######## gonso_wb_initiator ########
### Track usage over the die, gonso_wb_initiator

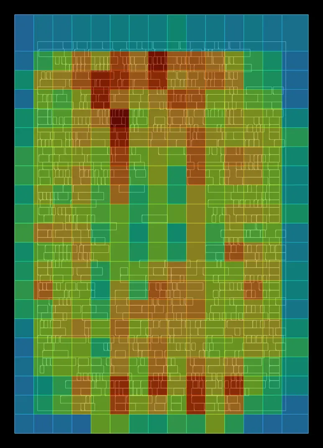

===== src/rtl/gonso_wb_pkg.sv =====
// Shared types and constants for the gonso Wishbone initiator: FSM encoding,
// bus widths and the gonso register map.
package gonso_wb_pkg;

  localparam int WB_DATA_W = 32;
  localparam int WB_SEL_W  = 4;

  localparam logic [31:0] GONSO_REG0_ADDR = 32'h3003_0004;
  localparam logic [31:0] GONSO_REG1_ADDR = 32'h3003_0008;
  localparam logic [31:0] GONSO_REG2_ADDR = 32'h3003_000C;

  typedef enum logic [1:0] {
    ST_IDLE = 2'd0,
    ST_BUS  = 2'd1,
    ST_RESP = 2'd2,
    ST_GAP  = 2'd3
  } wb_state_e;

  // Writes return zero so the consumer never sees stale slave data.
  function automatic logic [WB_DATA_W-1:0] ack_rdata(input logic we,
                                                     input logic [WB_DATA_W-1:0] dat);
    return we ? '0 : dat;
  endfunction

endpackage


===== src/rtl/gonso_wb_watchdog.sv =====
// Bus-cycle watchdog: counts un-acknowledged BUS cycles and flags expiry so
// the initiator can abandon a transfer to a silent slave.
module gonso_wb_watchdog #(
  parameter int TIMEOUT_CYCLES = 16
) (
  input  logic clk,
  input  logic rst,
  input  logic clear,
  input  logic enable,
  output logic expired
);

  localparam int CNT_W = $clog2(TIMEOUT_CYCLES + 1);
  localparam logic [CNT_W-1:0] LIMIT = CNT_W'(TIMEOUT_CYCLES - 1);

  logic [CNT_W-1:0] count;

  // Holds at LIMIT once reached, so the counter can never wrap.
  always_ff @(posedge clk or posedge rst) begin
    if (rst) begin
      count <= '0;
    end else if (clear) begin
      count <= '0;
    end else if (enable && !expired) begin
      count <= count + CNT_W'(1);
    end
  end

  assign expired = (count == LIMIT);

endmodule


===== src/rtl/gonso_wb_initiator.sv =====
// Wishbone classic single-beat initiator: one valid/ready command becomes one
// bus cycle, answered by one valid/ready response (with timeout reporting).
module gonso_wb_initiator
  import gonso_wb_pkg::*;
#(
  parameter int TIMEOUT_CYCLES = 16,
  parameter int ADDR_W         = 32
) (
  input  logic              clk,
  input  logic              rst,
  input  logic              cmd_valid,
  output logic              cmd_ready,
  input  logic              cmd_we,
  input  logic [ADDR_W-1:0] cmd_addr,
  input  logic [31:0]       cmd_wdata,
  input  logic [3:0]        cmd_sel,
  output logic              rsp_valid,
  input  logic              rsp_ready,
  output logic [31:0]       rsp_rdata,
  output logic              rsp_err,
  output logic              busy,
  output logic              wbm_cyc_o,
  output logic              wbm_stb_o,
  output logic              wbm_we_o,
  output logic [ADDR_W-1:0] wbm_adr_o,
  output logic [31:0]       wbm_dat_o,
  output logic [3:0]        wbm_sel_o,
  input  logic [31:0]       wbm_dat_i,
  input  logic              wbm_ack_i
);

  wb_state_e         state_q, state_nxt;
  logic              cmd_ready_nxt, rsp_valid_nxt, rsp_err_nxt, busy_nxt;
  logic [31:0]       rsp_rdata_nxt;
  logic              cyc_nxt, stb_nxt, we_nxt;
  logic [ADDR_W-1:0] adr_nxt;
  logic [31:0]       dat_nxt;
  logic [3:0]        sel_nxt;
  logic              wd_expired;

  gonso_wb_watchdog #(
    .TIMEOUT_CYCLES(TIMEOUT_CYCLES)
  ) u_watchdog (
    .clk    (clk),
    .rst    (rst),
    .clear  (state_q == ST_IDLE),
    .enable ((state_q == ST_BUS) && !wbm_ack_i),
    .expired(wd_expired)
  );

  always_comb begin
    state_nxt     = state_q;
    cmd_ready_nxt = 1'b0;
    rsp_valid_nxt = rsp_valid;
    rsp_rdata_nxt = rsp_rdata;
    rsp_err_nxt   = rsp_err;
    cyc_nxt       = wbm_cyc_o;
    stb_nxt       = wbm_stb_o;
    we_nxt        = wbm_we_o;
    adr_nxt       = wbm_adr_o;
    dat_nxt       = wbm_dat_o;
    sel_nxt       = wbm_sel_o;

    unique case (state_q)
      ST_IDLE: begin
        cmd_ready_nxt = 1'b1;
        if (cmd_valid && cmd_ready) begin
          cmd_ready_nxt = 1'b0;
          we_nxt        = cmd_we;
          adr_nxt       = cmd_addr;
          dat_nxt       = cmd_wdata;
          sel_nxt       = cmd_sel;
          cyc_nxt       = 1'b1;
          stb_nxt       = 1'b1;
          state_nxt     = ST_BUS;
        end
      end
      ST_BUS: begin
        // An ack in the expiry cycle still completes the transfer normally.
        if (wbm_ack_i) begin
          cyc_nxt       = 1'b0;
          stb_nxt       = 1'b0;
          rsp_rdata_nxt = ack_rdata(wbm_we_o, wbm_dat_i);
          rsp_err_nxt   = 1'b0;
          rsp_valid_nxt = 1'b1;
          state_nxt     = ST_RESP;
        end else if (wd_expired) begin
          cyc_nxt       = 1'b0;
          stb_nxt       = 1'b0;
          rsp_rdata_nxt = '0;
          rsp_err_nxt   = 1'b1;
          rsp_valid_nxt = 1'b1;
          state_nxt     = ST_RESP;
        end
      end
      ST_RESP: begin
        if (rsp_ready) begin
          rsp_valid_nxt = 1'b0;
          state_nxt     = ST_GAP;
        end
      end
      ST_GAP: begin
        // One dead cycle absorbs a late ack from a slow slave.
        cmd_ready_nxt = 1'b1;
        state_nxt     = ST_IDLE;
      end
      default: state_nxt = ST_IDLE;
    endcase

    busy_nxt = (state_nxt != ST_IDLE);
  end

  always_ff @(posedge clk or posedge rst) begin
    if (rst) begin
      state_q   <= ST_IDLE;
      cmd_ready <= 1'b0;
      rsp_valid <= 1'b0;
      rsp_rdata <= '0;
      rsp_err   <= 1'b0;
      busy      <= 1'b0;
      wbm_cyc_o <= 1'b0;
      wbm_stb_o <= 1'b0;
      wbm_we_o  <= 1'b0;
      wbm_adr_o <= '0;
      wbm_dat_o <= '0;
      wbm_sel_o <= '0;
    end else begin
      state_q   <= state_nxt;
      cmd_ready <= cmd_ready_nxt;
      rsp_valid <= rsp_valid_nxt;
      rsp_rdata <= rsp_rdata_nxt;
      rsp_err   <= rsp_err_nxt;
      busy      <= busy_nxt;
      wbm_cyc_o <= cyc_nxt;
      wbm_stb_o <= stb_nxt;
      wbm_we_o  <= we_nxt;
      wbm_adr_o <= adr_nxt;
      wbm_dat_o <= dat_nxt;
      wbm_sel_o <= sel_nxt;
    end
  end

endmodule

===== config.mk =====
export PLATFORM = sky130hd
export DESIGN_NAME = gonso_wb_initiator
export DESIGN_NICKNAME = d
export VERILOG_FILES = /design/src/rtl/gonso_wb_pkg.sv /design/src/rtl/gonso_wb_watchdog.sv /design/src/rtl/gonso_wb_initiator.sv
export SDC_FILE = /design/constraint.sdc
export NUM_CORES = 1
export LEC_CHECK = 0
export ABC_CLOCK_PERIOD_IN_PS = 3100
export CAP_MARGIN = 5
export CORE_ASPECT_RATIO = 1.5
export CORE_MARGIN = 8
export CORE_UTILIZATION = 37
export CTS_CLUSTER_DIAMETER = 200
export DETAILED_ROUTE_END_ITERATION = 12
export PLACE_DENSITY = 0.76
export SKIP_CTS_REPAIR_TIMING = 1
export SLEW_MARGIN = 20
export SYNTH_ARGS = -nofsm -noshare
export SYNTH_HDL_FRONTEND = slang
export SYNTH_HIERARCHICAL = 1
export SYNTH_SLANG_ARGS = --single-unit

===== constraint.sdc =====
create_clock -name clk -period 3.1 [get_ports clk]
set_input_delay 0.31 -clock clk [delete_from_list [all_inputs] [get_ports clk]]
set_output_delay 0.31 -clock clk [all_outputs]
set_load 0.03 [all_outputs]

######## tap_controller ########
<file path="src/rtl/jtag_pkg.sv">
// Shared JTAG definitions: TAP state encodings, instruction codes and default widths.
package jtag_pkg;

  localparam int unsigned IR_WIDTH_DEFAULT = 4;
  localparam int unsigned TAP_STATE_W      = 4;

  // IEEE 1149.1 TAP state encodings
  typedef enum logic [3:0] {
    ST_EX2_DR   = 4'h0,
    ST_EX1_DR   = 4'h1,
    ST_SH_DR    = 4'h2,
    ST_PAUSE_DR = 4'h3,
    ST_SEL_IR   = 4'h4,
    ST_UPD_DR   = 4'h5,
    ST_CAP_DR   = 4'h6,
    ST_SEL_DR   = 4'h7,
    ST_EX2_IR   = 4'h8,
    ST_EX1_IR   = 4'h9,
    ST_SH_IR    = 4'hA,
    ST_PAUSE_IR = 4'hB,
    ST_RTI      = 4'hC,
    ST_UPD_IR   = 4'hD,
    ST_CAP_IR   = 4'hE,
    ST_TLR      = 4'hF
  } tap_state_e;

  // Instruction codes shared with the instruction decoder
  localparam logic [3:0] INSTR_BYPASS         = 4'hF;
  localparam logic [3:0] INSTR_SAMPLE_PRELOAD = 4'h1;
  localparam logic [3:0] INSTR_IDCODE         = 4'h2;
  localparam logic [3:0] INSTR_EXTEST         = 4'h4;
  localparam logic [3:0] INSTR_INTEST         = 4'h8;

endpackage

</file>
<file path="src/rtl/tap_fsm.sv">
// TAP state machine: state register, TMS next-state graph and registered DR strobes.
module tap_fsm
  import jtag_pkg::*;
(
  input  logic       i_tck,
  input  logic       i_trst_n,
  input  logic       i_tms,
  output logic [3:0] o_state,
  output logic [3:0] o_next_state,
  output logic       o_capture_dr,
  output logic       o_shift_dr,
  output logic       o_update_dr,
  output logic       o_tlr
);

  tap_state_e r_state;
  tap_state_e w_next_state;
  logic       r_capture_dr;
  logic       r_shift_dr;
  logic       r_update_dr;
  logic       r_tlr;

  // State register; strobes registered from the next state so they align with TAP_STATE
  always_ff @(posedge i_tck or negedge i_trst_n) begin
    if (!i_trst_n) begin
      r_state      <= ST_TLR;
      r_capture_dr <= 1'b0;
      r_shift_dr   <= 1'b0;
      r_update_dr  <= 1'b0;
      r_tlr        <= 1'b1;
    end else begin
      r_state      <= w_next_state;
      r_capture_dr <= (w_next_state == ST_CAP_DR);
      r_shift_dr   <= (w_next_state == ST_SH_DR);
      r_update_dr  <= (w_next_state == ST_UPD_DR);
      r_tlr        <= (w_next_state == ST_TLR);
    end
  end

  // Standard 1149.1 TMS transition graph
  always_comb begin
    w_next_state = r_state;
    case (r_state)
      ST_TLR:      w_next_state = i_tms ? ST_TLR    : ST_RTI;
      ST_RTI:      w_next_state = i_tms ? ST_SEL_DR : ST_RTI;
      ST_SEL_DR:   w_next_state = i_tms ? ST_SEL_IR : ST_CAP_DR;
      ST_CAP_DR:   w_next_state = i_tms ? ST_EX1_DR : ST_SH_DR;
      ST_SH_DR:    w_next_state = i_tms ? ST_EX1_DR : ST_SH_DR;
      ST_EX1_DR:   w_next_state = i_tms ? ST_UPD_DR : ST_PAUSE_DR;
      ST_PAUSE_DR: w_next_state = i_tms ? ST_EX2_DR : ST_PAUSE_DR;
      ST_EX2_DR:   w_next_state = i_tms ? ST_UPD_DR : ST_SH_DR;
      ST_UPD_DR:   w_next_state = i_tms ? ST_SEL_DR : ST_RTI;
      ST_SEL_IR:   w_next_state = i_tms ? ST_TLR    : ST_CAP_IR;
      ST_CAP_IR:   w_next_state = i_tms ? ST_EX1_IR : ST_SH_IR;
      ST_SH_IR:    w_next_state = i_tms ? ST_EX1_IR : ST_SH_IR;
      ST_EX1_IR:   w_next_state = i_tms ? ST_UPD_IR : ST_PAUSE_IR;
      ST_PAUSE_IR: w_next_state = i_tms ? ST_EX2_IR : ST_PAUSE_IR;
      ST_EX2_IR:   w_next_state = i_tms ? ST_UPD_IR : ST_SH_IR;
      ST_UPD_IR:   w_next_state = i_tms ? ST_SEL_DR : ST_RTI;
      default:     w_next_state = ST_TLR;
    endcase
  end

  assign o_state      = r_state;
  assign o_next_state = w_next_state;
  assign o_capture_dr = r_capture_dr;
  assign o_shift_dr   = r_shift_dr;
  assign o_update_dr  = r_update_dr;
  assign o_tlr        = r_tlr;

endmodule

</file>
<file path="src/rtl/tap_controller.sv">
// JTAG TAP controller: TAP FSM, instruction shift/update register and TDO mux.
// Build option: define TDO_NEGEDGE_EN to register TDO/TDO_EN on falling TCK.
module tap_controller
  import jtag_pkg::*;
#(
  parameter int unsigned           IR_WIDTH        = IR_WIDTH_DEFAULT,
  parameter logic [IR_WIDTH-1:0]   IR_RESET_CODE   = IR_WIDTH'(INSTR_IDCODE),
  parameter logic [IR_WIDTH-1:0]   IR_CAPTURE_CODE = IR_WIDTH'(4'h1)
) (
  input  logic                TCK,
  input  logic                TRST_N,
  input  logic                TMS,
  input  logic                TDI,
  input  logic                DR_TDO,
  output logic [IR_WIDTH-1:0] INSTR_REG,
  output logic [3:0]          TAP_STATE,
  output logic                CAPTURE_DR,
  output logic                SHIFT_DR,
  output logic                UPDATE_DR,
  output logic                TEST_LOGIC_RESET,
  output logic                TDO,
  output logic                TDO_EN
);

  logic [3:0]          w_state;
  logic [3:0]          w_next_state;
  logic [IR_WIDTH-1:0] r_ir_sr;
  logic [IR_WIDTH-1:0] r_instr;
  logic                w_tdo;
  logic                w_tdo_en;

  tap_fsm u_fsm (
    .i_tck        (TCK),
    .i_trst_n     (TRST_N),
    .i_tms        (TMS),
    .o_state      (w_state),
    .o_next_state (w_next_state),
    .o_capture_dr (CAPTURE_DR),
    .o_shift_dr   (SHIFT_DR),
    .o_update_dr  (UPDATE_DR),
    .o_tlr        (TEST_LOGIC_RESET)
  );

  // IR shift register: capture fixed pattern, shift right with TDI into the MSB
  always_ff @(posedge TCK or negedge TRST_N) begin
    if (!TRST_N) begin
      r_ir_sr <= IR_CAPTURE_CODE;
    end else if (w_state == ST_CAP_IR) begin
      r_ir_sr <= IR_CAPTURE_CODE;
    end else if (w_state == ST_SH_IR) begin
      r_ir_sr <= {TDI, r_ir_sr[IR_WIDTH-1:1]};
    end
  end

  // Instruction register: reset code whenever TLR is entered or held, else update on leaving UpdIR
  always_ff @(posedge TCK or negedge TRST_N) begin
    if (!TRST_N) begin
      r_instr <= IR_RESET_CODE;
    end else if (w_next_state == ST_TLR) begin
      r_instr <= IR_RESET_CODE;
    end else if (w_state == ST_UPD_IR) begin
      r_instr <= r_ir_sr;
    end
  end

  // Serial-out source select: IR LSB in ShIR, selected DR in ShDR, otherwise idle
  always_comb begin
    w_tdo    = 1'b0;
    w_tdo_en = 1'b0;
    if (w_state == ST_SH_IR) begin
      w_tdo    = r_ir_sr[0];
      w_tdo_en = 1'b1;
    end else if (w_state == ST_SH_DR) begin
      w_tdo    = DR_TDO;
      w_tdo_en = 1'b1;
    end
  end

`ifdef TDO_NEGEDGE_EN
  logic r_tdo;
  logic r_tdo_en;

  // Launch TDO on falling TCK so the next device samples it cleanly on the rising edge
  always_ff @(negedge TCK or negedge TRST_N) begin
    if (!TRST_N) begin
      r_tdo    <= 1'b0;
      r_tdo_en <= 1'b0;
    end else begin
      r_tdo    <= w_tdo;
      r_tdo_en <= w_tdo_en;
    end
  end

  assign TDO    = r_tdo;
  assign TDO_EN = r_tdo_en;
`else
  assign TDO    = w_tdo;
  assign TDO_EN = w_tdo_en;
`endif

  assign INSTR_REG = r_instr;
  assign TAP_STATE = w_state;

endmodule

</file>
<file path="config.mk">
export PLATFORM = sky130hd
export DESIGN_NAME = tap_controller
export DESIGN_NICKNAME = d
export VERILOG_FILES = /design/src/rtl/jtag_pkg.sv /design/src/rtl/tap_fsm.sv /design/src/rtl/tap_controller.sv
export SDC_FILE = /design/constraint.sdc
export NUM_CORES = 1
export LEC_CHECK = 0
export ABC_AREA = 1
export ABC_CLOCK_PERIOD_IN_PS = 1700
export CORE_UTILIZATION = 40
export DETAILED_ROUTE_END_ITERATION = 16
export PLACE_DENSITY_LB_ADDON = 0.12
export REMOVE_ABC_BUFFERS = 1
export SLEW_MARGIN = 0
export SYNTH_ARGS = -nofsm -noshare
export SYNTH_HDL_FRONTEND = slang
export SYNTH_SLANG_ARGS = --single-unit
</file>
<file path="constraint.sdc">
create_clock -name TCK -period 1.7 [get_ports TCK]
set_clock_uncertainty 0.2 [all_clocks]
set_input_delay 0.34 -clock TCK [delete_from_list [all_inputs] [get_ports TCK]]
set_output_delay 0.34 -clock TCK [all_outputs]
set_load 0.01 [all_outputs]
</file>
######## tl_channel_queue_flat ########
==> src/rtl/tl_xbar_pkg.sv <==
// Shared crossbar definitions: the default TileLink beat width and a width helper
// that is used to size the pointer and count registers.
package tl_xbar_pkg;

    localparam int TL_BEAT_W = 8;

    // Number of bits needed to hold the values 0..n-1. The result is always at least 1.
    function automatic int clog2_w(input int n);
        int w;
        w = 1;
        for (int i = 1; i < 31; i++) begin
            if ((1 << i) < n) begin
                w = i + 1;
            end
        end
        return w;
    endfunction

endpackage

==> src/rtl/tl_channel_queue_if.sv <==
// Handshake bundle for one TileLink channel queue: an upstream beat in, a head beat out,
// and the queue occupancy.
interface tl_channel_queue_if #(
    parameter int DATA_W = tl_xbar_pkg::TL_BEAT_W,
    parameter int DEPTH  = 4
);
    localparam int CNT_W = tl_xbar_pkg::clog2_w(DEPTH + 1);

    logic              valid_i;
    logic              ready_o;
    logic [DATA_W-1:0] data_i;
    logic              valid_o;
    logic              ready_i;
    logic [DATA_W-1:0] data_o;
    logic [CNT_W-1:0]  count_o;

    modport master (
        output valid_i, data_i, ready_i,
        input  ready_o, valid_o, data_o, count_o
    );

    modport slave (
        input  valid_i, data_i, ready_i,
        output ready_o, valid_o, data_o, count_o
    );
endinterface

==> src/rtl/tl_queue_ram.sv <==
// DEPTH x DATA_W queue storage with one synchronous write port and one asynchronous read port.
// The storage array is not reset.
module tl_queue_ram #(
    parameter int DATA_W = 8,
    parameter int DEPTH  = 4,
    parameter int AW     = 2
) (
    input  logic              clk,
    input  logic              we,
    input  logic [AW-1:0]     waddr,
    input  logic [DATA_W-1:0] wdata,
    input  logic [AW-1:0]     raddr,
    output logic [DATA_W-1:0] rdata
);
    logic [DATA_W-1:0] mem [DEPTH];

    always_ff @(posedge clk) begin
        if (we) begin
            mem[waddr] <= wdata;
        end
    end

    assign rdata = mem[raddr];
endmodule

==> src/rtl/tl_channel_queue.sv <==
// Elastic in-order FIFO for one TileLink channel, placed downstream of the crossbar arbiter.
// Define TL_QUEUE_FLOW_EN to let a beat fall through the queue when the queue is empty.
module tl_channel_queue
    import tl_xbar_pkg::*;
#(
    parameter int DATA_W = TL_BEAT_W,
    parameter int DEPTH  = 4
) (
    input  logic              clk,
    input  logic              rst,
    tl_channel_queue_if.slave q
);
    localparam int PTR_W = clog2_w(DEPTH);
    localparam int CNT_W = clog2_w(DEPTH + 1);
    localparam logic [CNT_W-1:0] FULL = CNT_W'(DEPTH);

    logic [PTR_W-1:0]  wr_ptr_q, wr_ptr_d;
    logic [PTR_W-1:0]  rd_ptr_q, rd_ptr_d;
    logic [CNT_W-1:0]  count_q, count_d;
    logic [DATA_W-1:0] ram_rdata;
    logic              has_data;
    logic              can_accept;
    logic              bypass;
    logic              push;
    logic              pop;

    assign has_data   = (count_q != '0);
    assign can_accept = !rst && (count_q != FULL);

`ifdef TL_QUEUE_FLOW_EN
    assign bypass = !rst && !has_data && q.valid_i;
`else
    assign bypass = 1'b0;
`endif

    // When a bypassed beat is taken downstream in the same cycle, it never touches storage.
    assign push = q.valid_i && can_accept && !(bypass && q.ready_i);
    assign pop  = !rst && has_data && q.ready_i;

    always_comb begin
        q.ready_o = can_accept;
        q.valid_o = !rst && (has_data || bypass);
        q.count_o = rst ? '0 : count_q;
        q.data_o  = '0;
        if (!rst && has_data) begin
            q.data_o = ram_rdata;
        end else if (bypass) begin
            q.data_o = q.data_i;
        end
    end

    always_comb begin
        wr_ptr_d = wr_ptr_q;
        rd_ptr_d = rd_ptr_q;
        count_d  = count_q;
        if (push) begin
            wr_ptr_d = wr_ptr_q + PTR_W'(1);
        end
        if (pop) begin
            rd_ptr_d = rd_ptr_q + PTR_W'(1);
        end
        if (push && !pop) begin
            count_d = count_q + CNT_W'(1);
        end else if (pop && !push) begin
            count_d = count_q - CNT_W'(1);
        end
    end

    always_ff @(posedge clk) begin
        if (rst) begin
            wr_ptr_q <= '0;
            rd_ptr_q <= '0;
            count_q  <= '0;
        end else begin
            wr_ptr_q <= wr_ptr_d;
            rd_ptr_q <= rd_ptr_d;
            count_q  <= count_d;
        end
    end

    tl_queue_ram #(
        .DATA_W (DATA_W),
        .DEPTH  (DEPTH),
        .AW     (PTR_W)
    ) u_ram (
        .clk    (clk),
        .we     (push),
        .waddr  (wr_ptr_q),
        .wdata  (q.data_i),
        .raddr  (rd_ptr_q),
        .rdata  (ram_rdata)
    );
endmodule

==> src/flat_wrapper.sv <==
// flat-port wrapper written by rule: the top's interface ports become plain ports
module tl_channel_queue_flat import tl_xbar_pkg::*;
#(
    parameter int DATA_W = TL_BEAT_W,
    parameter int DEPTH  = 4
)
  (clk, rst, q_valid_i, q_data_i, q_ready_i, q_ready_o, q_valid_o, q_data_o, q_count_o);
  tl_channel_queue_if #(.DATA_W(DATA_W), .DEPTH(DEPTH)) q_i ();
  input  logic clk;
  input  logic rst;
  input wire logic [$bits(q_i.valid_i)-1:0] q_valid_i;
  input wire logic [$bits(q_i.data_i)-1:0] q_data_i;
  input wire logic [$bits(q_i.ready_i)-1:0] q_ready_i;
  output wire logic [$bits(q_i.ready_o)-1:0] q_ready_o;
  output wire logic [$bits(q_i.valid_o)-1:0] q_valid_o;
  output wire logic [$bits(q_i.data_o)-1:0] q_data_o;
  output wire logic [$bits(q_i.count_o)-1:0] q_count_o;
  assign q_i.valid_i = q_valid_i;
  assign q_i.data_i = q_data_i;
  assign q_i.ready_i = q_ready_i;
  assign q_ready_o = q_i.ready_o;
  assign q_valid_o = q_i.valid_o;
  assign q_data_o = q_i.data_o;
  assign q_count_o = q_i.count_o;
  tl_channel_queue #(.DATA_W(DATA_W), .DEPTH(DEPTH)) u_core (.clk(clk), .rst(rst), .q(q_i));
endmodule
==> config.mk <==
export PLATFORM = sky130hd
export DESIGN_NAME = tl_channel_queue_flat
export DESIGN_NICKNAME = d
export VERILOG_FILES = /design/src/rtl/tl_xbar_pkg.sv /design/src/rtl/tl_channel_queue_if.sv /design/src/rtl/tl_queue_ram.sv /design/src/rtl/tl_channel_queue.sv /design/src/flat_wrapper.sv
export SDC_FILE = /design/constraint.sdc
export NUM_CORES = 1
export LEC_CHECK = 0
export CORE_ASPECT_RATIO = 0.75
export CORE_UTILIZATION = 30
export DETAILED_ROUTE_END_ITERATION = 8
export PLACE_DENSITY = 0.51
export SYNTH_ARGS = -nofsm -noshare
export SYNTH_HDL_FRONTEND = slang
export SYNTH_SLANG_ARGS = --single-unit
==> constraint.sdc <==
create_clock -name clk -period 7.2 [get_ports clk]
set_clock_uncertainty 0.05 [all_clocks]
set_input_delay 1.44 -clock clk [delete_from_list [all_inputs] [get_ports clk]]
set_output_delay 1.44 -clock clk [all_outputs]
set_load 0.05 [all_outputs]
######## fsk_frame_sync ########
==> config.mk <==
export PLATFORM = sky130hd
export DESIGN_NAME = fsk_frame_sync
export DESIGN_NICKNAME = d
export VERILOG_FILES = /design/src/rtl/fsk_frame_sync.sv
export SDC_FILE = /design/constraint.sdc
export NUM_CORES = 1
export LEC_CHECK = 0
export CORE_ASPECT_RATIO = 0.9
export CORE_UTILIZATION = 56
export DETAILED_ROUTE_END_ITERATION = 6
export PLACE_DENSITY = 0.8
export SYNTH_ARGS = -nofsm -noshare
export SYNTH_HDL_FRONTEND = slang
export SYNTH_SLANG_ARGS = --single-unit
==> constraint.sdc <==
create_clock -name clk -period 6.8 [get_ports clk]
set_input_delay 1.36 -clock clk [delete_from_list [all_inputs] [get_ports clk]]
set_output_delay 1.36 -clock clk [all_outputs]
set_load 0.1 [all_outputs]
==> src/rtl/fsk_frame_sync.sv <==
// ---------------------------------------------------------------------------
// fsk_frame_sync
//
// Symbol-rate back end of the FSK demodulator. Each strobed 16-bit signed
// symbol sample is sliced to a bit with hysteresis. In HUNT the bits are
// searched for a 16-bit sync word within a Hamming-distance tolerance. In
// DATA a fixed-length payload is packed MSB-first into bytes.
//
// Optional feature macro: FSK_AUTO_POLARITY_EN
//   When defined, the bit-inverted sync word is also accepted. The payload of
//   that frame is then complemented before byte assembly.
//
// Ports:
//   clk          system clock
//   reset        asynchronous, active-high reset; clears all state
//   x            signed symbol sample, valid when x_valid is high
//   x_valid      one-cycle sample strobe (may be high on consecutive cycles)
//   bit_out      current sliced bit (registered)
//   byte_out     last assembled payload byte, held until the next byte
//   byte_valid   one-cycle pulse, byte_out updated
//   frame_start  one-cycle pulse, sync accepted
//   frame_done   one-cycle pulse, last payload byte emitted
//   locked       high while in DATA
// ---------------------------------------------------------------------------
module fsk_frame_sync #(
    parameter logic [15:0]        SYNC_WORD     = 16'hEB90,
    parameter int                 MAX_ERR       = 1,
    parameter int                 PAYLOAD_BYTES = 4,
    parameter logic signed [15:0] HYST          = 16'sd256
) (
    input  logic               clk,
    input  logic               reset,
    input  logic signed [15:0] x,
    input  logic               x_valid,
    output logic               bit_out,
    output logic [7:0]         byte_out,
    output logic               byte_valid,
    output logic               frame_start,
    output logic               frame_done,
    output logic               locked
);

    typedef enum logic [0:0] {
        ST_HUNT = 1'b0,
        ST_DATA = 1'b1
    } state_t;

    state_t      state_q, state_d;
    logic [15:0] sr_q, sr_d;
    logic [4:0]  fill_q, fill_d;
    logic [2:0]  bit_cnt_q, bit_cnt_d;
    logic [7:0]  byte_cnt_q, byte_cnt_d;
    logic [7:0]  acc_q, acc_d;
    logic        bit_out_q, bit_out_d;
    logic [7:0]  byte_out_q, byte_out_d;
    logic        byte_valid_q, byte_valid_d;
    logic        frame_start_q, frame_start_d;
    logic        frame_done_q, frame_done_d;
    logic        locked_q, locked_d;

    logic        slice_bit_s;
    logic        data_bit_s;
    logic [15:0] sr_shift_s;
    logic [4:0]  fill_inc_s;
    logic [7:0]  acc_shift_s;
    logic [7:0]  byte_inc_s;
    logic        match_true_s;
    logic        sync_hit_s;

`ifdef FSK_AUTO_POLARITY_EN
    logic        invert_q, invert_d;
    logic        match_inv_s;
`endif

    // Number of set bits in a 16-bit word (Hamming weight).
    function automatic logic [4:0] popcount16(input logic [15:0] v);
        logic [4:0] n;
        n = 5'd0;
        for (int i = 0; i < 16; i++) begin
            n = n + {4'd0, v[i]};
        end
        return n;
    endfunction

    // Slicer, shift-register candidates and sync-match detection.
    always_comb begin
        // Strict compares: samples exactly at +/-HYST hold the previous bit.
        if (x > HYST) begin
            slice_bit_s = 1'b1;
        end else if (x < -HYST) begin
            slice_bit_s = 1'b0;
        end else begin
            slice_bit_s = bit_out_q;
        end
        sr_shift_s   = {sr_q[14:0], slice_bit_s};
        fill_inc_s   = (fill_q == 5'd16) ? 5'd16 : (fill_q + 5'd1);
        byte_inc_s   = byte_cnt_q + 8'd1;
        match_true_s = (popcount16(sr_shift_s ^ SYNC_WORD) <= 5'(MAX_ERR));
`ifdef FSK_AUTO_POLARITY_EN
        match_inv_s  = (popcount16(sr_shift_s ^ ~SYNC_WORD) <= 5'(MAX_ERR));
        sync_hit_s   = (fill_inc_s == 5'd16) && (match_true_s || match_inv_s);
        data_bit_s   = slice_bit_s ^ invert_q;
`else
        sync_hit_s   = (fill_inc_s == 5'd16) && match_true_s;
        data_bit_s   = slice_bit_s;
`endif
        acc_shift_s  = {acc_q[6:0], data_bit_s};
    end

    // Next-state logic: HUNT/DATA sequencing, byte assembly and pulses.
    always_comb begin
        state_d       = state_q;
        sr_d          = sr_q;
        fill_d        = fill_q;
        bit_cnt_d     = bit_cnt_q;
        byte_cnt_d    = byte_cnt_q;
        acc_d         = acc_q;
        bit_out_d     = bit_out_q;
        byte_out_d    = byte_out_q;
        byte_valid_d  = 1'b0;
        frame_start_d = 1'b0;
        frame_done_d  = 1'b0;
`ifdef FSK_AUTO_POLARITY_EN
        invert_d      = invert_q;
`endif
        if (x_valid) begin
            bit_out_d = slice_bit_s;
            case (state_q)
                ST_HUNT: begin
                    sr_d   = sr_shift_s;
                    fill_d = fill_inc_s;
                    if (sync_hit_s) begin
                        state_d       = ST_DATA;
                        frame_start_d = 1'b1;
                        bit_cnt_d     = 3'd0;
                        byte_cnt_d    = 8'd0;
`ifdef FSK_AUTO_POLARITY_EN
                        // True polarity wins when both words qualify.
                        invert_d      = ~match_true_s;
`endif
                    end else begin
                        state_d = ST_HUNT;
                    end
                end
                ST_DATA: begin
                    acc_d     = acc_shift_s;
                    bit_cnt_d = bit_cnt_q + 3'd1;
                    if (bit_cnt_q == 3'd7) begin
                        byte_out_d   = acc_shift_s;
                        byte_valid_d = 1'b1;
                        byte_cnt_d   = byte_inc_s;
                        if (byte_inc_s == 8'(PAYLOAD_BYTES)) begin
                            // Clearing fill forces 16 fresh symbols before
                            // the next sync can be recognised.
                            frame_done_d = 1'b1;
                            state_d      = ST_HUNT;
                            fill_d       = 5'd0;
                            sr_d         = 16'd0;
`ifdef FSK_AUTO_POLARITY_EN
                            invert_d     = 1'b0;
`endif
                        end else begin
                            state_d = ST_DATA;
                        end
                    end else begin
                        state_d = ST_DATA;
                    end
                end
                default: begin
                    state_d = ST_HUNT;
                end
            endcase
        end else begin
            state_d = state_q;
        end
        locked_d = (state_d == ST_DATA);
    end

    // State and output registers with asynchronous reset.
    always_ff @(posedge clk or posedge reset) begin
        if (reset) begin
            state_q       <= ST_HUNT;
            sr_q          <= 16'd0;
            fill_q        <= 5'd0;
            bit_cnt_q     <= 3'd0;
            byte_cnt_q    <= 8'd0;
            acc_q         <= 8'd0;
            bit_out_q     <= 1'b0;
            byte_out_q    <= 8'h00;
            byte_valid_q  <= 1'b0;
            frame_start_q <= 1'b0;
            frame_done_q  <= 1'b0;
            locked_q      <= 1'b0;
        end else begin
            state_q       <= state_d;
            sr_q          <= sr_d;
            fill_q        <= fill_d;
            bit_cnt_q     <= bit_cnt_d;
            byte_cnt_q    <= byte_cnt_d;
            acc_q         <= acc_d;
            bit_out_q     <= bit_out_d;
            byte_out_q    <= byte_out_d;
            byte_valid_q  <= byte_valid_d;
            frame_start_q <= frame_start_d;
            frame_done_q  <= frame_done_d;
            locked_q      <= locked_d;
        end
    end

`ifdef FSK_AUTO_POLARITY_EN
    // Per-frame payload inversion flag.
    always_ff @(posedge clk or posedge reset) begin
        if (reset) begin
            invert_q <= 1'b0;
        end else begin
            invert_q <= invert_d;
        end
    end
`endif

    assign bit_out     = bit_out_q;
    assign byte_out    = byte_out_q;
    assign byte_valid  = byte_valid_q;
    assign frame_start = frame_start_q;
    assign frame_done  = frame_done_q;
    assign locked      = locked_q;

endmodule

### Track usage over the die, tl_channel_queue_flat

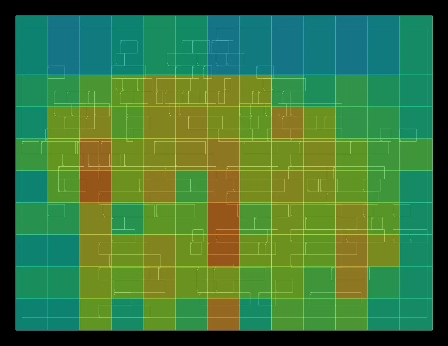
final core occ: 38.7%
routing usage on met1: 13.7%
GRT Overall Usage: 11.6%

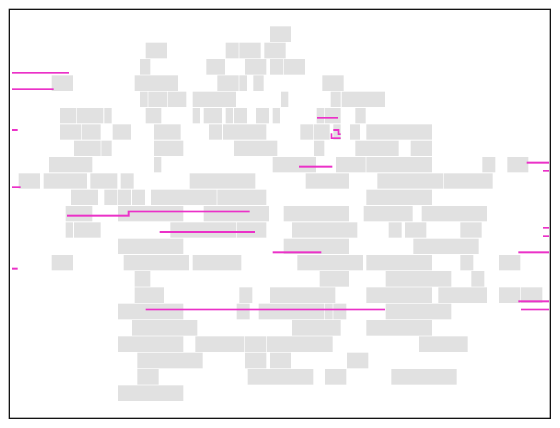
*The metal 3 layer, tl_channel_queue_flat*
(6 px per µm)
- wire length on this layer: 144 µm
- nets with wire on the layer: 17
- main direction: horizontal
- longest straight run: 39.6 µm
- share of all routed wire: 4.6%

==> qor.csv, tl_channel_queue_flat <==
stage,metric,value,unit
critical_path,number of cell instances on the worst register-to-register path,8,
pwr,maximum vdd drop,0.0979,mV
cells_and_area,count of non-CTS inverters in the layout,5,
clocking,clock net sink count,41,
critical_path,highest-delay cell along the critical path,clkdlybuf4s50_1,
cells_and_area,sequential cell area,0.00114,mm²
hold_path,number of cells on the worst hold path,1,
sta,unrepaired setup endpoints after global routing,no,
sta,Final Slew Violations,0,
place,Buffers on Ports,24,
detailed_routing,post-route met1 wirelength,1.47,mm
detailed_routing,highest metal layer with signal wires,met4,
die,# Taps,75,
synthesis,share of synthesized registers carrying an async set or reset,0,%
synthesis,register bit count reported by yosys,41,
cells_and_area,number of sequential cells in the layout,41,
cells_and_area,filler cell count,529,
synthesis,fraction of synthesized cell area taken by the top area cell type,55.3,%
clocking,clock input transition at the sequential cells of the worst setup and hold paths,70,ps
clocking,PostCTS Resize Cnt,0,
synthesis,cell area after synthesis,0.00174,mm²
synthesis,synthesized-area fraction occupied by and/or/nand/nor cells,10.5,%
cells_and_area,"flip-flop count of the largest register, all copies and words added",32,
critical_path,launching instance or port of the critical path,rst,
cells_and_area,most frequent cells in the layout,"edfxtp_1, clkdlybuf4s50_1, and3_1",
synthesis,"Compound Share, Synth",3.88,%
global_routing,most heavily used metal layer in global routing,met2,
cells_and_area,Buffers excl. clock,24,
outcome,status,"complete, no violations",
synthesis,Syn Nets,126,
hold_path,Hold Crit Endpoint,u_core.rd_ptr_q[1]$_SDFFE_PP0P_,
die,placeable core region,0.00547,mm²
cells_and_area,flop share of the area,53.9,%
pwr,Seq group,322,µW
clocking,count of H-tree levels built during CTS,2,
synthesis,post-synthesis area per instance,16.1,µm²
die,die boundary width,89.9,µm
cells_and_area,register ranked first by flip-flop count,u_core.u_ram.mem,
place,total half-perimeter wirelength after legalization and detailed placement,2.16,mm
pwr,internal power of the cells,472,µW
place,routability-driven placement congestion ratio,0.746,
detailed_routing,total met3 wirelength after detailed routing,143,µm
synthesis,largest cells by area after synthesis,"edfxtp_1, dfxtp_1, mux4_2",
==> tl_channel_queue_flat: through the flow <==
step | worst slack, ps | area, µm² | power [µW] | cells
5_1_grt | 2230 | 2120 | 795 | 209
3_5_place_dp | 2320 | 2030 | 619 | 201
4_1_cts | 2320 | 2120 | 759 | 209
2_1_floorplan | 3420 | 1740 | 535 | 108
3_3_place_gp | 2340 | 2030 | 613 | 201
6_report | 2330 | 2120 | 751 | 209
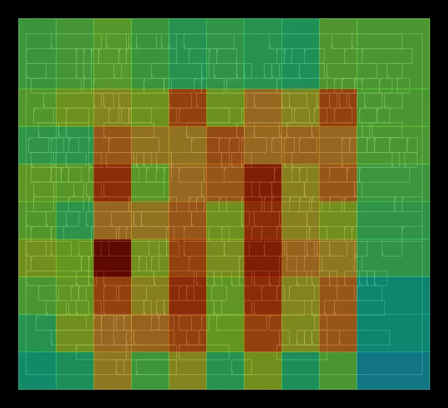
*Track usage over the die, fsk_frame_sync*
GRT Overall Usage: 24.4%
routing usage on met1: 31.1%
most heavily used metal layer in global routing: met2
met2 demand-to-capacity share in global routing: 42.2%

==> qor.csv, fsk_frame_sync <==
stage,metric,value,unit
outcome,status,"complete, no violations",
global_routing,global-route wire length before repair,9.21,mm
global_routing,vias in the first global route,1983,
place,post-placement worst setup slack,41.2,ps
sta,worst slew margin relative to its limit,30.5,%
die,area of the chip,0.00514,mm²
sta,final critical-path required period,6410,ps
detailed_routing,vias per cell,5.57,
critical_path,WP data required,6970,ps
cells_and_area,number of nets in the final layout,343,
critical_path,Critical Path Sink Type,register,
place,total half-perimeter wirelength after legalization and detailed placement,3.79,mm
clocking,CTS Root Buffer Type,clkbuf_8,
place,Buffers on Ports,31,
synthesis,"EDFF count, synth",0,
detailed_routing,total met3 wirelength after detailed routing,180,µm
pwr,combinational share of power,39.6,%
critical_path,startpoint kind of the worst setup timing path,primary input,
clocking,clock net sink count,51,
critical_path,most prevalent standard cell on the critical path,fa_1,
die,die boundary width,75.4,µm
synthesis,Adder-Cell Fraction of Synth Area,12.4,%
job,stage-log warning count,29,
clocking,hold_buf cts,0,
critical_path,slack of the worst reg-to-reg path,1490,ps
die,die outline height,68.1,µm
sta,Final Slew Violations,0,
critical_path,capturing instance or port of the critical path,byte_cnt_q[0]$_DFFE_PP0P_,
sta,achievable clock frequency,156,MHz
sta,Fin. Hold Viols,0,
synthesis,share of synthesized registers carrying an async set or reset,100,%
pwr,maximum vdd drop,0.219,mV
hold_path,Hold Crit Endpoint,byte_out[7]$_DFFE_PP0P_,
critical_path,worst reg2reg startpoint,bit_out$_DFFE_PP0P_,
synthesis,Main synth FF type,dfrtp_1,
synthesis,register bit count reported by yosys,51,
cells_and_area,most frequent cells in the layout,"nand2_1, dfrtp_1, clkdlybuf4s50_1",
clocking,clock input transition at the sequential cells of the worst setup and hold paths,90,ps
synthesis,area fraction in mux cells,3.27,%
synthesis,post-synthesis area per instance,9.89,µm²
place,total instance count after detailed placement,358,
cells_and_area,combinational gate area,0.00128,mm²
critical_path,number of cell instances on the worst register-to-register path,17,
place,instance area after placement,0.00307,mm²
## fsk_frame_sync: flip-flops by register name, indices dropped and copies added, names as in the netlist
register     count
acc_q            7
bit_cnt_q        3
bit_out          1
byte_cnt_q       8
byte_out         8
byte_valid       1
fill_q           5
frame_done       1
frame_start      1
locked           1
sr_q            15
## fsk_frame_sync: area by class of cell
cell class | instances | share of cell area [%]
flip-flops and latches | 51 | 40.3
clock inverters | 1 | 0.947
clock buffers | 6 | 2.29
repair buffers | 33 | 10.3
multi-input cells | 183 | 40.3
inverters | 29 | 3.43
well taps | 62 | 2.45
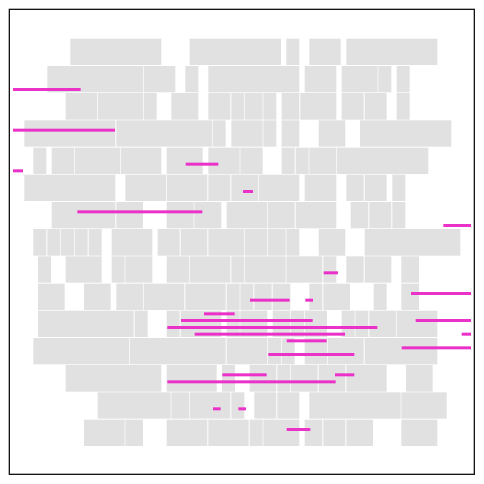
*The metal 3 layer, tap_controller*
(10 px per µm)
- nets with wire on the layer: 21
- share of all routed wire: 5.8%
- main direction: horizontal
via total after detailed routing: 883
global routing met3 resource utilization: 4.71%

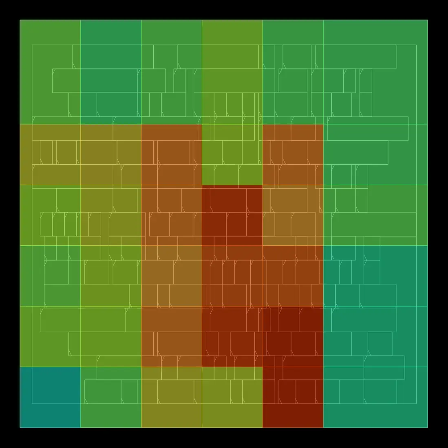
*Track usage over the die, tap_controller*
final core occ: 79.4%
most heavily used metal layer in global routing: met2
average wire per cell in the routed design: 14.1 µm

==> qor.csv, tap_controller <==
stage,metric,value,unit
outcome,status,finished with violations,
outcome,failing checks,setup timing,
clocking,hold_buf cts,0,
die,die outline height,46.4,µm
die,Std-Cell Rows,15,
synthesis,"EDFF count, synth",0,
detailed_routing,count of unresolved DRC violations after routing,0,
synthesis,share of the yosys chip area belonging to registers,52.0,%
detailed_routing,met2 WL,1.26,mm
critical_path,crit-path max FO,3,
pwr,sequential cell fraction of total power,22.5,%
cells_and_area,area growth from synthesis to layout,80.0,%
synthesis,commonest cells in the netlist,"inv_1, nand2_1, nor2_1",
synthesis,area fraction in mux cells,1.27,%
pwr,power consumed by the clock network,263,µW
sta,worst path setup slack after routing,-200,ps
sta,TNS Setup,-1080,ps
sta,final hold slack,157,ps
critical_path,slack of the worst reg-to-reg path,-140,ps
hold_path,worst min-delay path category,primary input to async pin,
die,area of the chip,0.00215,mm²
place,post-placement worst setup slack,-385,ps
critical_path,Reg2Reg Capture Point,INSTR_REG[2]$_DFFE_PN0P_,
sta,final critical-path required period,1900,ps
critical_path,total stage count of the critical path,6,
pwr,Seq group,689,µW
sta,setup violation total in the final timing report,11,
place,total half-perimeter wirelength after legalization and detailed placement,1.42,mm
detailed_routing,number of DRC violations after detailed-routing iteration 0,28,
clocking,maximum clock insertion buffer count,2,
pwr,biggest power consumer among the groups,combinational cells,
pwr,internal power of the cells,1720,µW
synthesis,"XOR-XNOR Cells, Area Fraction",0,%
critical_path,Critical Path Sink Type,primary output,
[tap_controller: area by class of cell]
type	count	area (µm²)
clock buffer	4	36.3
fill	118	367
inverter	24	92.6
multi-input combinational	63	434
sequential	16	409
tap	25	31.3
timing repair buffer	46	413
[tap_controller: worst reg2reg max path, cell delays in order (launching register included)]
cell     delay [ps]
dfstp_2         580
buf_6           130
buf_6           130
nand2_8          70
nor2_2          180
a21oi_2          60
nand3_2          90
nand2_4          80
nor2_4          150
nor2_1           60
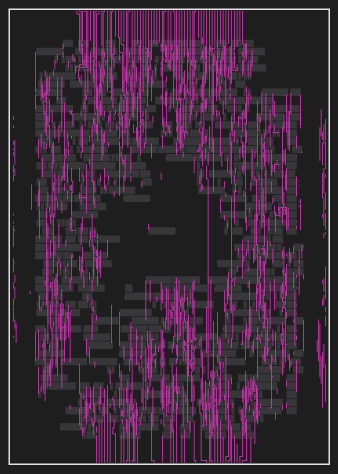
*Met2 routing, gonso_wb_initiator*
(3 px per µm)
- share of all routed wire: 51%
- main direction: vertical
via total after detailed routing: 4082
aggregate routed wire length: 13.5 mm
met2 demand-to-capacity share in global routing: 29.1%

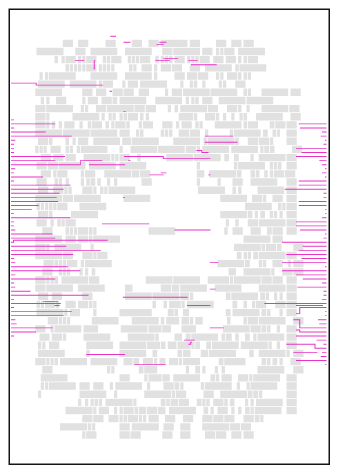
*The metal 3 layer, gonso_wb_initiator*
(3 px per µm)
- main direction: horizontal
- wire length on this layer: 1150 µm
- share of all routed wire: 8.5%

Notes on 'Track usage over the die' of gonso_wb_initiator above:
global routing met3 resource utilization: 6.90%
final core occ: 61.4%
routing usage on met1: 16.9%

==> qor.csv, gonso_wb_initiator <==
stage,metric,value,unit
synthesis,register bit count reported by yosys,113,
sta,Final Slew Violations,0,
cells_and_area,layout buffering overhead excluding clock cells,30.0,%
synthesis,synthesized-area fraction occupied by and/or/nand/nor cells,25.9,%
synthesis,fraction of synthesized cell area taken by the top area cell type,62.7,%
critical_path,Reg2Reg Capture Point,rsp_valid$_DFFE_PP0P_,
sta,achievable clock frequency,464,MHz
synthesis,Adder-Cell Fraction of Synth Area,1.67,%
cells_and_area,filler cell count,1015,
sta,setup violation total in the final timing report,0,
sta,Fin. Hold Viols,0,
critical_path,chain of cells forming the critical path,ha_1 -> and3_1 -> ha_1 -> o21ai_4 -> buf_12 -> nor2b_1 -> a21oi_1,
cells_and_area,count of non-CTS inverters in the layout,8,
job,max-cap violation count,0,
global_routing,antenna violations before repair,0,
detailed_routing,met2 WL,6.91,mm
cells_and_area,Non-Filler Instances,876,
global_routing,global-route wire length before repair,21.1,mm
pwr,maximum vdd drop,0.578,mV
outcome,status,"complete, no violations",
pwr,leakage power figure,0.00347,µW
global_routing,most heavily used metal layer in global routing,met2,
die,die boundary width,106,µm
synthesis,cell type contributing the most total cell area after synthesis,dfrtp_1,
synthesis,most numerous cell in the Yosys netlist,nand2_1,
critical_path,WP data required,3370,ps
job,stage-log warning count,29,
sta,TNS Setup,0,ps
synthesis,cell area after synthesis,0.00451,mm²
critical_path,highest-delay cell along the critical path,o21ai_4,
cells_and_area,portion of the layout cell area used by clock cells,7.50,%
critical_path,Critical Path Sink Type,register,
synthesis,commonest cells in the netlist,"nand2_1, dfrtp_1, o21ai_0",
pwr,"Power, Total",8050,µW
die,die outline height,151,µm
sta,unrepaired setup endpoints after global routing,no,
critical_path,most prevalent standard cell on the critical path,ha_1,
synthesis,unique cell type count in the Yosys netlist,30,
cells_and_area,flop share of the area,38.5,%
synthesis,Syn Nets,612,
cells_and_area,area growth from synthesis to layout,62.7,%
clocking,clock input transition at the sequential cells of the worst setup and hold paths,50,ps
[gonso_wb_initiator: registers in the layout, indices dropped and copies added (netlist names)]
signal	cells
cmd_ready	1
u_watchdog/count	5
rsp_rdata	32
wbm_dat_o	32
busy	1
rsp_valid	1
state_q	2
wbm_adr_o	32
rsp_err	1
wbm_we_o	1
wbm_stb_o	1
wbm_sel_o	4
[gonso_wb_initiator: power breakdown]
group / switching [µW] / internal (µW)
registers: 360 / 2120
logic: 2270 / 1520
clock network: 650 / 1140
total: 3280 / 4770

######## adder_tree_var_pipe_flat ########
### Pin map, adder_tree_var_pipe_flat

(3 px per µm) Pins as bars across the die edge, other pins in grey.
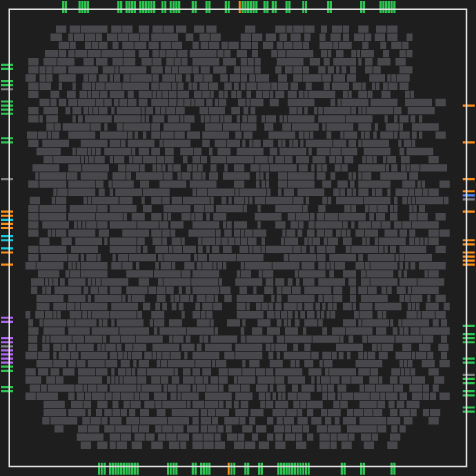

===== config.mk =====
export PLATFORM = sky130hd
export DESIGN_NAME = adder_tree_var_pipe_flat
export DESIGN_NICKNAME = d
export VERILOG_FILES = /design/src/rtl/adder_tree_var_pipe_if.sv /design/src/rtl/adder_tree_var_pipe.sv /design/src/flat_wrapper.sv
export SDC_FILE = /design/constraint.sdc
export NUM_CORES = 1
export LEC_CHECK = 0
export CAP_MARGIN = 20
export CORE_MARGIN = 5
export CORE_UTILIZATION = 56
export DETAILED_ROUTE_END_ITERATION = 10
export GPL_TIMING_DRIVEN = 0
export PLACE_DENSITY_LB_ADDON = 0.12
export SYNTH_ARGS = -nofsm -noshare
export SYNTH_HDL_FRONTEND = slang
export SYNTH_SLANG_ARGS = --single-unit

===== constraint.sdc =====
create_clock -name clk -period 3 [get_ports clk]
set_input_delay 0.3 -clock clk [delete_from_list [all_inputs] [get_ports clk]]
set_output_delay 0.3 -clock clk [all_outputs]
set_load 0.02 [all_outputs]

===== src/rtl/adder_tree_var_pipe_if.sv =====
// Lane/handshake bundle for the pipelined adder tree.
// The master drives the lanes and pipe control. The slave returns the reduced sum.
interface adder_tree_var_pipe_if #(
    parameter int DATA_WIDTH = 16,
    parameter int NUM_IN     = 8
);
    localparam int LEVELS = $clog2(NUM_IN);

    logic [NUM_IN*DATA_WIDTH-1:0] i_data;
    logic [NUM_IN-1:0]            i_valid;
    logic                         i_mode;
    logic                         i_en;
    logic                         i_flush;
    logic [DATA_WIDTH+LEVELS-1:0] o_data;
    logic                         o_valid;
    logic [LEVELS:0]              o_cnt;

    modport master (
        output i_data, i_valid, i_mode, i_en, i_flush,
        input  o_data, o_valid, o_cnt
    );

    modport slave (
        input  i_data, i_valid, i_mode, i_en, i_flush,
        output o_data, o_valid, o_cnt
    );
endinterface


===== src/rtl/adder_tree_var_pipe.sv =====
// Fully pipelined NUM_IN-to-1 adder tree with one register level per tree level.
// Supports strict or masked lane qualification, stall-and-hold on i_en, and a synchronous flush.
module adder_tree_var_pipe #(
    parameter int DATA_WIDTH = 16,
    parameter int NUM_IN     = 8,
    parameter int SIGNED     = 1
) (
    input logic                  clk,
    input logic                  rst_n,
    adder_tree_var_pipe_if.slave bus
);
    localparam int LEVELS = $clog2(NUM_IN);
    localparam logic EXT_SIGN = (SIGNED != 0);

    function automatic logic [LEVELS:0] popcount(input logic [NUM_IN-1:0] v);
        logic [LEVELS:0] c;
        c = '0;
        for (int k = 0; k < NUM_IN; k++) begin
            c = c + (LEVELS+1)'(v[k]);
        end
        return c;
    endfunction

    logic issue_vld_p0;
    logic en_d;

    always_comb begin
        issue_vld_p0 = bus.i_mode ? (|bus.i_valid) : (&bus.i_valid);
    end

    // In masked mode, invalid lanes enter as zero. A bubble forces every lane to zero.
    genvar l;
    generate
        for (l = 0; l <= LEVELS; l++) begin : g_lvl
            localparam int W = DATA_WIDTH + l;
            localparam int N = NUM_IN >> l;

            logic [W-1:0]    sum [N];
            logic            vld;
            logic [LEVELS:0] cnt;

            if (l == 0) begin : g_in
                // ---- stage p0: gated input lanes (combinational) ----
                always_comb begin
                    for (int k = 0; k < N; k++) begin
                        sum[k] = (issue_vld_p0 && (!bus.i_mode || bus.i_valid[k]))
                               ? bus.i_data[k*DATA_WIDTH +: DATA_WIDTH] : '0;
                    end
                    vld = issue_vld_p0;
                    if (!issue_vld_p0)
                        cnt = '0;
                    else if (bus.i_mode)
                        cnt = popcount(bus.i_valid);
                    else
                        cnt = (LEVELS+1)'(NUM_IN);
                end
            end else begin : g_add
                logic [W-1:0] a_ext [N];
                logic [W-1:0] b_ext [N];

                // One guard bit per level means the pair sum can never overflow.
                always_comb begin
                    for (int k = 0; k < N; k++) begin
                        a_ext[k] = {EXT_SIGN & g_lvl[l-1].sum[2*k][W-2],   g_lvl[l-1].sum[2*k]};
                        b_ext[k] = {EXT_SIGN & g_lvl[l-1].sum[2*k+1][W-2], g_lvl[l-1].sum[2*k+1]};
                    end
                end

                // ---- stage p(l): pairwise sums registered at this tree level ----
                always_ff @(posedge clk or negedge rst_n) begin
                    if (!rst_n) begin
                        for (int k = 0; k < N; k++) sum[k] <= '0;
                        vld <= 1'b0;
                        cnt <= '0;
                    end else if (bus.i_flush) begin
                        for (int k = 0; k < N; k++) sum[k] <= '0;
                        vld <= 1'b0;
                        cnt <= '0;
                    end else if (bus.i_en) begin
                        for (int k = 0; k < N; k++) sum[k] <= a_ext[k] + b_ext[k];
                        vld <= g_lvl[l-1].vld;
                        cnt <= g_lvl[l-1].cnt;
                    end
                end
            end
        end
    endgenerate

    // en_d qualifies o_valid so that a held result is presented only once.
    always_ff @(posedge clk or negedge rst_n) begin
        if (!rst_n)
            en_d <= 1'b0;
        else if (bus.i_flush)
            en_d <= 1'b0;
        else
            en_d <= bus.i_en;
    end

    assign bus.o_data  = g_lvl[LEVELS].sum[0];
    assign bus.o_cnt   = g_lvl[LEVELS].cnt;
    assign bus.o_valid = g_lvl[LEVELS].vld & en_d;
endmodule


===== src/flat_wrapper.sv =====
// flat-port wrapper written by rule: the top's interface ports become plain ports
module adder_tree_var_pipe_flat 
#(
    parameter int DATA_WIDTH = 16,
    parameter int NUM_IN     = 8,
    parameter int SIGNED     = 1
)
  (clk, rst_n, bus_i_data, bus_i_valid, bus_i_mode, bus_i_en, bus_i_flush, bus_o_data, bus_o_valid, bus_o_cnt);
  adder_tree_var_pipe_if #(.DATA_WIDTH(DATA_WIDTH), .NUM_IN(NUM_IN)) bus_i ();
  input logic clk;
  input logic rst_n;
  input wire logic [$bits(bus_i.i_data)-1:0] bus_i_data;
  input wire logic [$bits(bus_i.i_valid)-1:0] bus_i_valid;
  input wire logic [$bits(bus_i.i_mode)-1:0] bus_i_mode;
  input wire logic [$bits(bus_i.i_en)-1:0] bus_i_en;
  input wire logic [$bits(bus_i.i_flush)-1:0] bus_i_flush;
  output wire logic [$bits(bus_i.o_data)-1:0] bus_o_data;
  output wire logic [$bits(bus_i.o_valid)-1:0] bus_o_valid;
  output wire logic [$bits(bus_i.o_cnt)-1:0] bus_o_cnt;
  assign bus_i.i_data = bus_i_data;
  assign bus_i.i_valid = bus_i_valid;
  assign bus_i.i_mode = bus_i_mode;
  assign bus_i.i_en = bus_i_en;
  assign bus_i.i_flush = bus_i_flush;
  assign bus_o_data = bus_i.o_data;
  assign bus_o_valid = bus_i.o_valid;
  assign bus_o_cnt = bus_i.o_cnt;
  adder_tree_var_pipe #(.DATA_WIDTH(DATA_WIDTH), .NUM_IN(NUM_IN), .SIGNED(SIGNED)) u_core (.clk(clk), .rst_n(rst_n), .bus(bus_i));
endmodule

######## down_counter ########
## src/rtl/down_counter.sv

```systemverilog
// Loadable down counter with a terminal-count pulse and optional auto-reload.
// All state updates on the falling edge of clk. Reset is synchronous and active-high.
module down_counter #(
  parameter int WIDTH = 4
) (
  input  logic             clk,
  input  logic             reset,
  input  logic             load,
  input  logic [WIDTH-1:0] load_val,
  input  logic             en,
  input  logic             auto_reload,
  output logic [WIDTH-1:0] q,
  output logic             busy,
  output logic             tc
);

  localparam logic [1:0] ST_IDLE = 2'd0;
  localparam logic [1:0] ST_RUN  = 2'd1;
  localparam logic [1:0] ST_DONE = 2'd2;

  localparam logic [WIDTH-1:0] ZERO = '0;
  localparam logic [WIDTH-1:0] ONE  = {{(WIDTH-1){1'b0}}, 1'b1};

  logic [1:0]       state_q, state_d;
  logic [WIDTH-1:0] cnt_q, cnt_d;
  logic [WIDTH-1:0] reload_q, reload_d;
  logic             busy_q, busy_d;
  logic             tc_q, tc_d;
  logic             expire;

  // q<=1 is treated as expiry so a RUN state can never wrap below zero.
  assign expire = (state_q == ST_RUN) && en && (cnt_q <= ONE);

  always_comb begin
    state_d  = state_q;
    cnt_d    = cnt_q;
    reload_d = reload_q;
    tc_d     = 1'b0;
    if (load) begin
      reload_d = load_val;
      cnt_d    = load_val;
      if (load_val != ZERO) begin
        state_d = ST_RUN;
      end else begin
        state_d = ST_DONE;
        tc_d    = 1'b1;
      end
    end else if (expire) begin
      tc_d = 1'b1;
      if (auto_reload && (reload_q != ZERO)) begin
        cnt_d = reload_q;
      end else begin
        cnt_d   = ZERO;
        state_d = ST_DONE;
      end
    end else if ((state_q == ST_RUN) && en) begin
      cnt_d = cnt_q - ONE;
    end
    busy_d = (state_d == ST_RUN);
  end

  always_ff @(negedge clk) begin
    if (reset) begin
      state_q  <= ST_IDLE;
      cnt_q    <= ZERO;
      reload_q <= ZERO;
      busy_q   <= 1'b0;
      tc_q     <= 1'b0;
    end else begin
      state_q  <= state_d;
      cnt_q    <= cnt_d;
      reload_q <= reload_d;
      busy_q   <= busy_d;
      tc_q     <= tc_d;
    end
  end

  assign q    = cnt_q;
  assign busy = busy_q;
  assign tc   = tc_q;

endmodule

```

## config.mk

```make
export PLATFORM = sky130hd
export DESIGN_NAME = down_counter
export DESIGN_NICKNAME = d
export VERILOG_FILES = /design/src/rtl/down_counter.sv
export SDC_FILE = /design/constraint.sdc
export NUM_CORES = 1
export LEC_CHECK = 0
export CORE_MARGIN = 2
export CORE_UTILIZATION = 25
export DETAILED_ROUTE_END_ITERATION = 7
export PLACE_DENSITY_LB_ADDON = 0.1
export SLEW_MARGIN = 20
export SYNTH_ARGS = -nofsm -noshare
export SYNTH_HDL_FRONTEND = slang
export SYNTH_SLANG_ARGS = --single-unit
```

## constraint.sdc

```tcl
create_clock -name clk -period 1.9 [get_ports clk]
set_input_delay 0.19 -clock clk [delete_from_list [all_inputs] [get_ports clk]]
set_output_delay 0.19 -clock clk [all_outputs]
set_load 0.005 [all_outputs]
```

######## uart_rx_module ########
**config.mk**
```make
export PLATFORM = sky130hd
export DESIGN_NAME = uart_rx_module
export DESIGN_NICKNAME = d
export VERILOG_FILES = /design/src/rtl/uart_rx_module.sv
export SDC_FILE = /design/constraint.sdc
export NUM_CORES = 1
export LEC_CHECK = 0
export CORE_MARGIN = 5
export CORE_UTILIZATION = 55
export DETAILED_ROUTE_END_ITERATION = 12
export HOLD_SLACK_MARGIN = 0.15
export PLACE_DENSITY_LB_ADDON = 0.25
export SYNTH_ARGS = -nofsm -noshare
export SYNTH_HDL_FRONTEND = slang
export SYNTH_SLANG_ARGS = --single-unit
```
**constraint.sdc**
```tcl
create_clock -name clk -period 2.4 [get_ports clk]
set_input_delay 0.48 -clock clk [delete_from_list [all_inputs] [get_ports clk]]
set_output_delay 0.48 -clock clk [all_outputs]
set_load 0.05 [all_outputs]
```
**src/rtl/uart_rx_module.sv**
```systemverilog
// uart_rx_module -- 8N1 UART receiver with OVS-times oversampling and
// mid-bit sampling.
//
// Ports:
//   clk        system clock, rising edge
//   rst        asynchronous active-low reset
//   rx_in      serial line (asynchronous to clk, idle high)
//   rx_data    last correctly received byte (held until the next good frame)
//   rx_valid   one-cycle pulse, rx_data updated with a good frame
//   rx_busy    high from confirmed start bit until mid-stop
//   frame_err  one-cycle pulse, stop bit sampled low (rx_data unchanged)
//   ovs_tick   one-cycle oversample strobe
module uart_rx_module #(
  parameter int CLK_FREQ = 100000000,
  parameter int BAUD     = 9600,
  parameter int OVS      = 16,
  parameter int OVS_DIV  = CLK_FREQ / (BAUD * OVS)
) (
  input  logic       clk,
  input  logic       rst,
  input  logic       rx_in,
  output logic [7:0] rx_data,
  output logic       rx_valid,
  output logic       rx_busy,
  output logic       frame_err,
  output logic       ovs_tick
);

  localparam int DIV_W  = (OVS_DIV > 1) ? $clog2(OVS_DIV) : 1;
  localparam int TICK_W = $clog2(OVS);

  typedef enum logic [1:0] {
    S_IDLE,
    S_START,
    S_DATA,
    S_STOP
  } state_e;

  state_e              state_q, state_d;
  logic                sync1_q, sync1_d;
  logic                sync2_q, sync2_d;
  logic [DIV_W-1:0]    div_cnt_q, div_cnt_d;
  logic                ovs_tick_q, ovs_tick_d;
  logic [TICK_W-1:0]   tick_cnt_q, tick_cnt_d;
  logic [2:0]          bit_idx_q, bit_idx_d;
  logic [7:0]          shift_q, shift_d;
  logic [7:0]          rx_data_q, rx_data_d;
  logic                rx_valid_q, rx_valid_d;
  logic                rx_busy_q, rx_busy_d;
  logic                frame_err_q, frame_err_d;
  logic                armed_q, armed_d;
  logic                rx_s;

  assign rx_s = sync2_q;

  always_comb begin
    sync1_d     = rx_in;
    sync2_d     = sync1_q;

    // Free-running divider; the strobe is registered, so the FSM sees it
    // one cycle after the wrap, which only shifts every sample uniformly.
    if (div_cnt_q == DIV_W'(OVS_DIV - 1)) begin
      div_cnt_d  = '0;
      ovs_tick_d = 1'b1;
    end else begin
      div_cnt_d  = div_cnt_q + 1'b1;
      ovs_tick_d = 1'b0;
    end

    state_d     = state_q;
    tick_cnt_d  = tick_cnt_q;
    bit_idx_d   = bit_idx_q;
    shift_d     = shift_q;
    rx_data_d   = rx_data_q;
    rx_valid_d  = 1'b0;
    rx_busy_d   = rx_busy_q;
    frame_err_d = 1'b0;
    armed_d     = armed_q;

    unique case (state_q)
      S_IDLE: begin
        // Start detection requires having seen the line high first, so a
        // line held low after a framing error cannot retrigger.
        if (armed_q && !rx_s) begin
          state_d    = S_START;
          tick_cnt_d = '0;
          armed_d    = 1'b0;
        end else if (rx_s) begin
          armed_d = 1'b1;
        end
      end

      S_START: begin
        if (ovs_tick_q) begin
          if (tick_cnt_q == TICK_W'(OVS / 2 - 1)) begin
            if (!rx_s) begin
              state_d    = S_DATA;
              rx_busy_d  = 1'b1;
              tick_cnt_d = '0;
              bit_idx_d  = '0;
            end else begin
              state_d = S_IDLE;
            end
          end else begin
            tick_cnt_d = tick_cnt_q + 1'b1;
          end
        end
      end

      S_DATA: begin
        if (ovs_tick_q) begin
          if (tick_cnt_q == TICK_W'(OVS - 1)) begin
            shift_d[bit_idx_q] = rx_s;
            tick_cnt_d         = '0;
            if (bit_idx_q == 3'd7) begin
              state_d = S_STOP;
            end else begin
              bit_idx_d = bit_idx_q + 1'b1;
            end
          end else begin
            tick_cnt_d = tick_cnt_q + 1'b1;
          end
        end
      end

      S_STOP: begin
        if (ovs_tick_q) begin
          if (tick_cnt_q == TICK_W'(OVS - 1)) begin
            // Leaving at mid-stop gives half a bit to re-arm before a
            // back-to-back start edge.
            state_d    = S_IDLE;
            tick_cnt_d = '0;
            rx_busy_d  = 1'b0;
            if (rx_s) begin
              rx_data_d  = shift_q;
              rx_valid_d = 1'b1;
            end else begin
              frame_err_d = 1'b1;
            end
          end else begin
            tick_cnt_d = tick_cnt_q + 1'b1;
          end
        end
      end

      default: state_d = S_IDLE;
    endcase
  end

  always_ff @(posedge clk or negedge rst) begin
    if (!rst) begin
      state_q     <= S_IDLE;
      sync1_q     <= 1'b1;
      sync2_q     <= 1'b1;
      div_cnt_q   <= '0;
      ovs_tick_q  <= 1'b0;
      tick_cnt_q  <= '0;
      bit_idx_q   <= '0;
      shift_q     <= '0;
      rx_data_q   <= '0;
      rx_valid_q  <= 1'b0;
      rx_busy_q   <= 1'b0;
      frame_err_q <= 1'b0;
      armed_q     <= 1'b0;
    end else begin
      state_q     <= state_d;
      sync1_q     <= sync1_d;
      sync2_q     <= sync2_d;
      div_cnt_q   <= div_cnt_d;
      ovs_tick_q  <= ovs_tick_d;
      tick_cnt_q  <= tick_cnt_d;
      bit_idx_q   <= bit_idx_d;
      shift_q     <= shift_d;
      rx_data_q   <= rx_data_d;
      rx_valid_q  <= rx_valid_d;
      rx_busy_q   <= rx_busy_d;
      frame_err_q <= frame_err_d;
      armed_q     <= armed_d;
    end
  end

  assign rx_data   = rx_data_q;
  assign rx_valid  = rx_valid_q;
  assign rx_busy   = rx_busy_q;
  assign frame_err = frame_err_q;
  assign ovs_tick  = ovs_tick_q;

endmodule

```
### Routed metal per tile, uart_rx_module

(6 px per µm) 14 x 14 tiles, from dark blue (low) to red (high), scaled to the fullest tile. Values are wire area over tile area, all layers added.
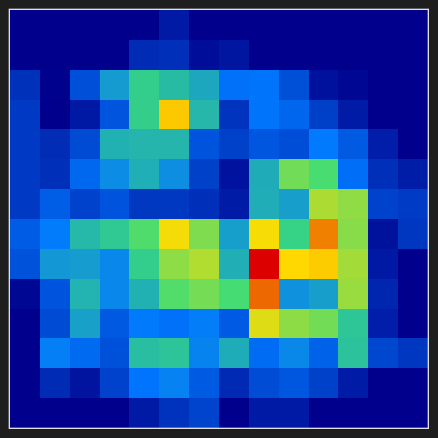
- fullest tile: 0.50
- emptiest ninth of the die: upper right
- nearly empty tiles: 25%
- tiles over half the peak: 13%
- mean over tiles: 0.11
- densest ninth of the die: centre
GRT Overall Usage: 15.5%
aggregate routed wire length: 3.30 mm
average wire per cell in the routed design: 14.6 µm
via total after detailed routing: 1288

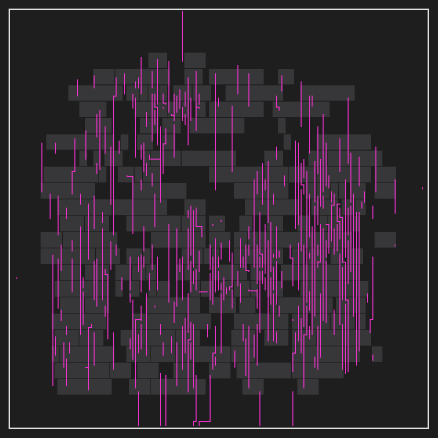
*Met2 routing, uart_rx_module*
(6 px per µm)
- main direction: vertical
- wire length on this layer: 1620 µm
- longest straight run: 25.5 µm
- nets with wire on the layer: 169
- share of all routed wire: 49%

==> qor.csv, uart_rx_module <==
stage,metric,value,unit
place,total instance count after detailed placement,219,
detailed_routing,total met3 wirelength after detailed routing,124,µm
critical_path,number of cell instances on the worst register-to-register path,6,
die,placeable core region,0.00339,mm²
cells_and_area,number of sequential cells in the layout,42,
critical_path,class of the most critical setup path,register to primary output,
sta,Fin. Hold Viols,0,
pwr,power density relative to cell area,627,mW/mm²
synthesis,post-synthesis area per instance,12.0,µm²
synthesis,commonest cells in the netlist,"dfrtp_1, mux2_2, nor2_1",
pwr,internal power of the cells,1030,µW
cells_and_area,Buffers excl. clock,15,
cells_and_area,portion of the layout cell area used by clock cells,3.43,%
pwr,power consumed by combinational cells,157,µW
place,total half-perimeter wirelength after legalization and detailed placement,2.36,mm
cells_and_area,area growth from synthesis to layout,12.2,%
critical_path,slack of the worst reg-to-reg path,400,ps
clocking,number of buffers inserted during clock tree synthesis,5,
die,Core Density at Floorplan,57.6,%
cells_and_area,count of non-CTS inverters in the layout,5,
outcome,status,"complete, no violations",
detailed_routing,iteration tally of the first detailed-router pass,4,
cells_and_area,number of nets in the final layout,188,
job,max-cap violation count,0,
critical_path,maximum cell stage delay along the critical path,850,ps
[uart_rx_module: placed cells by master, fill, tap and decap left out, types with 3 or more instances in the layout]
cell / n
dfrtp_1: 40
mux2_2: 19
nor2_1: 14
clkdlybuf4s50_1: 13
nand2_1: 10
nand3_1: 6
inv_1: 5
xnor2_1: 5
ha_1: 5
clkbuf_4: 5
and3_1: 4
nor3_1: 3
and4_1: 3
and2_1: 3
nor2b_1: 3
nand2b_1: 3
mux2i_1: 3
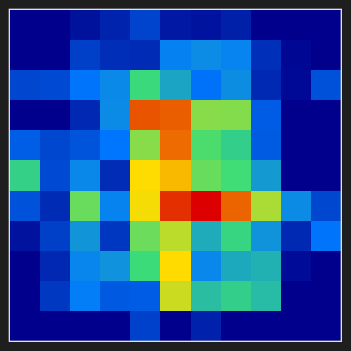
*Routed metal per tile, down_counter*
(6 px per µm) 11 x 11 tiles, from dark blue (low) to red (high), scaled to the fullest tile. Values are wire area over tile area, all layers added.
- mean over tiles: 0.097
- nearly empty tiles: 26%
- tiles over half the peak: 17%
aggregate routed wire length: 1.81 mm
GRT Overall Usage: 15.3%
via total after detailed routing: 694
average wire per cell in the routed design: 12.3 µm

==> qor.csv, down_counter <==
stage,metric,value,unit
outcome,failing checks,setup timing,
pwr,biggest power consumer among the groups,sequential cells,
cells_and_area,number of nets in the final layout,130,
cells_and_area,filler cell count,286,
cells_and_area,count of non-CTS inverters in the layout,5,
global_routing,global-route wire length before repair,3.22,mm
pwr,power consumed by combinational cells,163,µW
hold_path,Hold Crit Endpoint,reload_q[2]$_SDFFE_NP0P_,
synthesis,area fraction in mux cells,6.13,%
sta,clock tree skew after final layout,6.39,ps
critical_path,startpoint kind of the worst setup timing path,register,
critical_path,number of cell instances on the worst register-to-register path,7,
sta,Tightest Pin Transition,404,ps
cells_and_area,post-route cell area,0.00100,mm²
critical_path,Reg2Reg Capture Point,busy$_SDFF_NP0_,
synthesis,Adder-Cell Fraction of Synth Area,3.83,%
cells_and_area,final core occ,40.5,%
die,die outline height,55.1,µm
synthesis,fraction of synthesized cell area taken by the top area cell type,36.8,%
pwr,power consumed by the clock network,265,µW
cells_and_area,clk_buf instances,3,
sta,worst path setup slack after routing,-14.7,ps
global_routing,vias in the first global route,749,
critical_path,buffer and inverter count on the worst path,1,
critical_path,Critical Path Sink Type,primary output,
sta,setup violation total in the final timing report,4,
synthesis,main combinational cell family by area after synthesis,simple AND/OR/NAND/NOR gates,
clocking,PostCTS Resize Cnt,40,
outcome,status,finished with violations,
synthesis,commonest cells in the netlist,"dfxtp_1, a21oi_1, inv_1, nor3_1, nor2_1",
die,placeable core region,0.00248,mm²
## down_counter: worst max path at each step
stage / from / end / slack, ps / cells past startpoint
after detailed placement: load / state_q[0]$_SDFF_NP0_ / -570 / 5
final: q[1]$_SDFFE_NP0P_ / q[1] / -10 / 1
after global placement: load / q[0]$_SDFFE_NP0P_ / -600 / 4
after CTS: q[1]$_SDFFE_NP0P_ / q[1] / -40 / 1
after global routing: q[1]$_SDFFE_NP0P_ / q[1] / -60 / 1
after floorplan: en / q[1]$_SDFFE_NP0P_ / -10 / 4
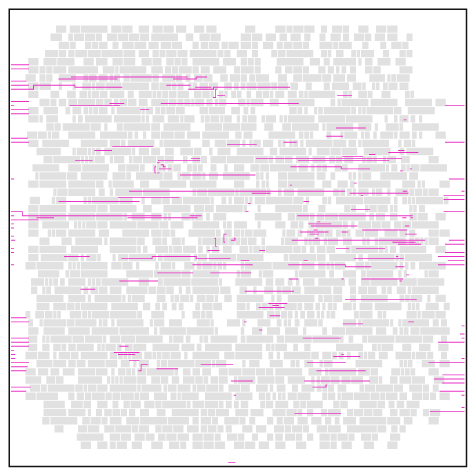
*The metal 3 layer, adder_tree_var_pipe_flat*
(3 px per µm)
- main direction: horizontal
- wire length on this layer: 1550 µm
- nets with wire on the layer: 145
aggregate routed wire length: 32.0 mm
via total after detailed routing: 10352

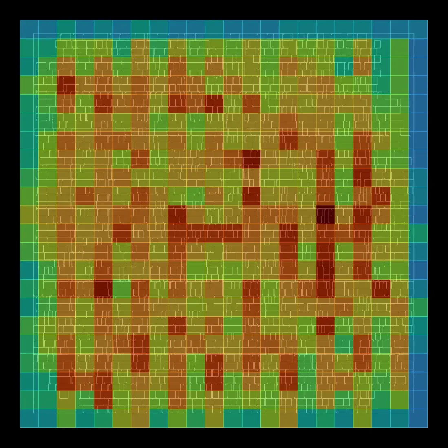
*Track usage over the die, adder_tree_var_pipe_flat*
final core occ: 77.1%
average wire per cell in the routed design: 17.6 µm

About 'Pin map' of adder_tree_var_pipe_flat:
- cyan: `bus_o_cnt` (pins 4; direction output; edge left)
- purple: `bus_i_valid` (pins 8; direction input; edge left)
- blue: `bus_i_en` (pins 1; direction input; edge right)
- orange: `bus_o_data` (pins 19; direction output; edge 11 right, 6 left, 1 bottom, 1 top)
- green: `bus_i_data` (pins 128; direction input; edge 54 top, 48 bottom, 14 left, 12 right)
- all pins by edge: 55 top, 49 bottom, 35 left, 26 right
Buffers on Ports: 163
die outline height: 152 µm
die boundary width: 152 µm

==> qor.csv, adder_tree_var_pipe_flat <==
stage,metric,value,unit
outcome,status,finished with violations,
outcome,failing checks,setup timing,
synthesis,register bit count reported by yosys,139,
sta,setup violation total in the final timing report,26,
clocking,count of H-tree levels built during CTS,4,
sta,worst path setup slack after routing,-170,ps
synthesis,area fraction in mux cells,5.06,%
global_routing,vias in the first global route,10158,
place,post-placement worst setup slack,-1550,ps
sta,worst slew margin relative to its limit,31.3,%
pwr,biggest power consumer among the groups,sequential cells,
critical_path,worst reg2reg startpoint,u_core.g_lvl[2].sum[0]$_DFFE_PN0P_,
pwr,combinational share of power,31.9,%
place,total instance count after detailed placement,1719,
synthesis,synthesized-area fraction occupied by and/or/nand/nor cells,19.4,%
pwr,"Power, Total",6170,µW
pwr,Seq group,2120,µW
pwr,power density relative to cell area,400,mW/mm²
## adder_tree_var_pipe_flat: routing by layer
layer	up-vias	wire, µm
li1	5013	-
met1	5015	14200
met2	275	15700
met3	49	1550
met4	0	561
met5	-	0
## adder_tree_var_pipe_flat: area by class of cell
| class | count | area, µm² |
|---|---|---|
| Clock buffer | 17 | 425 |
| Tap cell | 270 | 338 |
| Clock inverter | 15 | 153 |
| Timing Repair Buffer | 233 | 2300 |
| Multi-Input combinational cell | 1047 | 8290 |
| Inverter | 56 | 244 |
| Buffer | 42 | 221 |
| Fill cell | 1410 | 4590 |
| Sequential cell | 139 | 3480 |

######## periodic_sampler ########
### The metal 3 layer, periodic_sampler

(12 px per µm)
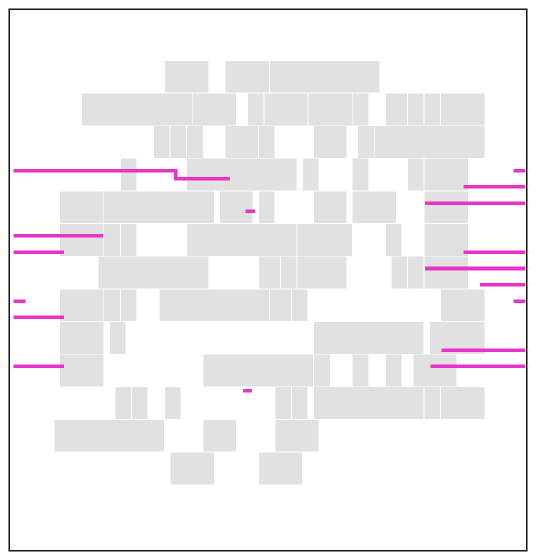

$ cat src/rtl/periodic_sampler.sv
// Periodic capture stage: ticks every PERIOD cycles while run is high and holds the
// sample behind a valid/ready handshake. Optional PERIODIC_SAMPLER_DROPCNT_EN adds drop_cnt.
module periodic_sampler #(
    parameter int W      = 8,
    parameter int PERIOD = 3,
    parameter int CW     = (PERIOD > 1) ? $clog2(PERIOD) : 1
) (
    input  logic         clk,
    input  logic         rst_b,
    input  logic         run,
    input  logic [W-1:0] d,
    output logic         tick,
    output logic [W-1:0] out_data,
    output logic         out_valid,
    input  logic         out_ready,
    output logic         overrun,
    input  logic         clr_ovr
`ifdef PERIODIC_SAMPLER_DROPCNT_EN
    ,
    output logic [7:0]   drop_cnt
`endif
);

    localparam logic [CW-1:0] CNT_LAST = CW'(PERIOD - 1);

    logic [CW-1:0] cnt_reg, cnt_next;
    logic [W-1:0]  data_reg, data_next;
    logic          valid_reg, valid_next;
    logic          ovr_reg, ovr_next;
    logic          at_last;
    logic          ovr_evt;

    assign at_last = (cnt_reg == CNT_LAST);
    assign tick    = run & at_last;
    // A simultaneous accept drains the old sample, so only an unaccepted one is lost.
    assign ovr_evt = tick & valid_reg & ~out_ready;

    always_comb begin
        cnt_next   = '0;
        data_next  = data_reg;
        valid_next = valid_reg;
        if (run && !at_last) begin
            cnt_next = cnt_reg + CW'(1);
        end
        if (tick) begin
            data_next  = d;
            valid_next = 1'b1;
        end else if (valid_reg && out_ready) begin
            valid_next = 1'b0;
        end
        ovr_next = ovr_evt | (ovr_reg & ~clr_ovr);
    end

    always_ff @(posedge clk or negedge rst_b) begin
        if (!rst_b) begin
            cnt_reg   <= '0;
            data_reg  <= '0;
            valid_reg <= 1'b0;
            ovr_reg   <= 1'b0;
        end else begin
            cnt_reg   <= cnt_next;
            data_reg  <= data_next;
            valid_reg <= valid_next;
            ovr_reg   <= ovr_next;
        end
    end

    assign out_data  = data_reg;
    assign out_valid = valid_reg;
    assign overrun   = ovr_reg;

`ifdef PERIODIC_SAMPLER_DROPCNT_EN
    logic [7:0] drop_reg, drop_next;

    // Set beats clear: an overrun coinciding with clr_ovr restarts the count at 1.
    always_comb begin
        drop_next = drop_reg;
        if (ovr_evt) begin
            if (clr_ovr) begin
                drop_next = 8'd1;
            end else if (drop_reg != 8'hFF) begin
                drop_next = drop_reg + 8'd1;
            end
        end else if (clr_ovr) begin
            drop_next = 8'd0;
        end
    end

    always_ff @(posedge clk or negedge rst_b) begin
        if (!rst_b) begin
            drop_reg <= 8'd0;
        end else begin
            drop_reg <= drop_next;
        end
    end

    assign drop_cnt = drop_reg;
`endif

endmodule

$ cat config.mk
export PLATFORM = sky130hd
export DESIGN_NAME = periodic_sampler
export DESIGN_NICKNAME = d
export VERILOG_FILES = /design/src/rtl/periodic_sampler.sv
export SDC_FILE = /design/constraint.sdc
export NUM_CORES = 1
export LEC_CHECK = 0
export ABC_AREA = 1
export CORE_AREA = 3 3 40 42
export CTS_CLUSTER_DIAMETER = 150
export DETAILED_ROUTE_END_ITERATION = 8
export DIE_AREA = 0 0 43 45
export PLACE_DENSITY = 0.69
export SLEW_MARGIN = 20
export SYNTH_ARGS = -nofsm -noshare
export SYNTH_HDL_FRONTEND = slang
export SYNTH_SLANG_ARGS = --single-unit
export TNS_END_PERCENT = 30
$ cat constraint.sdc
create_clock -name clk -period 2.4 [get_ports clk]
set_input_delay 0.6 -clock clk [delete_from_list [all_inputs] [get_ports clk]]
set_output_delay 0.6 -clock clk [all_outputs]
set_load 0.01 [all_outputs]
######## keccak_squeeze_serializer_flat ########
$ cat src/rtl/keccak_squeeze_serializer_if.sv
// Output word stream of the Keccak squeeze serializer: one 64-bit lane per
// valid/ready transfer.
interface keccak_squeeze_serializer_if #(
  parameter int BW_WORD = 64
);
  logic [BW_WORD-1:0] o_word;
  logic               o_word_valid;
  logic               i_word_ready;

  modport master (output o_word, output o_word_valid, input i_word_ready);
  modport slave  (input o_word, input o_word_valid, output i_word_ready);
endinterface

$ cat src/rtl/keccak_squeeze_serializer.sv
// Squeeze-side reader for Keccak-f[1600]: captures a permuted state and streams
// its rate lanes as 64-bit words, requesting more permutations as needed.
module keccak_squeeze_serializer #(
  parameter int BW_DATA = 1600,
  parameter int BW_WORD = 64,
  parameter int BW_CNT  = 16
) (
  input  logic               i_clk,
  input  logic               i_rst,
  input  logic               i_start,
  input  logic               i_mode,
  input  logic [BW_CNT-1:0]  i_nwords,
  input  logic [BW_DATA-1:0] i_state,
  input  logic               i_state_valid,
  output logic               o_state_ready,
  output logic               o_perm_req,
  output logic               o_done,
  keccak_squeeze_serializer_if.master word_if
);

  localparam int N_LANES = BW_DATA / BW_WORD;
  localparam int BW_IDX  = $clog2(N_LANES);

  typedef enum logic [1:0] {IDLE, WAIT_ST, SEND, DONE} state_t;

  state_t              state_reg, state_next;
  logic                mode_reg, mode_next;
  logic [BW_CNT-1:0]   remaining_reg, remaining_next;
  logic [BW_IDX-1:0]   lane_idx_reg, lane_idx_next;
  logic                perm_req_reg, perm_req_next;
  logic                capture;
  logic [BW_IDX-1:0]   rate_last;
  logic [BW_WORD-1:0]  lane_word [N_LANES];

  // One register per lane; all lanes load together when a state is accepted.
  generate
    for (genvar gi = 0; gi < N_LANES; gi++) begin : g_lane
      logic [BW_WORD-1:0] lane_reg;
      always_ff @(posedge i_clk) begin
        if (i_rst) begin
          lane_reg <= '0;
        end else if (capture) begin
          lane_reg <= i_state[gi*BW_WORD +: BW_WORD];
        end
      end
      assign lane_word[gi] = lane_reg;
    end
  endgenerate

  always_ff @(posedge i_clk) begin
    if (i_rst) begin
      state_reg     <= IDLE;
      mode_reg      <= 1'b0;
      remaining_reg <= '0;
      lane_idx_reg  <= '0;
      perm_req_reg  <= 1'b0;
    end else begin
      state_reg     <= state_next;
      mode_reg      <= mode_next;
      remaining_reg <= remaining_next;
      lane_idx_reg  <= lane_idx_next;
      perm_req_reg  <= perm_req_next;
    end
  end

  assign rate_last = mode_reg ? BW_IDX'(16) : BW_IDX'(20);

  always_comb begin
    state_next     = state_reg;
    mode_next      = mode_reg;
    remaining_next = remaining_reg;
    lane_idx_next  = lane_idx_reg;
    perm_req_next  = 1'b0;
    capture        = 1'b0;
    case (state_reg)
      IDLE: begin
        if (i_start) begin
          if (i_nwords != '0) begin
            mode_next      = i_mode;
            remaining_next = i_nwords;
            perm_req_next  = 1'b1;
            state_next     = WAIT_ST;
          end else begin
            state_next = DONE;
          end
        end
      end
      WAIT_ST: begin
        if (i_state_valid) begin
          capture       = 1'b1;
          lane_idx_next = '0;
          state_next    = SEND;
        end
      end
      SEND: begin
        if (word_if.i_word_ready) begin
          remaining_next = remaining_reg - BW_CNT'(1);
          lane_idx_next  = lane_idx_reg + BW_IDX'(1);
          // Finishing the request wins over running out of rate lanes.
          if (remaining_reg == BW_CNT'(1)) begin
            state_next = DONE;
          end else if (lane_idx_reg == rate_last) begin
            perm_req_next = 1'b1;
            state_next    = WAIT_ST;
          end
        end
      end
      DONE: begin
        state_next = IDLE;
      end
      default: begin
        state_next = IDLE;
      end
    endcase
  end

  assign o_state_ready        = (state_reg == WAIT_ST);
  assign o_perm_req           = perm_req_reg;
  assign o_done               = (state_reg == DONE);
  assign word_if.o_word_valid = (state_reg == SEND);
  assign word_if.o_word       = (state_reg == SEND) ? lane_word[lane_idx_reg] : '0;

endmodule

$ cat src/flat_wrapper.sv
// flat-port wrapper written by rule: the top's interface ports become plain ports
module keccak_squeeze_serializer_flat 
#(
  parameter int BW_DATA = 1600,
  parameter int BW_WORD = 64,
  parameter int BW_CNT  = 16
)
  (i_clk, i_rst, i_start, i_mode, i_nwords, i_state, i_state_valid, o_state_ready, o_perm_req, o_done, word_if_o_word, word_if_o_word_valid, word_if_i_word_ready);
  keccak_squeeze_serializer_if #(.BW_WORD(BW_WORD)) word_if_i ();
  input  logic i_clk;
  input  logic i_rst;
  input  logic i_start;
  input  logic i_mode;
  input  logic [BW_CNT-1:0] i_nwords;
  input  logic [BW_DATA-1:0] i_state;
  input  logic i_state_valid;
  output logic o_state_ready;
  output logic o_perm_req;
  output logic o_done;
  output wire logic [$bits(word_if_i.o_word)-1:0] word_if_o_word;
  output wire logic [$bits(word_if_i.o_word_valid)-1:0] word_if_o_word_valid;
  input wire logic [$bits(word_if_i.i_word_ready)-1:0] word_if_i_word_ready;
  assign word_if_o_word = word_if_i.o_word;
  assign word_if_o_word_valid = word_if_i.o_word_valid;
  assign word_if_i.i_word_ready = word_if_i_word_ready;
  keccak_squeeze_serializer #(.BW_DATA(BW_DATA), .BW_WORD(BW_WORD), .BW_CNT(BW_CNT)) u_core (.i_clk(i_clk), .i_rst(i_rst), .i_start(i_start), .i_mode(i_mode), .i_nwords(i_nwords), .i_state(i_state), .i_state_valid(i_state_valid), .o_state_ready(o_state_ready), .o_perm_req(o_perm_req), .o_done(o_done), .word_if(word_if_i));
endmodule
$ cat config.mk
export PLATFORM = sky130hd
export DESIGN_NAME = keccak_squeeze_serializer_flat
export DESIGN_NICKNAME = d
export VERILOG_FILES = /design/src/rtl/keccak_squeeze_serializer_if.sv /design/src/rtl/keccak_squeeze_serializer.sv /design/src/flat_wrapper.sv
export SDC_FILE = /design/constraint.sdc
export NUM_CORES = 2
export LEC_CHECK = 0
export CORE_AREA = 2 2 650 652
export CTS_BUF_LIST = sky130_fd_sc_hd__clkbuf_2 sky130_fd_sc_hd__clkbuf_4 sky130_fd_sc_hd__clkbuf_8
export DETAILED_ROUTE_END_ITERATION = 7
export DIE_AREA = 0 0 652 654
export DONT_BUFFER_PORTS = 1
export PLACE_DENSITY = 0.36
export SYNTH_ARGS = -nofsm -noshare
export SYNTH_HDL_FRONTEND = slang
export SYNTH_SLANG_ARGS = --single-unit
$ cat constraint.sdc
create_clock -name i_clk -period 4.7 [get_ports i_clk]
set_clock_uncertainty 0.2 [all_clocks]
set_input_delay 0.705 -clock i_clk [delete_from_list [all_inputs] [get_ports i_clk]]
set_output_delay 0.705 -clock i_clk [all_outputs]
set_load 0.03 [all_outputs]
### Track usage over the die, periodic_sampler

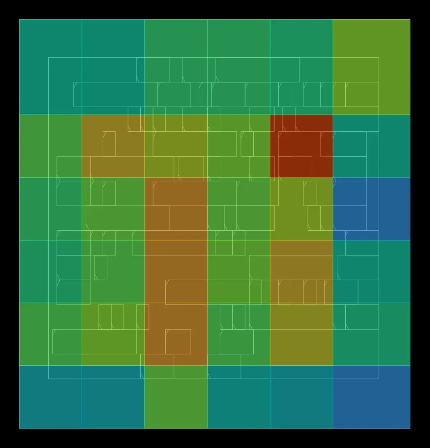
final core occ: 58.5%
average wire per cell in the routed design: 10.8 µm
met2 demand-to-capacity share in global routing: 20.4%
most heavily used metal layer in global routing: met2

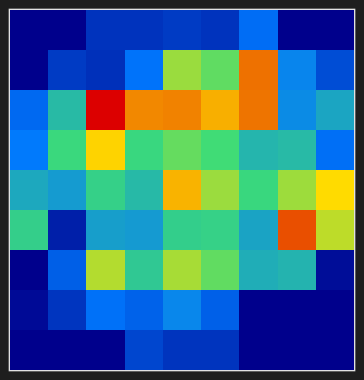
*Routed metal per tile, periodic_sampler*
(8 px per µm) 9 x 9 tiles, from dark blue (low) to red (high), scaled to the fullest tile. Values are wire area over tile area, all layers added.
- emptiest ninth of the die: lower right
- mean over tiles: 0.085
- nearly empty tiles: 19%

About 'The metal 3 layer' of periodic_sampler:
- wire length on this layer: 83.2 µm
- nets with wire on the layer: 16
- longest straight run: 13.3 µm
- share of all routed wire: 8.3%
- main direction: horizontal

==> qor.csv, periodic_sampler <==
stage,metric,value,unit
hold_path,Hold Crit Start,cnt_reg[0]$_DFF_PN0_,
pwr,combinational share of power,40.0,%
pwr,switching power of the nets,208,µW
clocking,insertion delay to the later sink of the worst-skew pair,260,ps
critical_path,highest-delay cell along the critical path,clkdlybuf4s50_1,
synthesis,fraction of synthesized cell area taken by the top area cell type,64.9,%
synthesis,share of the yosys chip area belonging to registers,64.9,%
critical_path,maximum cell stage delay along the critical path,520,ps
outcome,status,"complete, no violations",
pwr,internal power of the cells,499,µW
place,Buffers on Ports,23,
cells_and_area,Buffers excl. clock,25,
pwr,leakage power figure,0.000394,µW
clocking,count of H-tree levels built during CTS,1,
sta,worst slew margin relative to its limit,63.2,%
critical_path,Reg2Reg Capture Point,overrun$_DFF_PN0_,
clocking,maximum clock insertion buffer count,2,
critical_path,worst reg2reg startpoint,cnt_reg[0]$_DFF_PN0_,
synthesis,unique cell type count in the Yosys netlist,9,
cells_and_area,portion of the layout cell area used by clock cells,3.00,%
die,die boundary width,43,µm
detailed_routing,via total after detailed routing,420,
pwr,"Power, Total",707,µW
sta,clock tree skew after final layout,0.864,ps
pwr,power consumed by the clock network,117,µW
critical_path,chain of cells forming the critical path,inv_1 -> ha_1 -> nand2_4 -> inv_2 -> clkdlybuf4s50_1,
sta,Final Slew Violations,0,
critical_path,Critical Path Sink Type,primary output,
global_routing,vias in the first global route,426,
global_routing,global-route wire length before repair,1.76,mm
cells_and_area,share of final-layout standard cells stronger than drive strength 1,8.97,%
clocking,CTS tree,done,
-- periodic_sampler: metal layers --
layer / GRT usage (%) / vias to the layer above
met5: 0 / -
met4: 5.42 / 0
met3: 2.79 / 2
met2: 20.4 / 17
met1: 14.6 / 193
li1: - / 208
-- periodic_sampler: cells by family (layout without fill, tap and decap cells) --
family                     count (synthesis)  in the layout  synth area share, %
buffers and inverters                      5             33                 4.05
and+or+nand+nor                           31             31                 27.3
DFF                                       12             12                 64.9
AOI/OAI and AO/OA                          1              1                 1.08
adders and majority gates                  1              1                 2.70
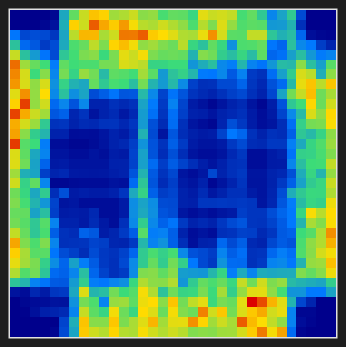
*Routed metal per tile, keccak_squeeze_serializer_flat*
(0.5 px per µm) 33 x 33 tiles, from dark blue (low) to red (high), scaled to the fullest tile. Values are wire area over tile area, all layers added.
- tiles over half the peak: 32%
- mean over tiles: 0.17
- nearly empty tiles: 4.8%
- emptiest ninth of the die: centre

==> qor.csv, keccak_squeeze_serializer_flat <==
stage,metric,value,unit
synthesis,Post-Synthesis Cells,8364,
synthesis,"EDFF count, synth",0,
die,Std-Cell Rows,238,
sta,achievable clock frequency,216,MHz
clocking,insertion delay to the later sink of the worst-skew pair,1080,ps
synthesis,most numerous cell in the Yosys netlist,nand2_1,
critical_path,slack of the worst reg-to-reg path,450,ps
hold_path,worst min-delay path category,primary input to register,
place,routability-driven placement congestion ratio,0.888,
sta,TNS Setup,0,ps
cells_and_area,"flip-flop count of the largest register, all copies and words added",1600,
synthesis,yosys cell count,8364,
critical_path,gate family responsible for the most delay along the worst path,buffers and inverters,
die,ports placed on the boundary,1690,
detailed_routing,aggregate routed wire length,449,mm
critical_path,total stage count of the critical path,9,
die,placeable core region,0.419,mm²
pwr,power consumed by combinational cells,4240,µW
clocking,PostCTS Resize Cnt,307,
detailed_routing,average wire per cell in the routed design,27.3,µm
synthesis,Main synth FF type,dfxtp_1,
synthesis,share of synthesized registers carrying an async set or reset,0,%
critical_path,buffer and inverter count on the worst path,5,
outcome,status,"complete, no violations",
sta,final hold slack,121,ps
cells_and_area,count of non-CTS inverters in the layout,5,
cells_and_area,flop share of the area,30.1,%
critical_path,capturing instance or port of the critical path,word_if_o_word[17],
synthesis,register bit count reported by yosys,1625,
-- keccak_squeeze_serializer_flat: cells by family (layout without fill, tap and decap cells) --
| kind of cell | after synthesis | count (layout) | share of synthesized area, % |
|---|---|---|---|
| DFF | 1625 | 1625 | 47.6 |
| and+or+nand+nor | 3367 | 3368 | 18.8 |
| xor gates and xnor gates | 4 | 4 | 0.0513 |
| muxes | 611 | 611 | 13.5 |
| other | 0 | 131 | 0 |
| adders and majority gates | 4 | 4 | 0.0733 |
| buffers and inverters | 720 | 3142 | 4.03 |
| AOI/OAI and AO/OA | 2033 | 2033 | 15.9 |

######## ddr_dqs_eye_train ########
### Met2 routing, ddr_dqs_eye_train

(3 px per µm)
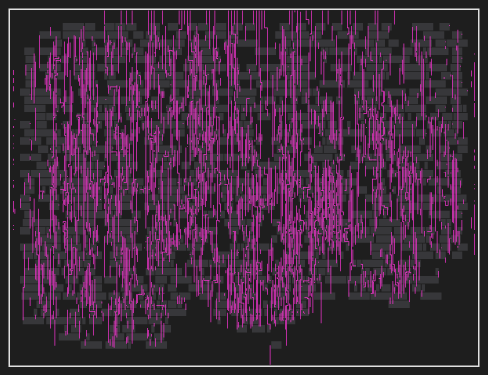

<file path="src/rtl/ddr_train_pkg.sv">
// Shared types for the DDR read-eye training controller: FSM state encoding
// and the default tap type.
package ddr_train_pkg;

  localparam int DEF_MAX_TAPS = 128;
  localparam int DEF_TAP_W    = $clog2(DEF_MAX_TAPS);

  typedef logic [DEF_TAP_W-1:0] tap_t;

  typedef enum logic [3:0] {
    IDLE,
    LOAD,
    CLEAR,
    SETTLE,
    SAMPLE,
    EVAL,
    STEP,
    CHECK,
    CENTER,
    LOAD_FAIL,
    NEXT,
    FINISH
  } state_t;

endpackage

</file>
<file path="src/rtl/ddr_eye_sampler.sv">
// Settle-then-sample timer for one tap: waits SETTLE_CYC cycles, then ORs the
// eye-monitor error flag over SAMPLE_CYC cycles and pulses done.
module ddr_eye_sampler
  import ddr_train_pkg::*;
#(
  parameter int SETTLE_CYC = 8,
  parameter int SAMPLE_CYC = 16
) (
  input  logic clk,
  input  logic rst,
  input  logic start,
  input  logic flag,
  output logic sampling,
  output logic done,
  output logic err
);

  localparam int MAX_CYC = (SETTLE_CYC > SAMPLE_CYC) ? SETTLE_CYC : SAMPLE_CYC;
  localparam int CNT_W   = $clog2(MAX_CYC + 1);

  logic             active;
  logic [CNT_W-1:0] cnt;

  always_ff @(posedge clk) begin
    if (rst) begin
      active   <= 1'b0;
      sampling <= 1'b0;
      done     <= 1'b0;
      err      <= 1'b0;
      cnt      <= '0;
    end else begin
      done <= 1'b0;
      if (start) begin
        active   <= 1'b1;
        sampling <= 1'b0;
        err      <= 1'b0;
        cnt      <= '0;
      end else if (active) begin
        if (!sampling) begin
          if (cnt == CNT_W'(SETTLE_CYC - 1)) begin
            cnt      <= '0;
            sampling <= 1'b1;
          end else begin
            cnt <= cnt + 1'b1;
          end
        end else begin
          err <= err | flag;
          if (cnt == CNT_W'(SAMPLE_CYC - 1)) begin
            active   <= 1'b0;
            sampling <= 1'b0;
            done     <= 1'b1;
          end else begin
            cnt <= cnt + 1'b1;
          end
        end
      end
    end
  end

endmodule

</file>
<file path="src/rtl/ddr_dqs_eye_train.sv">
// Read-eye centering controller: sweeps each lane's delay line upward, finds
// the passing window and parks the line at its centre, one lane at a time.
module ddr_dqs_eye_train
  import ddr_train_pkg::*;
#(
  parameter int NUM_LANES  = 9,
  parameter int MAX_TAPS   = 128,
  parameter int TAP_W      = $clog2(MAX_TAPS),
  parameter int SETTLE_CYC = 8,
  parameter int SAMPLE_CYC = 16,
  parameter int MIN_WIN    = 4
) (
  input  logic                       FAB_CLK,
  input  logic                       SYNC_RST,
  input  logic                       START,
  output logic                       BUSY,
  output logic                       DONE,
  output logic [NUM_LANES-1:0]       FAIL,
  output logic [NUM_LANES*TAP_W-1:0] TAP_OUT,
  output logic [NUM_LANES-1:0]       DELAY_LINE_LOAD,
  output logic [NUM_LANES-1:0]       DELAY_LINE_MOVE,
  output logic [NUM_LANES-1:0]       DELAY_LINE_DIRECTION,
  input  logic [NUM_LANES-1:0]       DELAY_LINE_OUT_OF_RANGE,
  output logic [NUM_LANES-1:0]       EYE_MONITOR_CLEAR_FLAGS,
  input  logic [NUM_LANES-1:0]       EYE_MONITOR_EARLY,
  input  logic [NUM_LANES-1:0]       EYE_MONITOR_LATE
);

  localparam int LANE_W = (NUM_LANES > 1) ? $clog2(NUM_LANES) : 1;

  state_t               state;
  logic [LANE_W-1:0]    lane;
  logic [TAP_W-1:0]     tap, win_start, win_end, down_cnt, centre;
  logic                 win_found, phase;
  logic [TAP_W:0]       win_width, win_sum;
  logic [NUM_LANES-1:0] lane_mask, next_mask;
  logic                 smp_start, smp_flag, smp_sampling, smp_done, smp_err, oor;

  assign lane_mask = NUM_LANES'(1) << lane;
  assign next_mask = lane_mask << 1;
  assign smp_flag  = |((EYE_MONITOR_EARLY | EYE_MONITOR_LATE) & lane_mask);
  assign oor       = |(DELAY_LINE_OUT_OF_RANGE & lane_mask);
  assign smp_start = (state == CLEAR);
  assign win_width = {1'b0, win_end} - {1'b0, win_start} + 1'b1;
  assign win_sum   = {1'b0, win_start} + {1'b0, win_end};
  assign centre    = TAP_W'(win_sum >> 1);

  ddr_eye_sampler #(
    .SETTLE_CYC(SETTLE_CYC),
    .SAMPLE_CYC(SAMPLE_CYC)
  ) u_sampler (
    .clk     (FAB_CLK),
    .rst     (SYNC_RST),
    .start   (smp_start),
    .flag    (smp_flag),
    .sampling(smp_sampling),
    .done    (smp_done),
    .err     (smp_err)
  );

  // Pulses are registered on entry to the state that owns them, so each is
  // high for exactly that state's cycle and the following cycle sees its effect.
  always_ff @(posedge FAB_CLK) begin
    if (SYNC_RST) begin
      state                   <= IDLE;
      lane                    <= '0;
      tap                     <= '0;
      win_start               <= '0;
      win_end                 <= '0;
      down_cnt                <= '0;
      win_found               <= 1'b0;
      phase                   <= 1'b0;
      BUSY                    <= 1'b0;
      DONE                    <= 1'b0;
      FAIL                    <= '0;
      TAP_OUT                 <= '0;
      DELAY_LINE_LOAD         <= '0;
      DELAY_LINE_MOVE         <= '0;
      DELAY_LINE_DIRECTION    <= '0;
      EYE_MONITOR_CLEAR_FLAGS <= '0;
    end else begin
      DELAY_LINE_LOAD         <= '0;
      DELAY_LINE_MOVE         <= '0;
      DELAY_LINE_DIRECTION    <= '0;
      EYE_MONITOR_CLEAR_FLAGS <= '0;
      case (state)
        IDLE: if (START) begin
          BUSY            <= 1'b1;
          DONE            <= 1'b0;
          FAIL            <= '0;
          TAP_OUT         <= '0;
          lane            <= '0;
          DELAY_LINE_LOAD <= NUM_LANES'(1);
          state           <= LOAD;
        end
        LOAD: begin
          tap                     <= '0;
          win_found               <= 1'b0;
          EYE_MONITOR_CLEAR_FLAGS <= lane_mask;
          state                   <= CLEAR;
        end
        CLEAR:  state <= SETTLE;
        SETTLE: if (smp_sampling) state <= SAMPLE;
        SAMPLE: if (smp_done) state <= EVAL;
        EVAL: begin
          if (!smp_err) begin
            if (!win_found) begin
              win_start <= tap;
              win_found <= 1'b1;
            end
            win_end <= tap;
          end
          if ((smp_err && win_found) || tap == TAP_W'(MAX_TAPS - 1)) begin
            state <= CHECK;
          end else begin
            DELAY_LINE_MOVE      <= lane_mask;
            DELAY_LINE_DIRECTION <= lane_mask;
            phase                <= 1'b0;
            state                <= STEP;
          end
        end
        // The idle cycle lets the delay line report a refused move.
        STEP: if (!phase) begin
          tap   <= tap + 1'b1;
          phase <= 1'b1;
        end else begin
          phase <= 1'b0;
          if (oor) begin
            tap   <= tap - 1'b1;
            state <= CHECK;
          end else begin
            EYE_MONITOR_CLEAR_FLAGS <= lane_mask;
            state                   <= CLEAR;
          end
        end
        CHECK: if (!win_found || win_width < (TAP_W+1)'(MIN_WIN)) begin
          FAIL            <= FAIL | lane_mask;
          DELAY_LINE_LOAD <= lane_mask;
          state           <= LOAD_FAIL;
        end else begin
          down_cnt <= tap - centre;
          phase    <= 1'b0;
          state    <= CENTER;
        end
        CENTER: if (phase) begin
          phase    <= 1'b0;
          down_cnt <= down_cnt - 1'b1;
          tap      <= tap - 1'b1;
        end else if (down_cnt != '0) begin
          DELAY_LINE_MOVE <= lane_mask;
          phase           <= 1'b1;
        end else begin
          TAP_OUT[int'(lane)*TAP_W +: TAP_W] <= centre;
          state                              <= NEXT;
        end
        LOAD_FAIL: begin
          TAP_OUT[int'(lane)*TAP_W +: TAP_W] <= '0;
          tap                                <= '0;
          state                              <= NEXT;
        end
        NEXT: if (lane == LANE_W'(NUM_LANES - 1)) begin
          state <= FINISH;
        end else begin
          lane            <= lane + 1'b1;
          DELAY_LINE_LOAD <= next_mask;
          state           <= LOAD;
        end
        FINISH: begin
          DONE  <= 1'b1;
          BUSY  <= 1'b0;
          state <= IDLE;
        end
        default: state <= IDLE;
      endcase
    end
  end

endmodule

</file>
<file path="config.mk">
export PLATFORM = sky130hd
export DESIGN_NAME = ddr_dqs_eye_train
export DESIGN_NICKNAME = d
export VERILOG_FILES = /design/src/rtl/ddr_train_pkg.sv /design/src/rtl/ddr_eye_sampler.sv /design/src/rtl/ddr_dqs_eye_train.sv
export SDC_FILE = /design/constraint.sdc
export NUM_CORES = 1
export LEC_CHECK = 0
export CAP_MARGIN = 20
export CORE_ASPECT_RATIO = 0.75
export CORE_MARGIN = 3
export CORE_UTILIZATION = 46
export DETAILED_ROUTE_END_ITERATION = 16
export GPL_ROUTABILITY_DRIVEN = 1
export GPL_TIMING_DRIVEN = 0
export PLACE_DENSITY = 0.71
export SYNTH_ARGS = -nofsm -noshare
export SYNTH_HDL_FRONTEND = slang
export SYNTH_SLANG_ARGS = --single-unit
export TNS_END_PERCENT = 100
</file>
<file path="constraint.sdc">
create_clock -name FAB_CLK -period 11.1 [get_ports FAB_CLK]
set_clock_uncertainty 0.15 [all_clocks]
set_input_delay 2.22 -clock FAB_CLK [delete_from_list [all_inputs] [get_ports FAB_CLK]]
set_output_delay 2.22 -clock FAB_CLK [all_outputs]
set_load 0.02 [all_outputs]
</file>
######## sub_seq_multibyte ########
==> config.mk <==
export PLATFORM = sky130hd
export DESIGN_NAME = sub_seq_multibyte
export DESIGN_NICKNAME = d
export VERILOG_FILES = /design/src/rtl/sub_seq_multibyte_pkg.sv /design/src/rtl/sub_slice_8_bit.sv /design/src/rtl/sub_seq_multibyte.sv
export SDC_FILE = /design/constraint.sdc
export NUM_CORES = 1
export LEC_CHECK = 0
export CAP_MARGIN = 20
export CORE_MARGIN = 8
export CORE_UTILIZATION = 30
export CTS_CLUSTER_SIZE = 40
export DETAILED_ROUTE_END_ITERATION = 8
export GPL_ROUTABILITY_DRIVEN = 0
export PLACE_DENSITY = 0.5
export SKIP_LAST_GASP = 1
export SLEW_MARGIN = 10
export SYNTH_ARGS = -nofsm -noshare
export SYNTH_HDL_FRONTEND = slang
export SYNTH_SLANG_ARGS = --single-unit
==> constraint.sdc <==
create_clock -name clk -period 5.4 [get_ports clk]
set_input_delay 1.35 -clock clk [delete_from_list [all_inputs] [get_ports clk]]
set_output_delay 1.35 -clock clk [all_outputs]
set_load 0.05 [all_outputs]
==> src/rtl/sub_seq_multibyte_pkg.sv <==
`default_nettype none
// ============================================================================
// Module   : sub_seq_multibyte_pkg
// Brief    : Shared constants and state encoding for the byte-serial subtractor.
// Revision : 1.0 - initial release
// ============================================================================
package sub_seq_multibyte_pkg;

  // Default width of one arithmetic slice
  localparam int C_SLICE_WIDTH = 8;

  // Sequencer state encoding
  typedef enum logic [1:0] {
    ST_IDLE = 2'd0,
    ST_RUN  = 2'd1,
    ST_DONE = 2'd2
  } state_t;

endpackage
`default_nettype wire

==> src/rtl/sub_slice_8_bit.sv <==
`default_nettype none
// ============================================================================
// Module   : sub_slice_8_bit
// Brief    : Combinational single-slice subtractor with borrow in/out.
// Revision : 1.0 - initial release
// ============================================================================
module sub_slice_8_bit
  import sub_seq_multibyte_pkg::*;
#(
  parameter int PA_DATA_WIDTH = C_SLICE_WIDTH
) (
  input  logic [PA_DATA_WIDTH-1:0] a,
  input  logic [PA_DATA_WIDTH-1:0] b,
  input  logic                     borrow_in,
  output logic [PA_DATA_WIDTH-1:0] diff,
  output logic                     borrow_out
);

  // One extra bit on top catches the borrow out of this slice
  assign {borrow_out, diff} = {1'b0, a} - {1'b0, b} - {{PA_DATA_WIDTH{1'b0}}, borrow_in};

endmodule
`default_nettype wire

==> src/rtl/sub_seq_multibyte.sv <==
`default_nettype none
// ============================================================================
// Module   : sub_seq_multibyte
// Brief    : Multi-cycle byte-serial subtractor, LS slice first, borrow
//            chained between slices, start/busy/done handshake.
// Revision : 1.0 - initial release
// ============================================================================
module sub_seq_multibyte
  import sub_seq_multibyte_pkg::*;
#(
  parameter int PA_DATA_WIDTH = C_SLICE_WIDTH,
  parameter int PA_NUM_BYTES  = 4
) (
  input  logic                                  clk,
  input  logic                                  rst_b,
  input  logic                                  start,
  input  logic [PA_DATA_WIDTH*PA_NUM_BYTES-1:0] operand_a,
  input  logic [PA_DATA_WIDTH*PA_NUM_BYTES-1:0] operand_b,
  input  logic                                  borrow_in,
  output logic                                  busy,
  output logic                                  done,
  output logic [PA_DATA_WIDTH*PA_NUM_BYTES-1:0] diff_out,
  output logic                                  borrow_out,
  output logic                                  zero_out
);

  localparam int c_total_w = PA_DATA_WIDTH * PA_NUM_BYTES;
  localparam int c_idx_w   = (PA_NUM_BYTES > 1) ? $clog2(PA_NUM_BYTES) : 1;
  localparam logic [c_idx_w-1:0] c_last_idx = c_idx_w'(PA_NUM_BYTES - 1);

  state_t                   r_state;
  logic [c_idx_w-1:0]       r_idx;
  logic [c_total_w-1:0]     r_op_a;
  logic [c_total_w-1:0]     r_op_b;
  logic [c_total_w-1:0]     r_acc;
  logic                     r_borrow;

  logic [PA_DATA_WIDTH-1:0] w_a_slice;
  logic [PA_DATA_WIDTH-1:0] w_b_slice;
  logic [PA_DATA_WIDTH-1:0] w_diff;
  logic                     w_borrow_next;
  logic [c_total_w-1:0]     w_acc_next;

  assign w_a_slice = r_op_a[r_idx*PA_DATA_WIDTH +: PA_DATA_WIDTH];
  assign w_b_slice = r_op_b[r_idx*PA_DATA_WIDTH +: PA_DATA_WIDTH];

  sub_slice_8_bit #(
    .PA_DATA_WIDTH (PA_DATA_WIDTH)
  ) u_slice (
    .a          (w_a_slice),
    .b          (w_b_slice),
    .borrow_in  (r_borrow),
    .diff       (w_diff),
    .borrow_out (w_borrow_next)
  );

  // Accumulator with the current slice result merged in; on the last slice
  // this is the complete difference that loads straight into diff_out
  always_comb begin
    w_acc_next = r_acc;
    w_acc_next[r_idx*PA_DATA_WIDTH +: PA_DATA_WIDTH] = w_diff;
  end

  // Sequencer: capture on start, one slice per clock, publish on DONE entry
  always_ff @(posedge clk or negedge rst_b) begin
    if (!rst_b) begin
      r_state    <= ST_IDLE;
      r_idx      <= '0;
      r_op_a     <= '0;
      r_op_b     <= '0;
      r_acc      <= '0;
      r_borrow   <= 1'b0;
      busy       <= 1'b0;
      done       <= 1'b0;
      diff_out   <= '0;
      borrow_out <= 1'b0;
      zero_out   <= 1'b0;
    end else begin
      case (r_state)
        ST_IDLE: begin
          done <= 1'b0;
          if (start) begin
            r_state  <= ST_RUN;
            r_op_a   <= operand_a;
            r_op_b   <= operand_b;
            r_borrow <= borrow_in;
            r_idx    <= '0;
            r_acc    <= '0;
            busy     <= 1'b1;
          end
        end
        ST_RUN: begin
          r_acc    <= w_acc_next;
          r_borrow <= w_borrow_next;
          if (r_idx == c_last_idx) begin
            r_state    <= ST_DONE;
            done       <= 1'b1;
            diff_out   <= w_acc_next;
            borrow_out <= w_borrow_next;
            zero_out   <= (w_acc_next == '0);
          end else begin
            r_idx <= r_idx + 1'b1;
          end
        end
        ST_DONE: begin
          r_state <= ST_IDLE;
          r_idx   <= '0;
          done    <= 1'b0;
          busy    <= 1'b0;
        end
        default: begin
          r_state <= ST_IDLE;
          done    <= 1'b0;
          busy    <= 1'b0;
        end
      endcase
    end
  end

endmodule
`default_nettype wire

######## tdc_hit_sequencer ########
File: src/rtl/tdc_hit_sequencer.sv
// tdc_hit_sequencer
//   Controller for a CARRY4 delay-chain TDC. Synchronises the chain taps,
//   detects a 0 -> nonzero transition as a hit, encodes the thermometer code
//   into a fine count, pairs it with a free-running coarse counter and offers
//   the timestamp downstream over valid/ready. After each transfer the chain
//   must read all-zero for DEAD_CYCLES consecutive samples before re-arming.
//
//   Optional build macro: TDC_BUBBLE_FILTER_EN
//     defined   : fine code = population count of the sampled taps
//     undefined : fine code = run of ones from bit 0 up to the first zero
//
// Ports
//   clk        : sole clock, taps sampled on its rising edge
//   rst        : asynchronous reset, active low
//   taps       : raw chain outputs (asynchronous to clk)
//   arm        : level, 1 = accept hits
//   out_ready  : downstream accepts the timestamp
//   ts_valid   : timestamp available
//   ts_coarse  : coarse count at the sampling edge
//   ts_fine    : encoded thermometer count, 0..NUM
//   ts_sat     : every tap was 1 (hit older than the chain)
//   missed_cnt : hits dropped while not armed-and-empty, saturates at 255
//   busy       : state is not IDLE
module tdc_hit_sequencer #(
  parameter int unsigned NUM         = 12,
  parameter int unsigned COARSE_W    = 16,
  parameter int unsigned DEAD_CYCLES = 2,
  localparam int unsigned FW         = $clog2(NUM + 1)
) (
  input  logic                clk,
  input  logic                rst,
  input  logic [NUM-1:0]      taps,
  input  logic                arm,
  input  logic                out_ready,
  output logic                ts_valid,
  output logic [COARSE_W-1:0] ts_coarse,
  output logic [FW-1:0]       ts_fine,
  output logic                ts_sat,
  output logic [7:0]          missed_cnt,
  output logic                busy
);

  // Counter only needs to reach DEAD_CYCLES-1; the final zero sample exits DEAD.
  localparam int unsigned DW = (DEAD_CYCLES > 1) ? $clog2(DEAD_CYCLES) : 1;

  typedef enum logic [1:0] {IDLE, ARMED, HOLD, DEAD} state_t;

  state_t              state, state_d;
  logic [NUM-1:0]      s1, s2, s2_prev;
  logic [COARSE_W-1:0] coarse, c1, c2;
  logic [DW-1:0]       dead_cnt, dead_d;
  logic                hit, capture, miss;

  function automatic logic [FW-1:0] enc(input logic [NUM-1:0] v);
    logic [FW-1:0] cnt;
    cnt = '0;
`ifdef TDC_BUBBLE_FILTER_EN
    for (int unsigned i = 0; i < NUM; i++) cnt = cnt + FW'(v[i]);
`else
    begin
      logic run;
      run = 1'b1;
      for (int unsigned i = 0; i < NUM; i++) begin
        run = run & v[i];
        cnt = cnt + FW'(run);
      end
    end
`endif
    return cnt;
  endfunction

  assign hit      = (s2 != '0) && (s2_prev == '0);
  assign ts_valid = (state == HOLD);
  assign busy     = (state != IDLE);

  // Two-stage synchroniser with the coarse count travelling alongside.
  always_ff @(posedge clk or negedge rst) begin
    if (!rst) begin
      s1      <= '0;
      s2      <= '0;
      s2_prev <= '0;
      c1      <= '0;
      c2      <= '0;
      coarse  <= '0;
    end else begin
      s1      <= taps;
      s2      <= s1;
      s2_prev <= s2;
      c1      <= coarse;
      c2      <= c1;
      coarse  <= coarse + COARSE_W'(1);
    end
  end

  always_comb begin
    state_d = state;
    dead_d  = dead_cnt;
    capture = 1'b0;
    miss    = 1'b0;
    case (state)
      IDLE: begin
        miss = hit;
        if (arm) state_d = ARMED;
      end
      ARMED: begin
        // A hit wins over a simultaneous disarm.
        if (hit) begin
          state_d = HOLD;
          capture = 1'b1;
        end else if (!arm) begin
          state_d = IDLE;
        end
      end
      HOLD: begin
        miss = hit;
        if (out_ready) begin
          state_d = DEAD;
          dead_d  = '0;
        end
      end
      DEAD: begin
        miss = hit;
        if (s2 == '0) begin
          if (dead_cnt == DW'(DEAD_CYCLES - 1)) begin
            state_d = arm ? ARMED : IDLE;
            dead_d  = '0;
          end else begin
            dead_d = dead_cnt + DW'(1);
          end
        end else begin
          dead_d = '0;
        end
      end
      default: state_d = IDLE;
    endcase
  end

  always_ff @(posedge clk or negedge rst) begin
    if (!rst) begin
      state      <= IDLE;
      dead_cnt   <= '0;
      ts_coarse  <= '0;
      ts_fine    <= '0;
      ts_sat     <= 1'b0;
      missed_cnt <= '0;
    end else begin
      state    <= state_d;
      dead_cnt <= dead_d;
      if (capture) begin
        ts_coarse <= c2;
        ts_fine   <= enc(s2);
        ts_sat    <= &s2;
      end
      if (miss && (missed_cnt != 8'hFF)) missed_cnt <= missed_cnt + 8'd1;
    end
  end

endmodule
File: config.mk
export PLATFORM = sky130hd
export DESIGN_NAME = tdc_hit_sequencer
export DESIGN_NICKNAME = d
export VERILOG_FILES = /design/src/rtl/tdc_hit_sequencer.sv
export SDC_FILE = /design/constraint.sdc
export NUM_CORES = 1
export LEC_CHECK = 0
export CORE_MARGIN = 8
export CORE_UTILIZATION = 35
export DETAILED_ROUTE_END_ITERATION = 8
export HOLD_SLACK_MARGIN = 0.03
export PLACE_DENSITY = 0.57
export SKIP_CTS_REPAIR_TIMING = 1
export SLEW_MARGIN = 20
export SYNTH_ARGS = -nofsm -noshare
export SYNTH_HDL_FRONTEND = slang
export SYNTH_SLANG_ARGS = --single-unit
File: constraint.sdc
create_clock -name clk -period 9.7 [get_ports clk]
set_clock_uncertainty 0.2 [all_clocks]
set_input_delay 1.455 -clock clk [delete_from_list [all_inputs] [get_ports clk]]
set_output_delay 1.455 -clock clk [all_outputs]
set_load 0.01 [all_outputs]
### The metal 3 layer, sub_seq_multibyte

(3 px per µm)
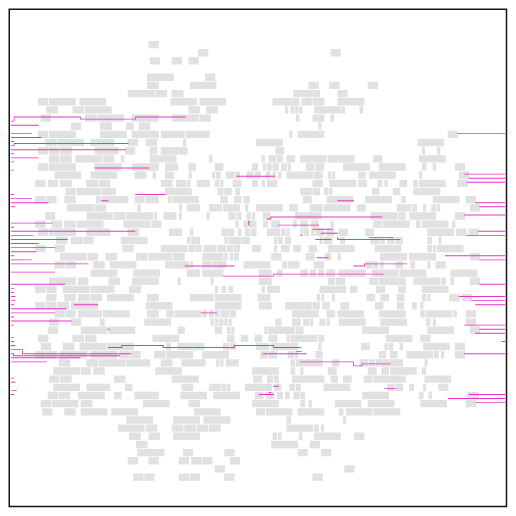
- longest straight run: 41.2 µm
- share of all routed wire: 6.8%
- nets with wire on the layer: 88
- main direction: horizontal
- wire length on this layer: 1190 µm
via total after detailed routing: 4696
aggregate routed wire length: 17.6 mm
global routing met3 resource utilization: 4.76%

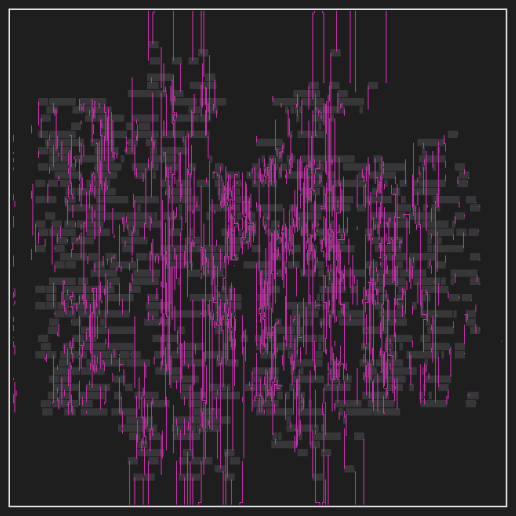
*Met2 routing, sub_seq_multibyte*
(3 px per µm)
- longest straight run: 68.0 µm
- nets with wire on the layer: 644
- main direction: vertical
- wire length on this layer: 8140 µm

==> qor.csv, sub_seq_multibyte <==
stage,metric,value,unit
cells_and_area,number of nets in the final layout,749,
detailed_routing,Detail Route Antenna Nets,0,
critical_path,startpoint kind of the worst setup timing path,register,
sta,Fin. Hold Viols,0,
synthesis,share of the yosys chip area belonging to registers,51.3,%
critical_path,total stage count of the critical path,9,
sta,Final Slew Violations,0,
clocking,CTS tree,done,
sta,final hold slack,475,ps
outcome,status,"complete, no violations",
die,Core Density at Floorplan,30.6,%
detailed_routing,average wire per cell in the routed design,18.5,µm
critical_path,endpoint arrival time on the critical path,4450,ps
sta,setup violation total in the final timing report,0,
clocking,number of buffers inserted during clock tree synthesis,17,
sta,clock tree skew after final layout,9.39,ps
synthesis,"EDFF count, synth",0,
detailed_routing,number of DRC violations after detailed-routing iteration 0,223,
sta,TNS Setup,0,ps
synthesis,synthesized-area fraction occupied by and/or/nand/nor cells,9.08,%
sta,final critical-path required period,4120,ps
detailed_routing,met2 WL,8.14,mm
detailed_routing,iteration tally of the first detailed-router pass,4,
critical_path,gate family responsible for the most delay along the worst path,simple AND/OR/NAND/NOR gates,
place,Buffers on Ports,103,
sub_seq_multibyte: area by class of cell:
cell class	instances	area, µm²	share of cell area [%]
clock buffers	20	457	5.34
clock inverters	12	125	1.46
inverters	29	109	1.27
multi-input cells	365	2990	34.9
flip-flops and latches	137	3430	40.1
well taps	280	350	4.10
repair buffers	111	1090	12.8
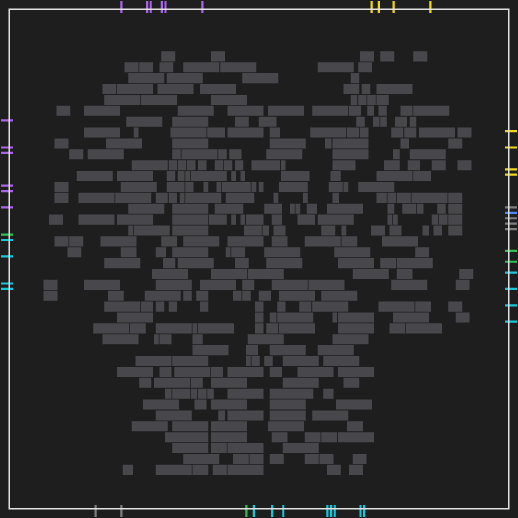
*Pin map, tdc_hit_sequencer*
(4 px per µm) Pins as bars across the die edge, other pins in grey.
- blue: `busy` (pins 1; direction output; edge right)
- purple: `taps` (pins 12; direction input; edge 6 left, 6 top)
- green: `ts_fine` (pins 4; direction output; edge 2 right, 1 bottom, 1 left)
- cyan: `ts_coarse` (pins 16; direction output; edge 8 bottom, 4 left, 4 right)
- yellow: `missed_cnt` (pins 8; direction output; edge 4 right, 4 top)
- all pins by edge: 15 right, 11 bottom, 11 left, 10 top
die outline height: 124 µm
Buffers on Ports: 46
die boundary width: 124 µm

==> qor.csv, tdc_hit_sequencer <==
stage,metric,value,unit
detailed_routing,vias per cell,4.55,
detailed_routing,average wire per cell in the routed design,13.8,µm
cells_and_area,Top cell excl fill/tap,dfrtp_1,
critical_path,total stage count of the critical path,16,
sta,Fin. Hold Viols,0,
detailed_routing,count of unresolved DRC violations after routing,0,
global_routing,global-route wire length before repair,11.5,mm
die,placeable core region,0.0115,mm²
job,stage-log warning count,26,
outcome,status,"complete, no violations",
detailed_routing,post-route met1 wirelength,3.31,mm
critical_path,worst reg2reg startpoint,s2[0]$_DFF_PN0_,
synthesis,most numerous cell in the Yosys netlist,dfrtp_1,
clocking,number of buffers inserted during clock tree synthesis,17,
synthesis,Main synth FF type,dfrtp_1,
synthesis,area fraction in mux cells,6.20,%
synthesis,"Compound Share, Synth",1.18,%
sta,setup violation total in the final timing report,0,
hold_path,worst min-delay path category,register to register,
synthesis,"XOR-XNOR Cells, Area Fraction",4.47,%
synthesis,share of synthesized registers carrying an async set or reset,100,%
cells_and_area,post-route cell area,0.00528,mm²
place,routability-driven placement congestion ratio,0.747,
synthesis,register bit count reported by yosys,116,
critical_path,crit-path max FO,6,
cells_and_area,sequential cell area,0.00290,mm²
sta,Tightest Pin Transition,730,ps
hold_path,Hold Crit Endpoint,s2[8]$_DFF_PN0_,
hold_path,number of cells on the worst hold path,0,
critical_path,buffer and inverter count on the worst path,5,
cells_and_area,filler cell count,1014,
die,Core Density at Floorplan,35.9,%
synthesis,Adder-Cell Fraction of Synth Area,5.04,%
tdc_hit_sequencer: sequential cells by signal, indices dropped and copies added (netlist names), named ones only:
register and count:
ts_sat 1, c1 16, c2 16, s2_prev 12, state 1, s1 12, coarse 16, s2 12
ts_fine 4, dead_cnt 1, missed_cnt 8, ts_coarse 16
tdc_hit_sequencer: area by class of cell:
type,count,area share (%)
Sequential cell,116,55.0
Multi-Input combinational cell,130,21.2
Timing Repair Buffer,48,8.95
Clock buffer,21,8.34
Tap cell,143,3.39
Clock inverter,10,2.08
Inverter,15,1.07
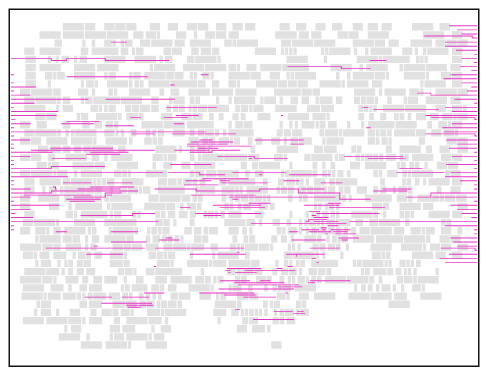
*The metal 3 layer, ddr_dqs_eye_train*
(3 px per µm)
- wire length on this layer: 2530 µm
- share of all routed wire: 11%
- main direction: horizontal

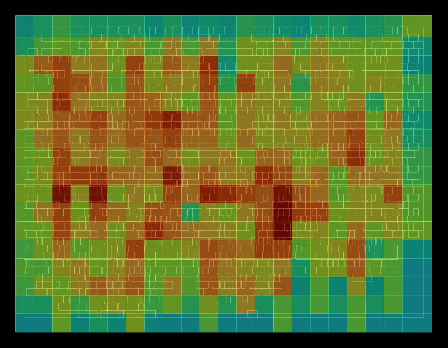
*Track usage over the die, ddr_dqs_eye_train*
met2 demand-to-capacity share in global routing: 37.7%
routing usage on met1: 37.7%
GRT Overall Usage: 25.9%

About 'Met2 routing' of ddr_dqs_eye_train:
- nets with wire on the layer: 939
- longest straight run: 42.6 µm

==> qor.csv, ddr_dqs_eye_train <==
stage,metric,value,unit
outcome,status,"complete, no violations",
detailed_routing,met2 WL,9.87,mm
die,area of the chip,0.0185,mm²
hold_path,Hold Crit Endpoint,FAIL[3]$_SDFFE_PP0P_,
critical_path,class of the most critical setup path,primary input to register,
clocking,hold_buf cts,0,
critical_path,most prevalent standard cell on the critical path,o21ai_0,
cells_and_area,ANT cells,0,
critical_path,worst reg2reg startpoint,win_start[0]$_SDFFE_PP0P_,
synthesis,Adder-Cell Fraction of Synth Area,6.90,%
clocking,CTS Root Buffer Type,clkbuf_16,
die,die boundary width,156,µm
synthesis,register bit count reported by yosys,157,
synthesis,synthesized-area fraction occupied by and/or/nand/nor cells,22.2,%
place,Buffers on Ports,139,
critical_path,Critical Path Sink Type,register,
clocking,buffer count from post-CTS setup fixing,0,
detailed_routing,total met3 wirelength after detailed routing,2.53,mm
detailed_routing,iteration tally of the first detailed-router pass,6,
cells_and_area,number of nets in the final layout,1147,
cells_and_area,final core occ,61.7,%
synthesis,Main synth FF type,dfxtp_1,
die,Core Density at Floorplan,47.7,%
synthesis,"Compound Share, Synth",22.2,%
synthesis,main combinational cell family by area after synthesis,AND-OR/OR-AND gates,
synthesis,area fraction in mux cells,2.21,%
place,routability-driven placement congestion ratio,0.947,
detailed_routing,count of unresolved DRC violations after routing,0,
critical_path,launching instance or port of the critical path,DELAY_LINE_OUT_OF_RANGE[0],
critical_path,startpoint kind of the worst setup timing path,primary input,
## ddr_dqs_eye_train: layout make-up
class	instances	area, µm²
clock buffer	18	429
clock inverter	14	148
timing repair buffer	145	1430
multi-input combinational	666	4260
inverter	48	180
buffer	41	175
fill	1415	6230
sequential	157	3140
tap	210	263
## ddr_dqs_eye_train: flip-flops by register name (all words and copies together) (netlist names), 9 cells and up
| signal | count |
|---|---|
| TAP_OUT | 63 |
| EYE_MONITOR_CLEAR_FLAGS | 9 |
| DELAY_LINE_DIRECTION | 9 |
| FAIL | 9 |
| DELAY_LINE_LOAD | 9 |
| DELAY_LINE_MOVE | 9 |


==> layout pictures side by side <==
Routed metal per tile.
panel A
(4 px per µm) 15 x 14 tiles, from dark blue (low) to red (high), scaled to the fullest tile. Values are wire area over tile area, all layers added.
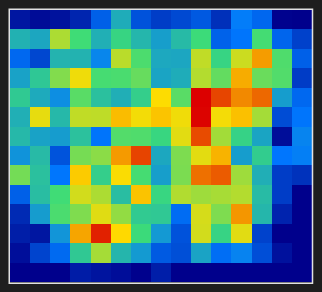
panel B
(3 px per µm) 25 x 25 tiles, from dark blue (low) to red (high), scaled to the fullest tile. Values are wire area over tile area, all layers added.
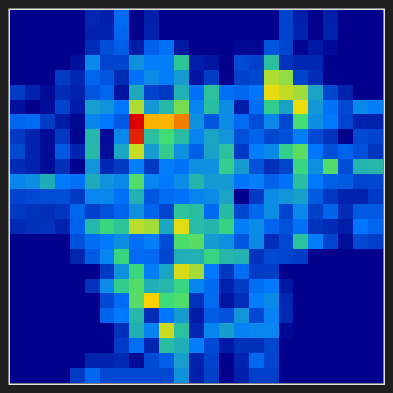
panel C
(8 px per µm) 9 x 9 tiles, from dark blue (low) to red (high), scaled to the fullest tile. Values are wire area over tile area, all layers added.
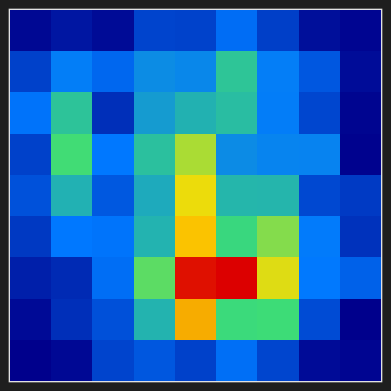
panel D
(4 px per µm) 18 x 14 tiles, from dark blue (low) to red (high), scaled to the fullest tile. Values are wire area over tile area, all layers added.
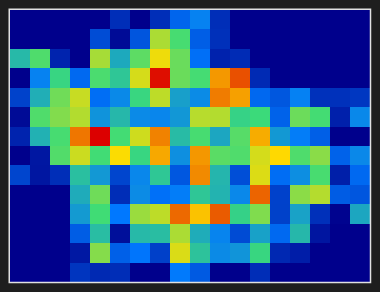
panel E
(2 px per µm) 33 x 33 tiles, from dark blue (low) to red (high), scaled to the fullest tile. Values are wire area over tile area, all layers added.
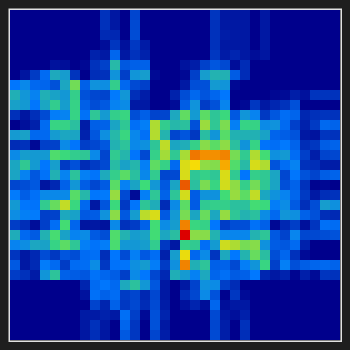
panel F
(2 px per µm) 30 x 30 tiles, from dark blue (low) to red (high), scaled to the fullest tile. Values are wire area over tile area, all layers added.
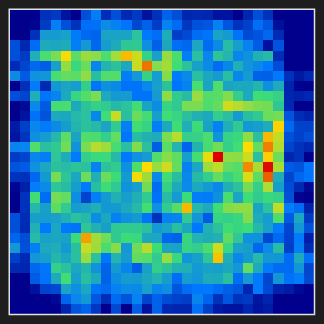
- largest die: panel E
- smallest die: panel C
panel C -> tap_controller
panel D -> tl_channel_queue_flat
panel A -> fsk_frame_sync
panel F -> adder_tree_var_pipe_flat
panel B -> tdc_hit_sequencer
panel E -> sub_seq_multibyte

Key to panel D:
- densest ninth of the die: centre
- tiles over half the peak: 25%
- emptiest ninth of the die: upper right
- nearly empty tiles: 28%


==> screenshots <==
Met2 routing.
image #1
(4 px per µm)
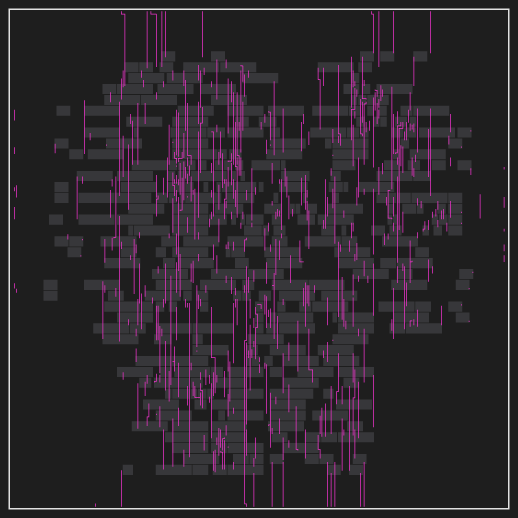
image #2
(12 px per µm)
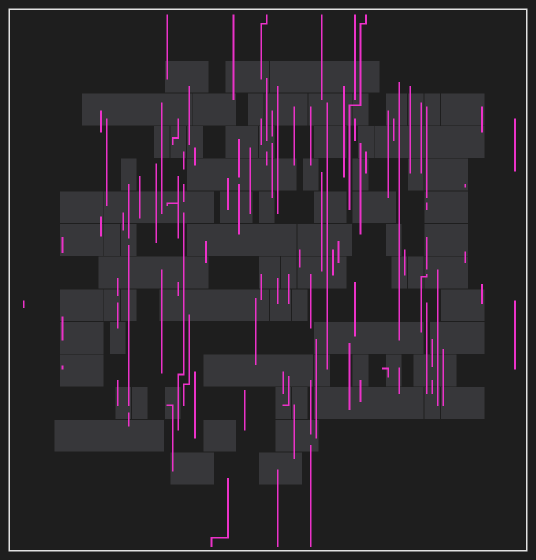
image #3
(3 px per µm)
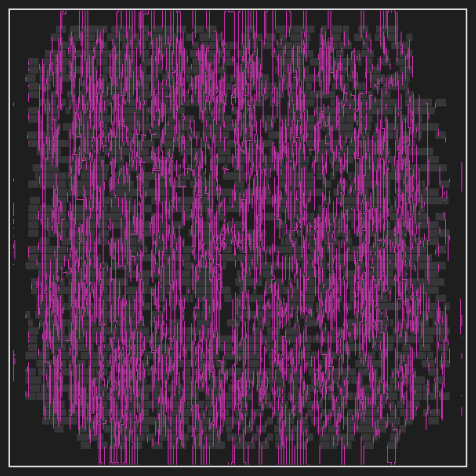
image #4
(1 px per µm)
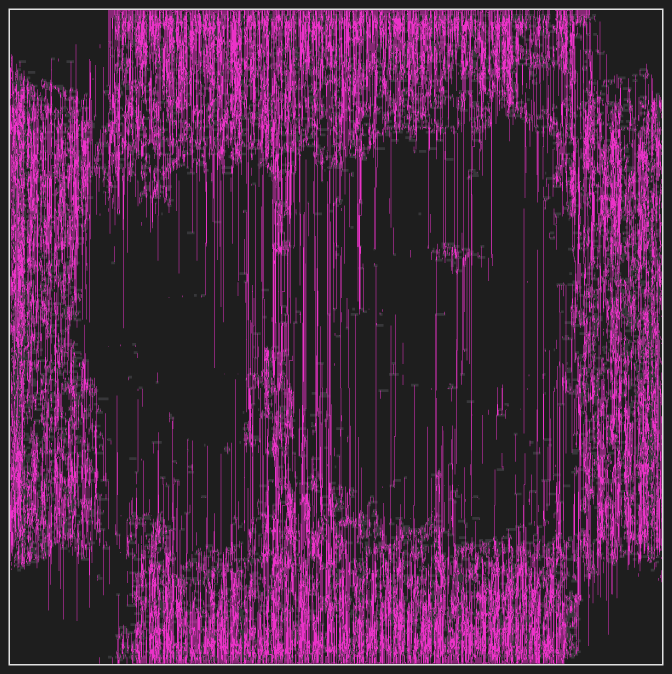
image #5
(6 px per µm)
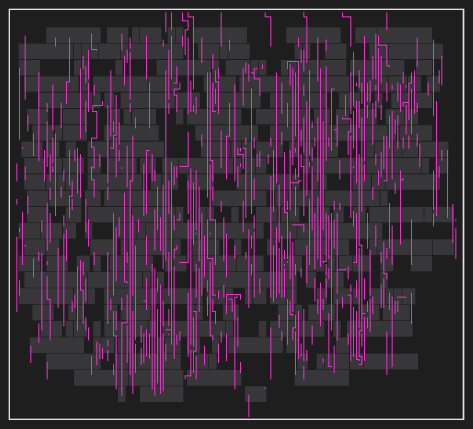
image #6
(6 px per µm)
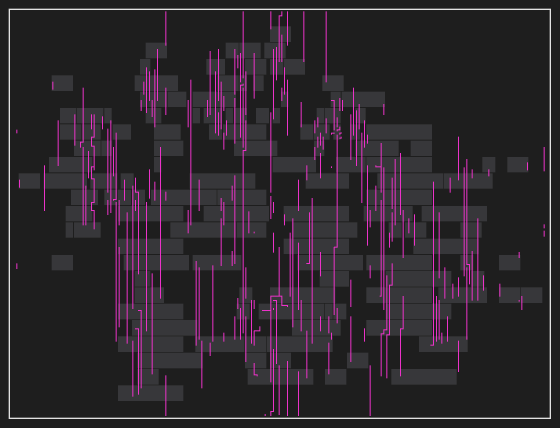
fsk_frame_sync is image #5.
adder_tree_var_pipe_flat is image #3.
tdc_hit_sequencer is image #1.
periodic_sampler is image #2.
tl_channel_queue_flat is image #6.
keccak_squeeze_serializer_flat is image #4.

Key to image #1:
- longest straight run: 40.8 µm
- share of all routed wire: 43%
- nets with wire on the layer: 303
- wire length on this layer: 2870 µm

Power is estimated from default activity; no workload was simulated.
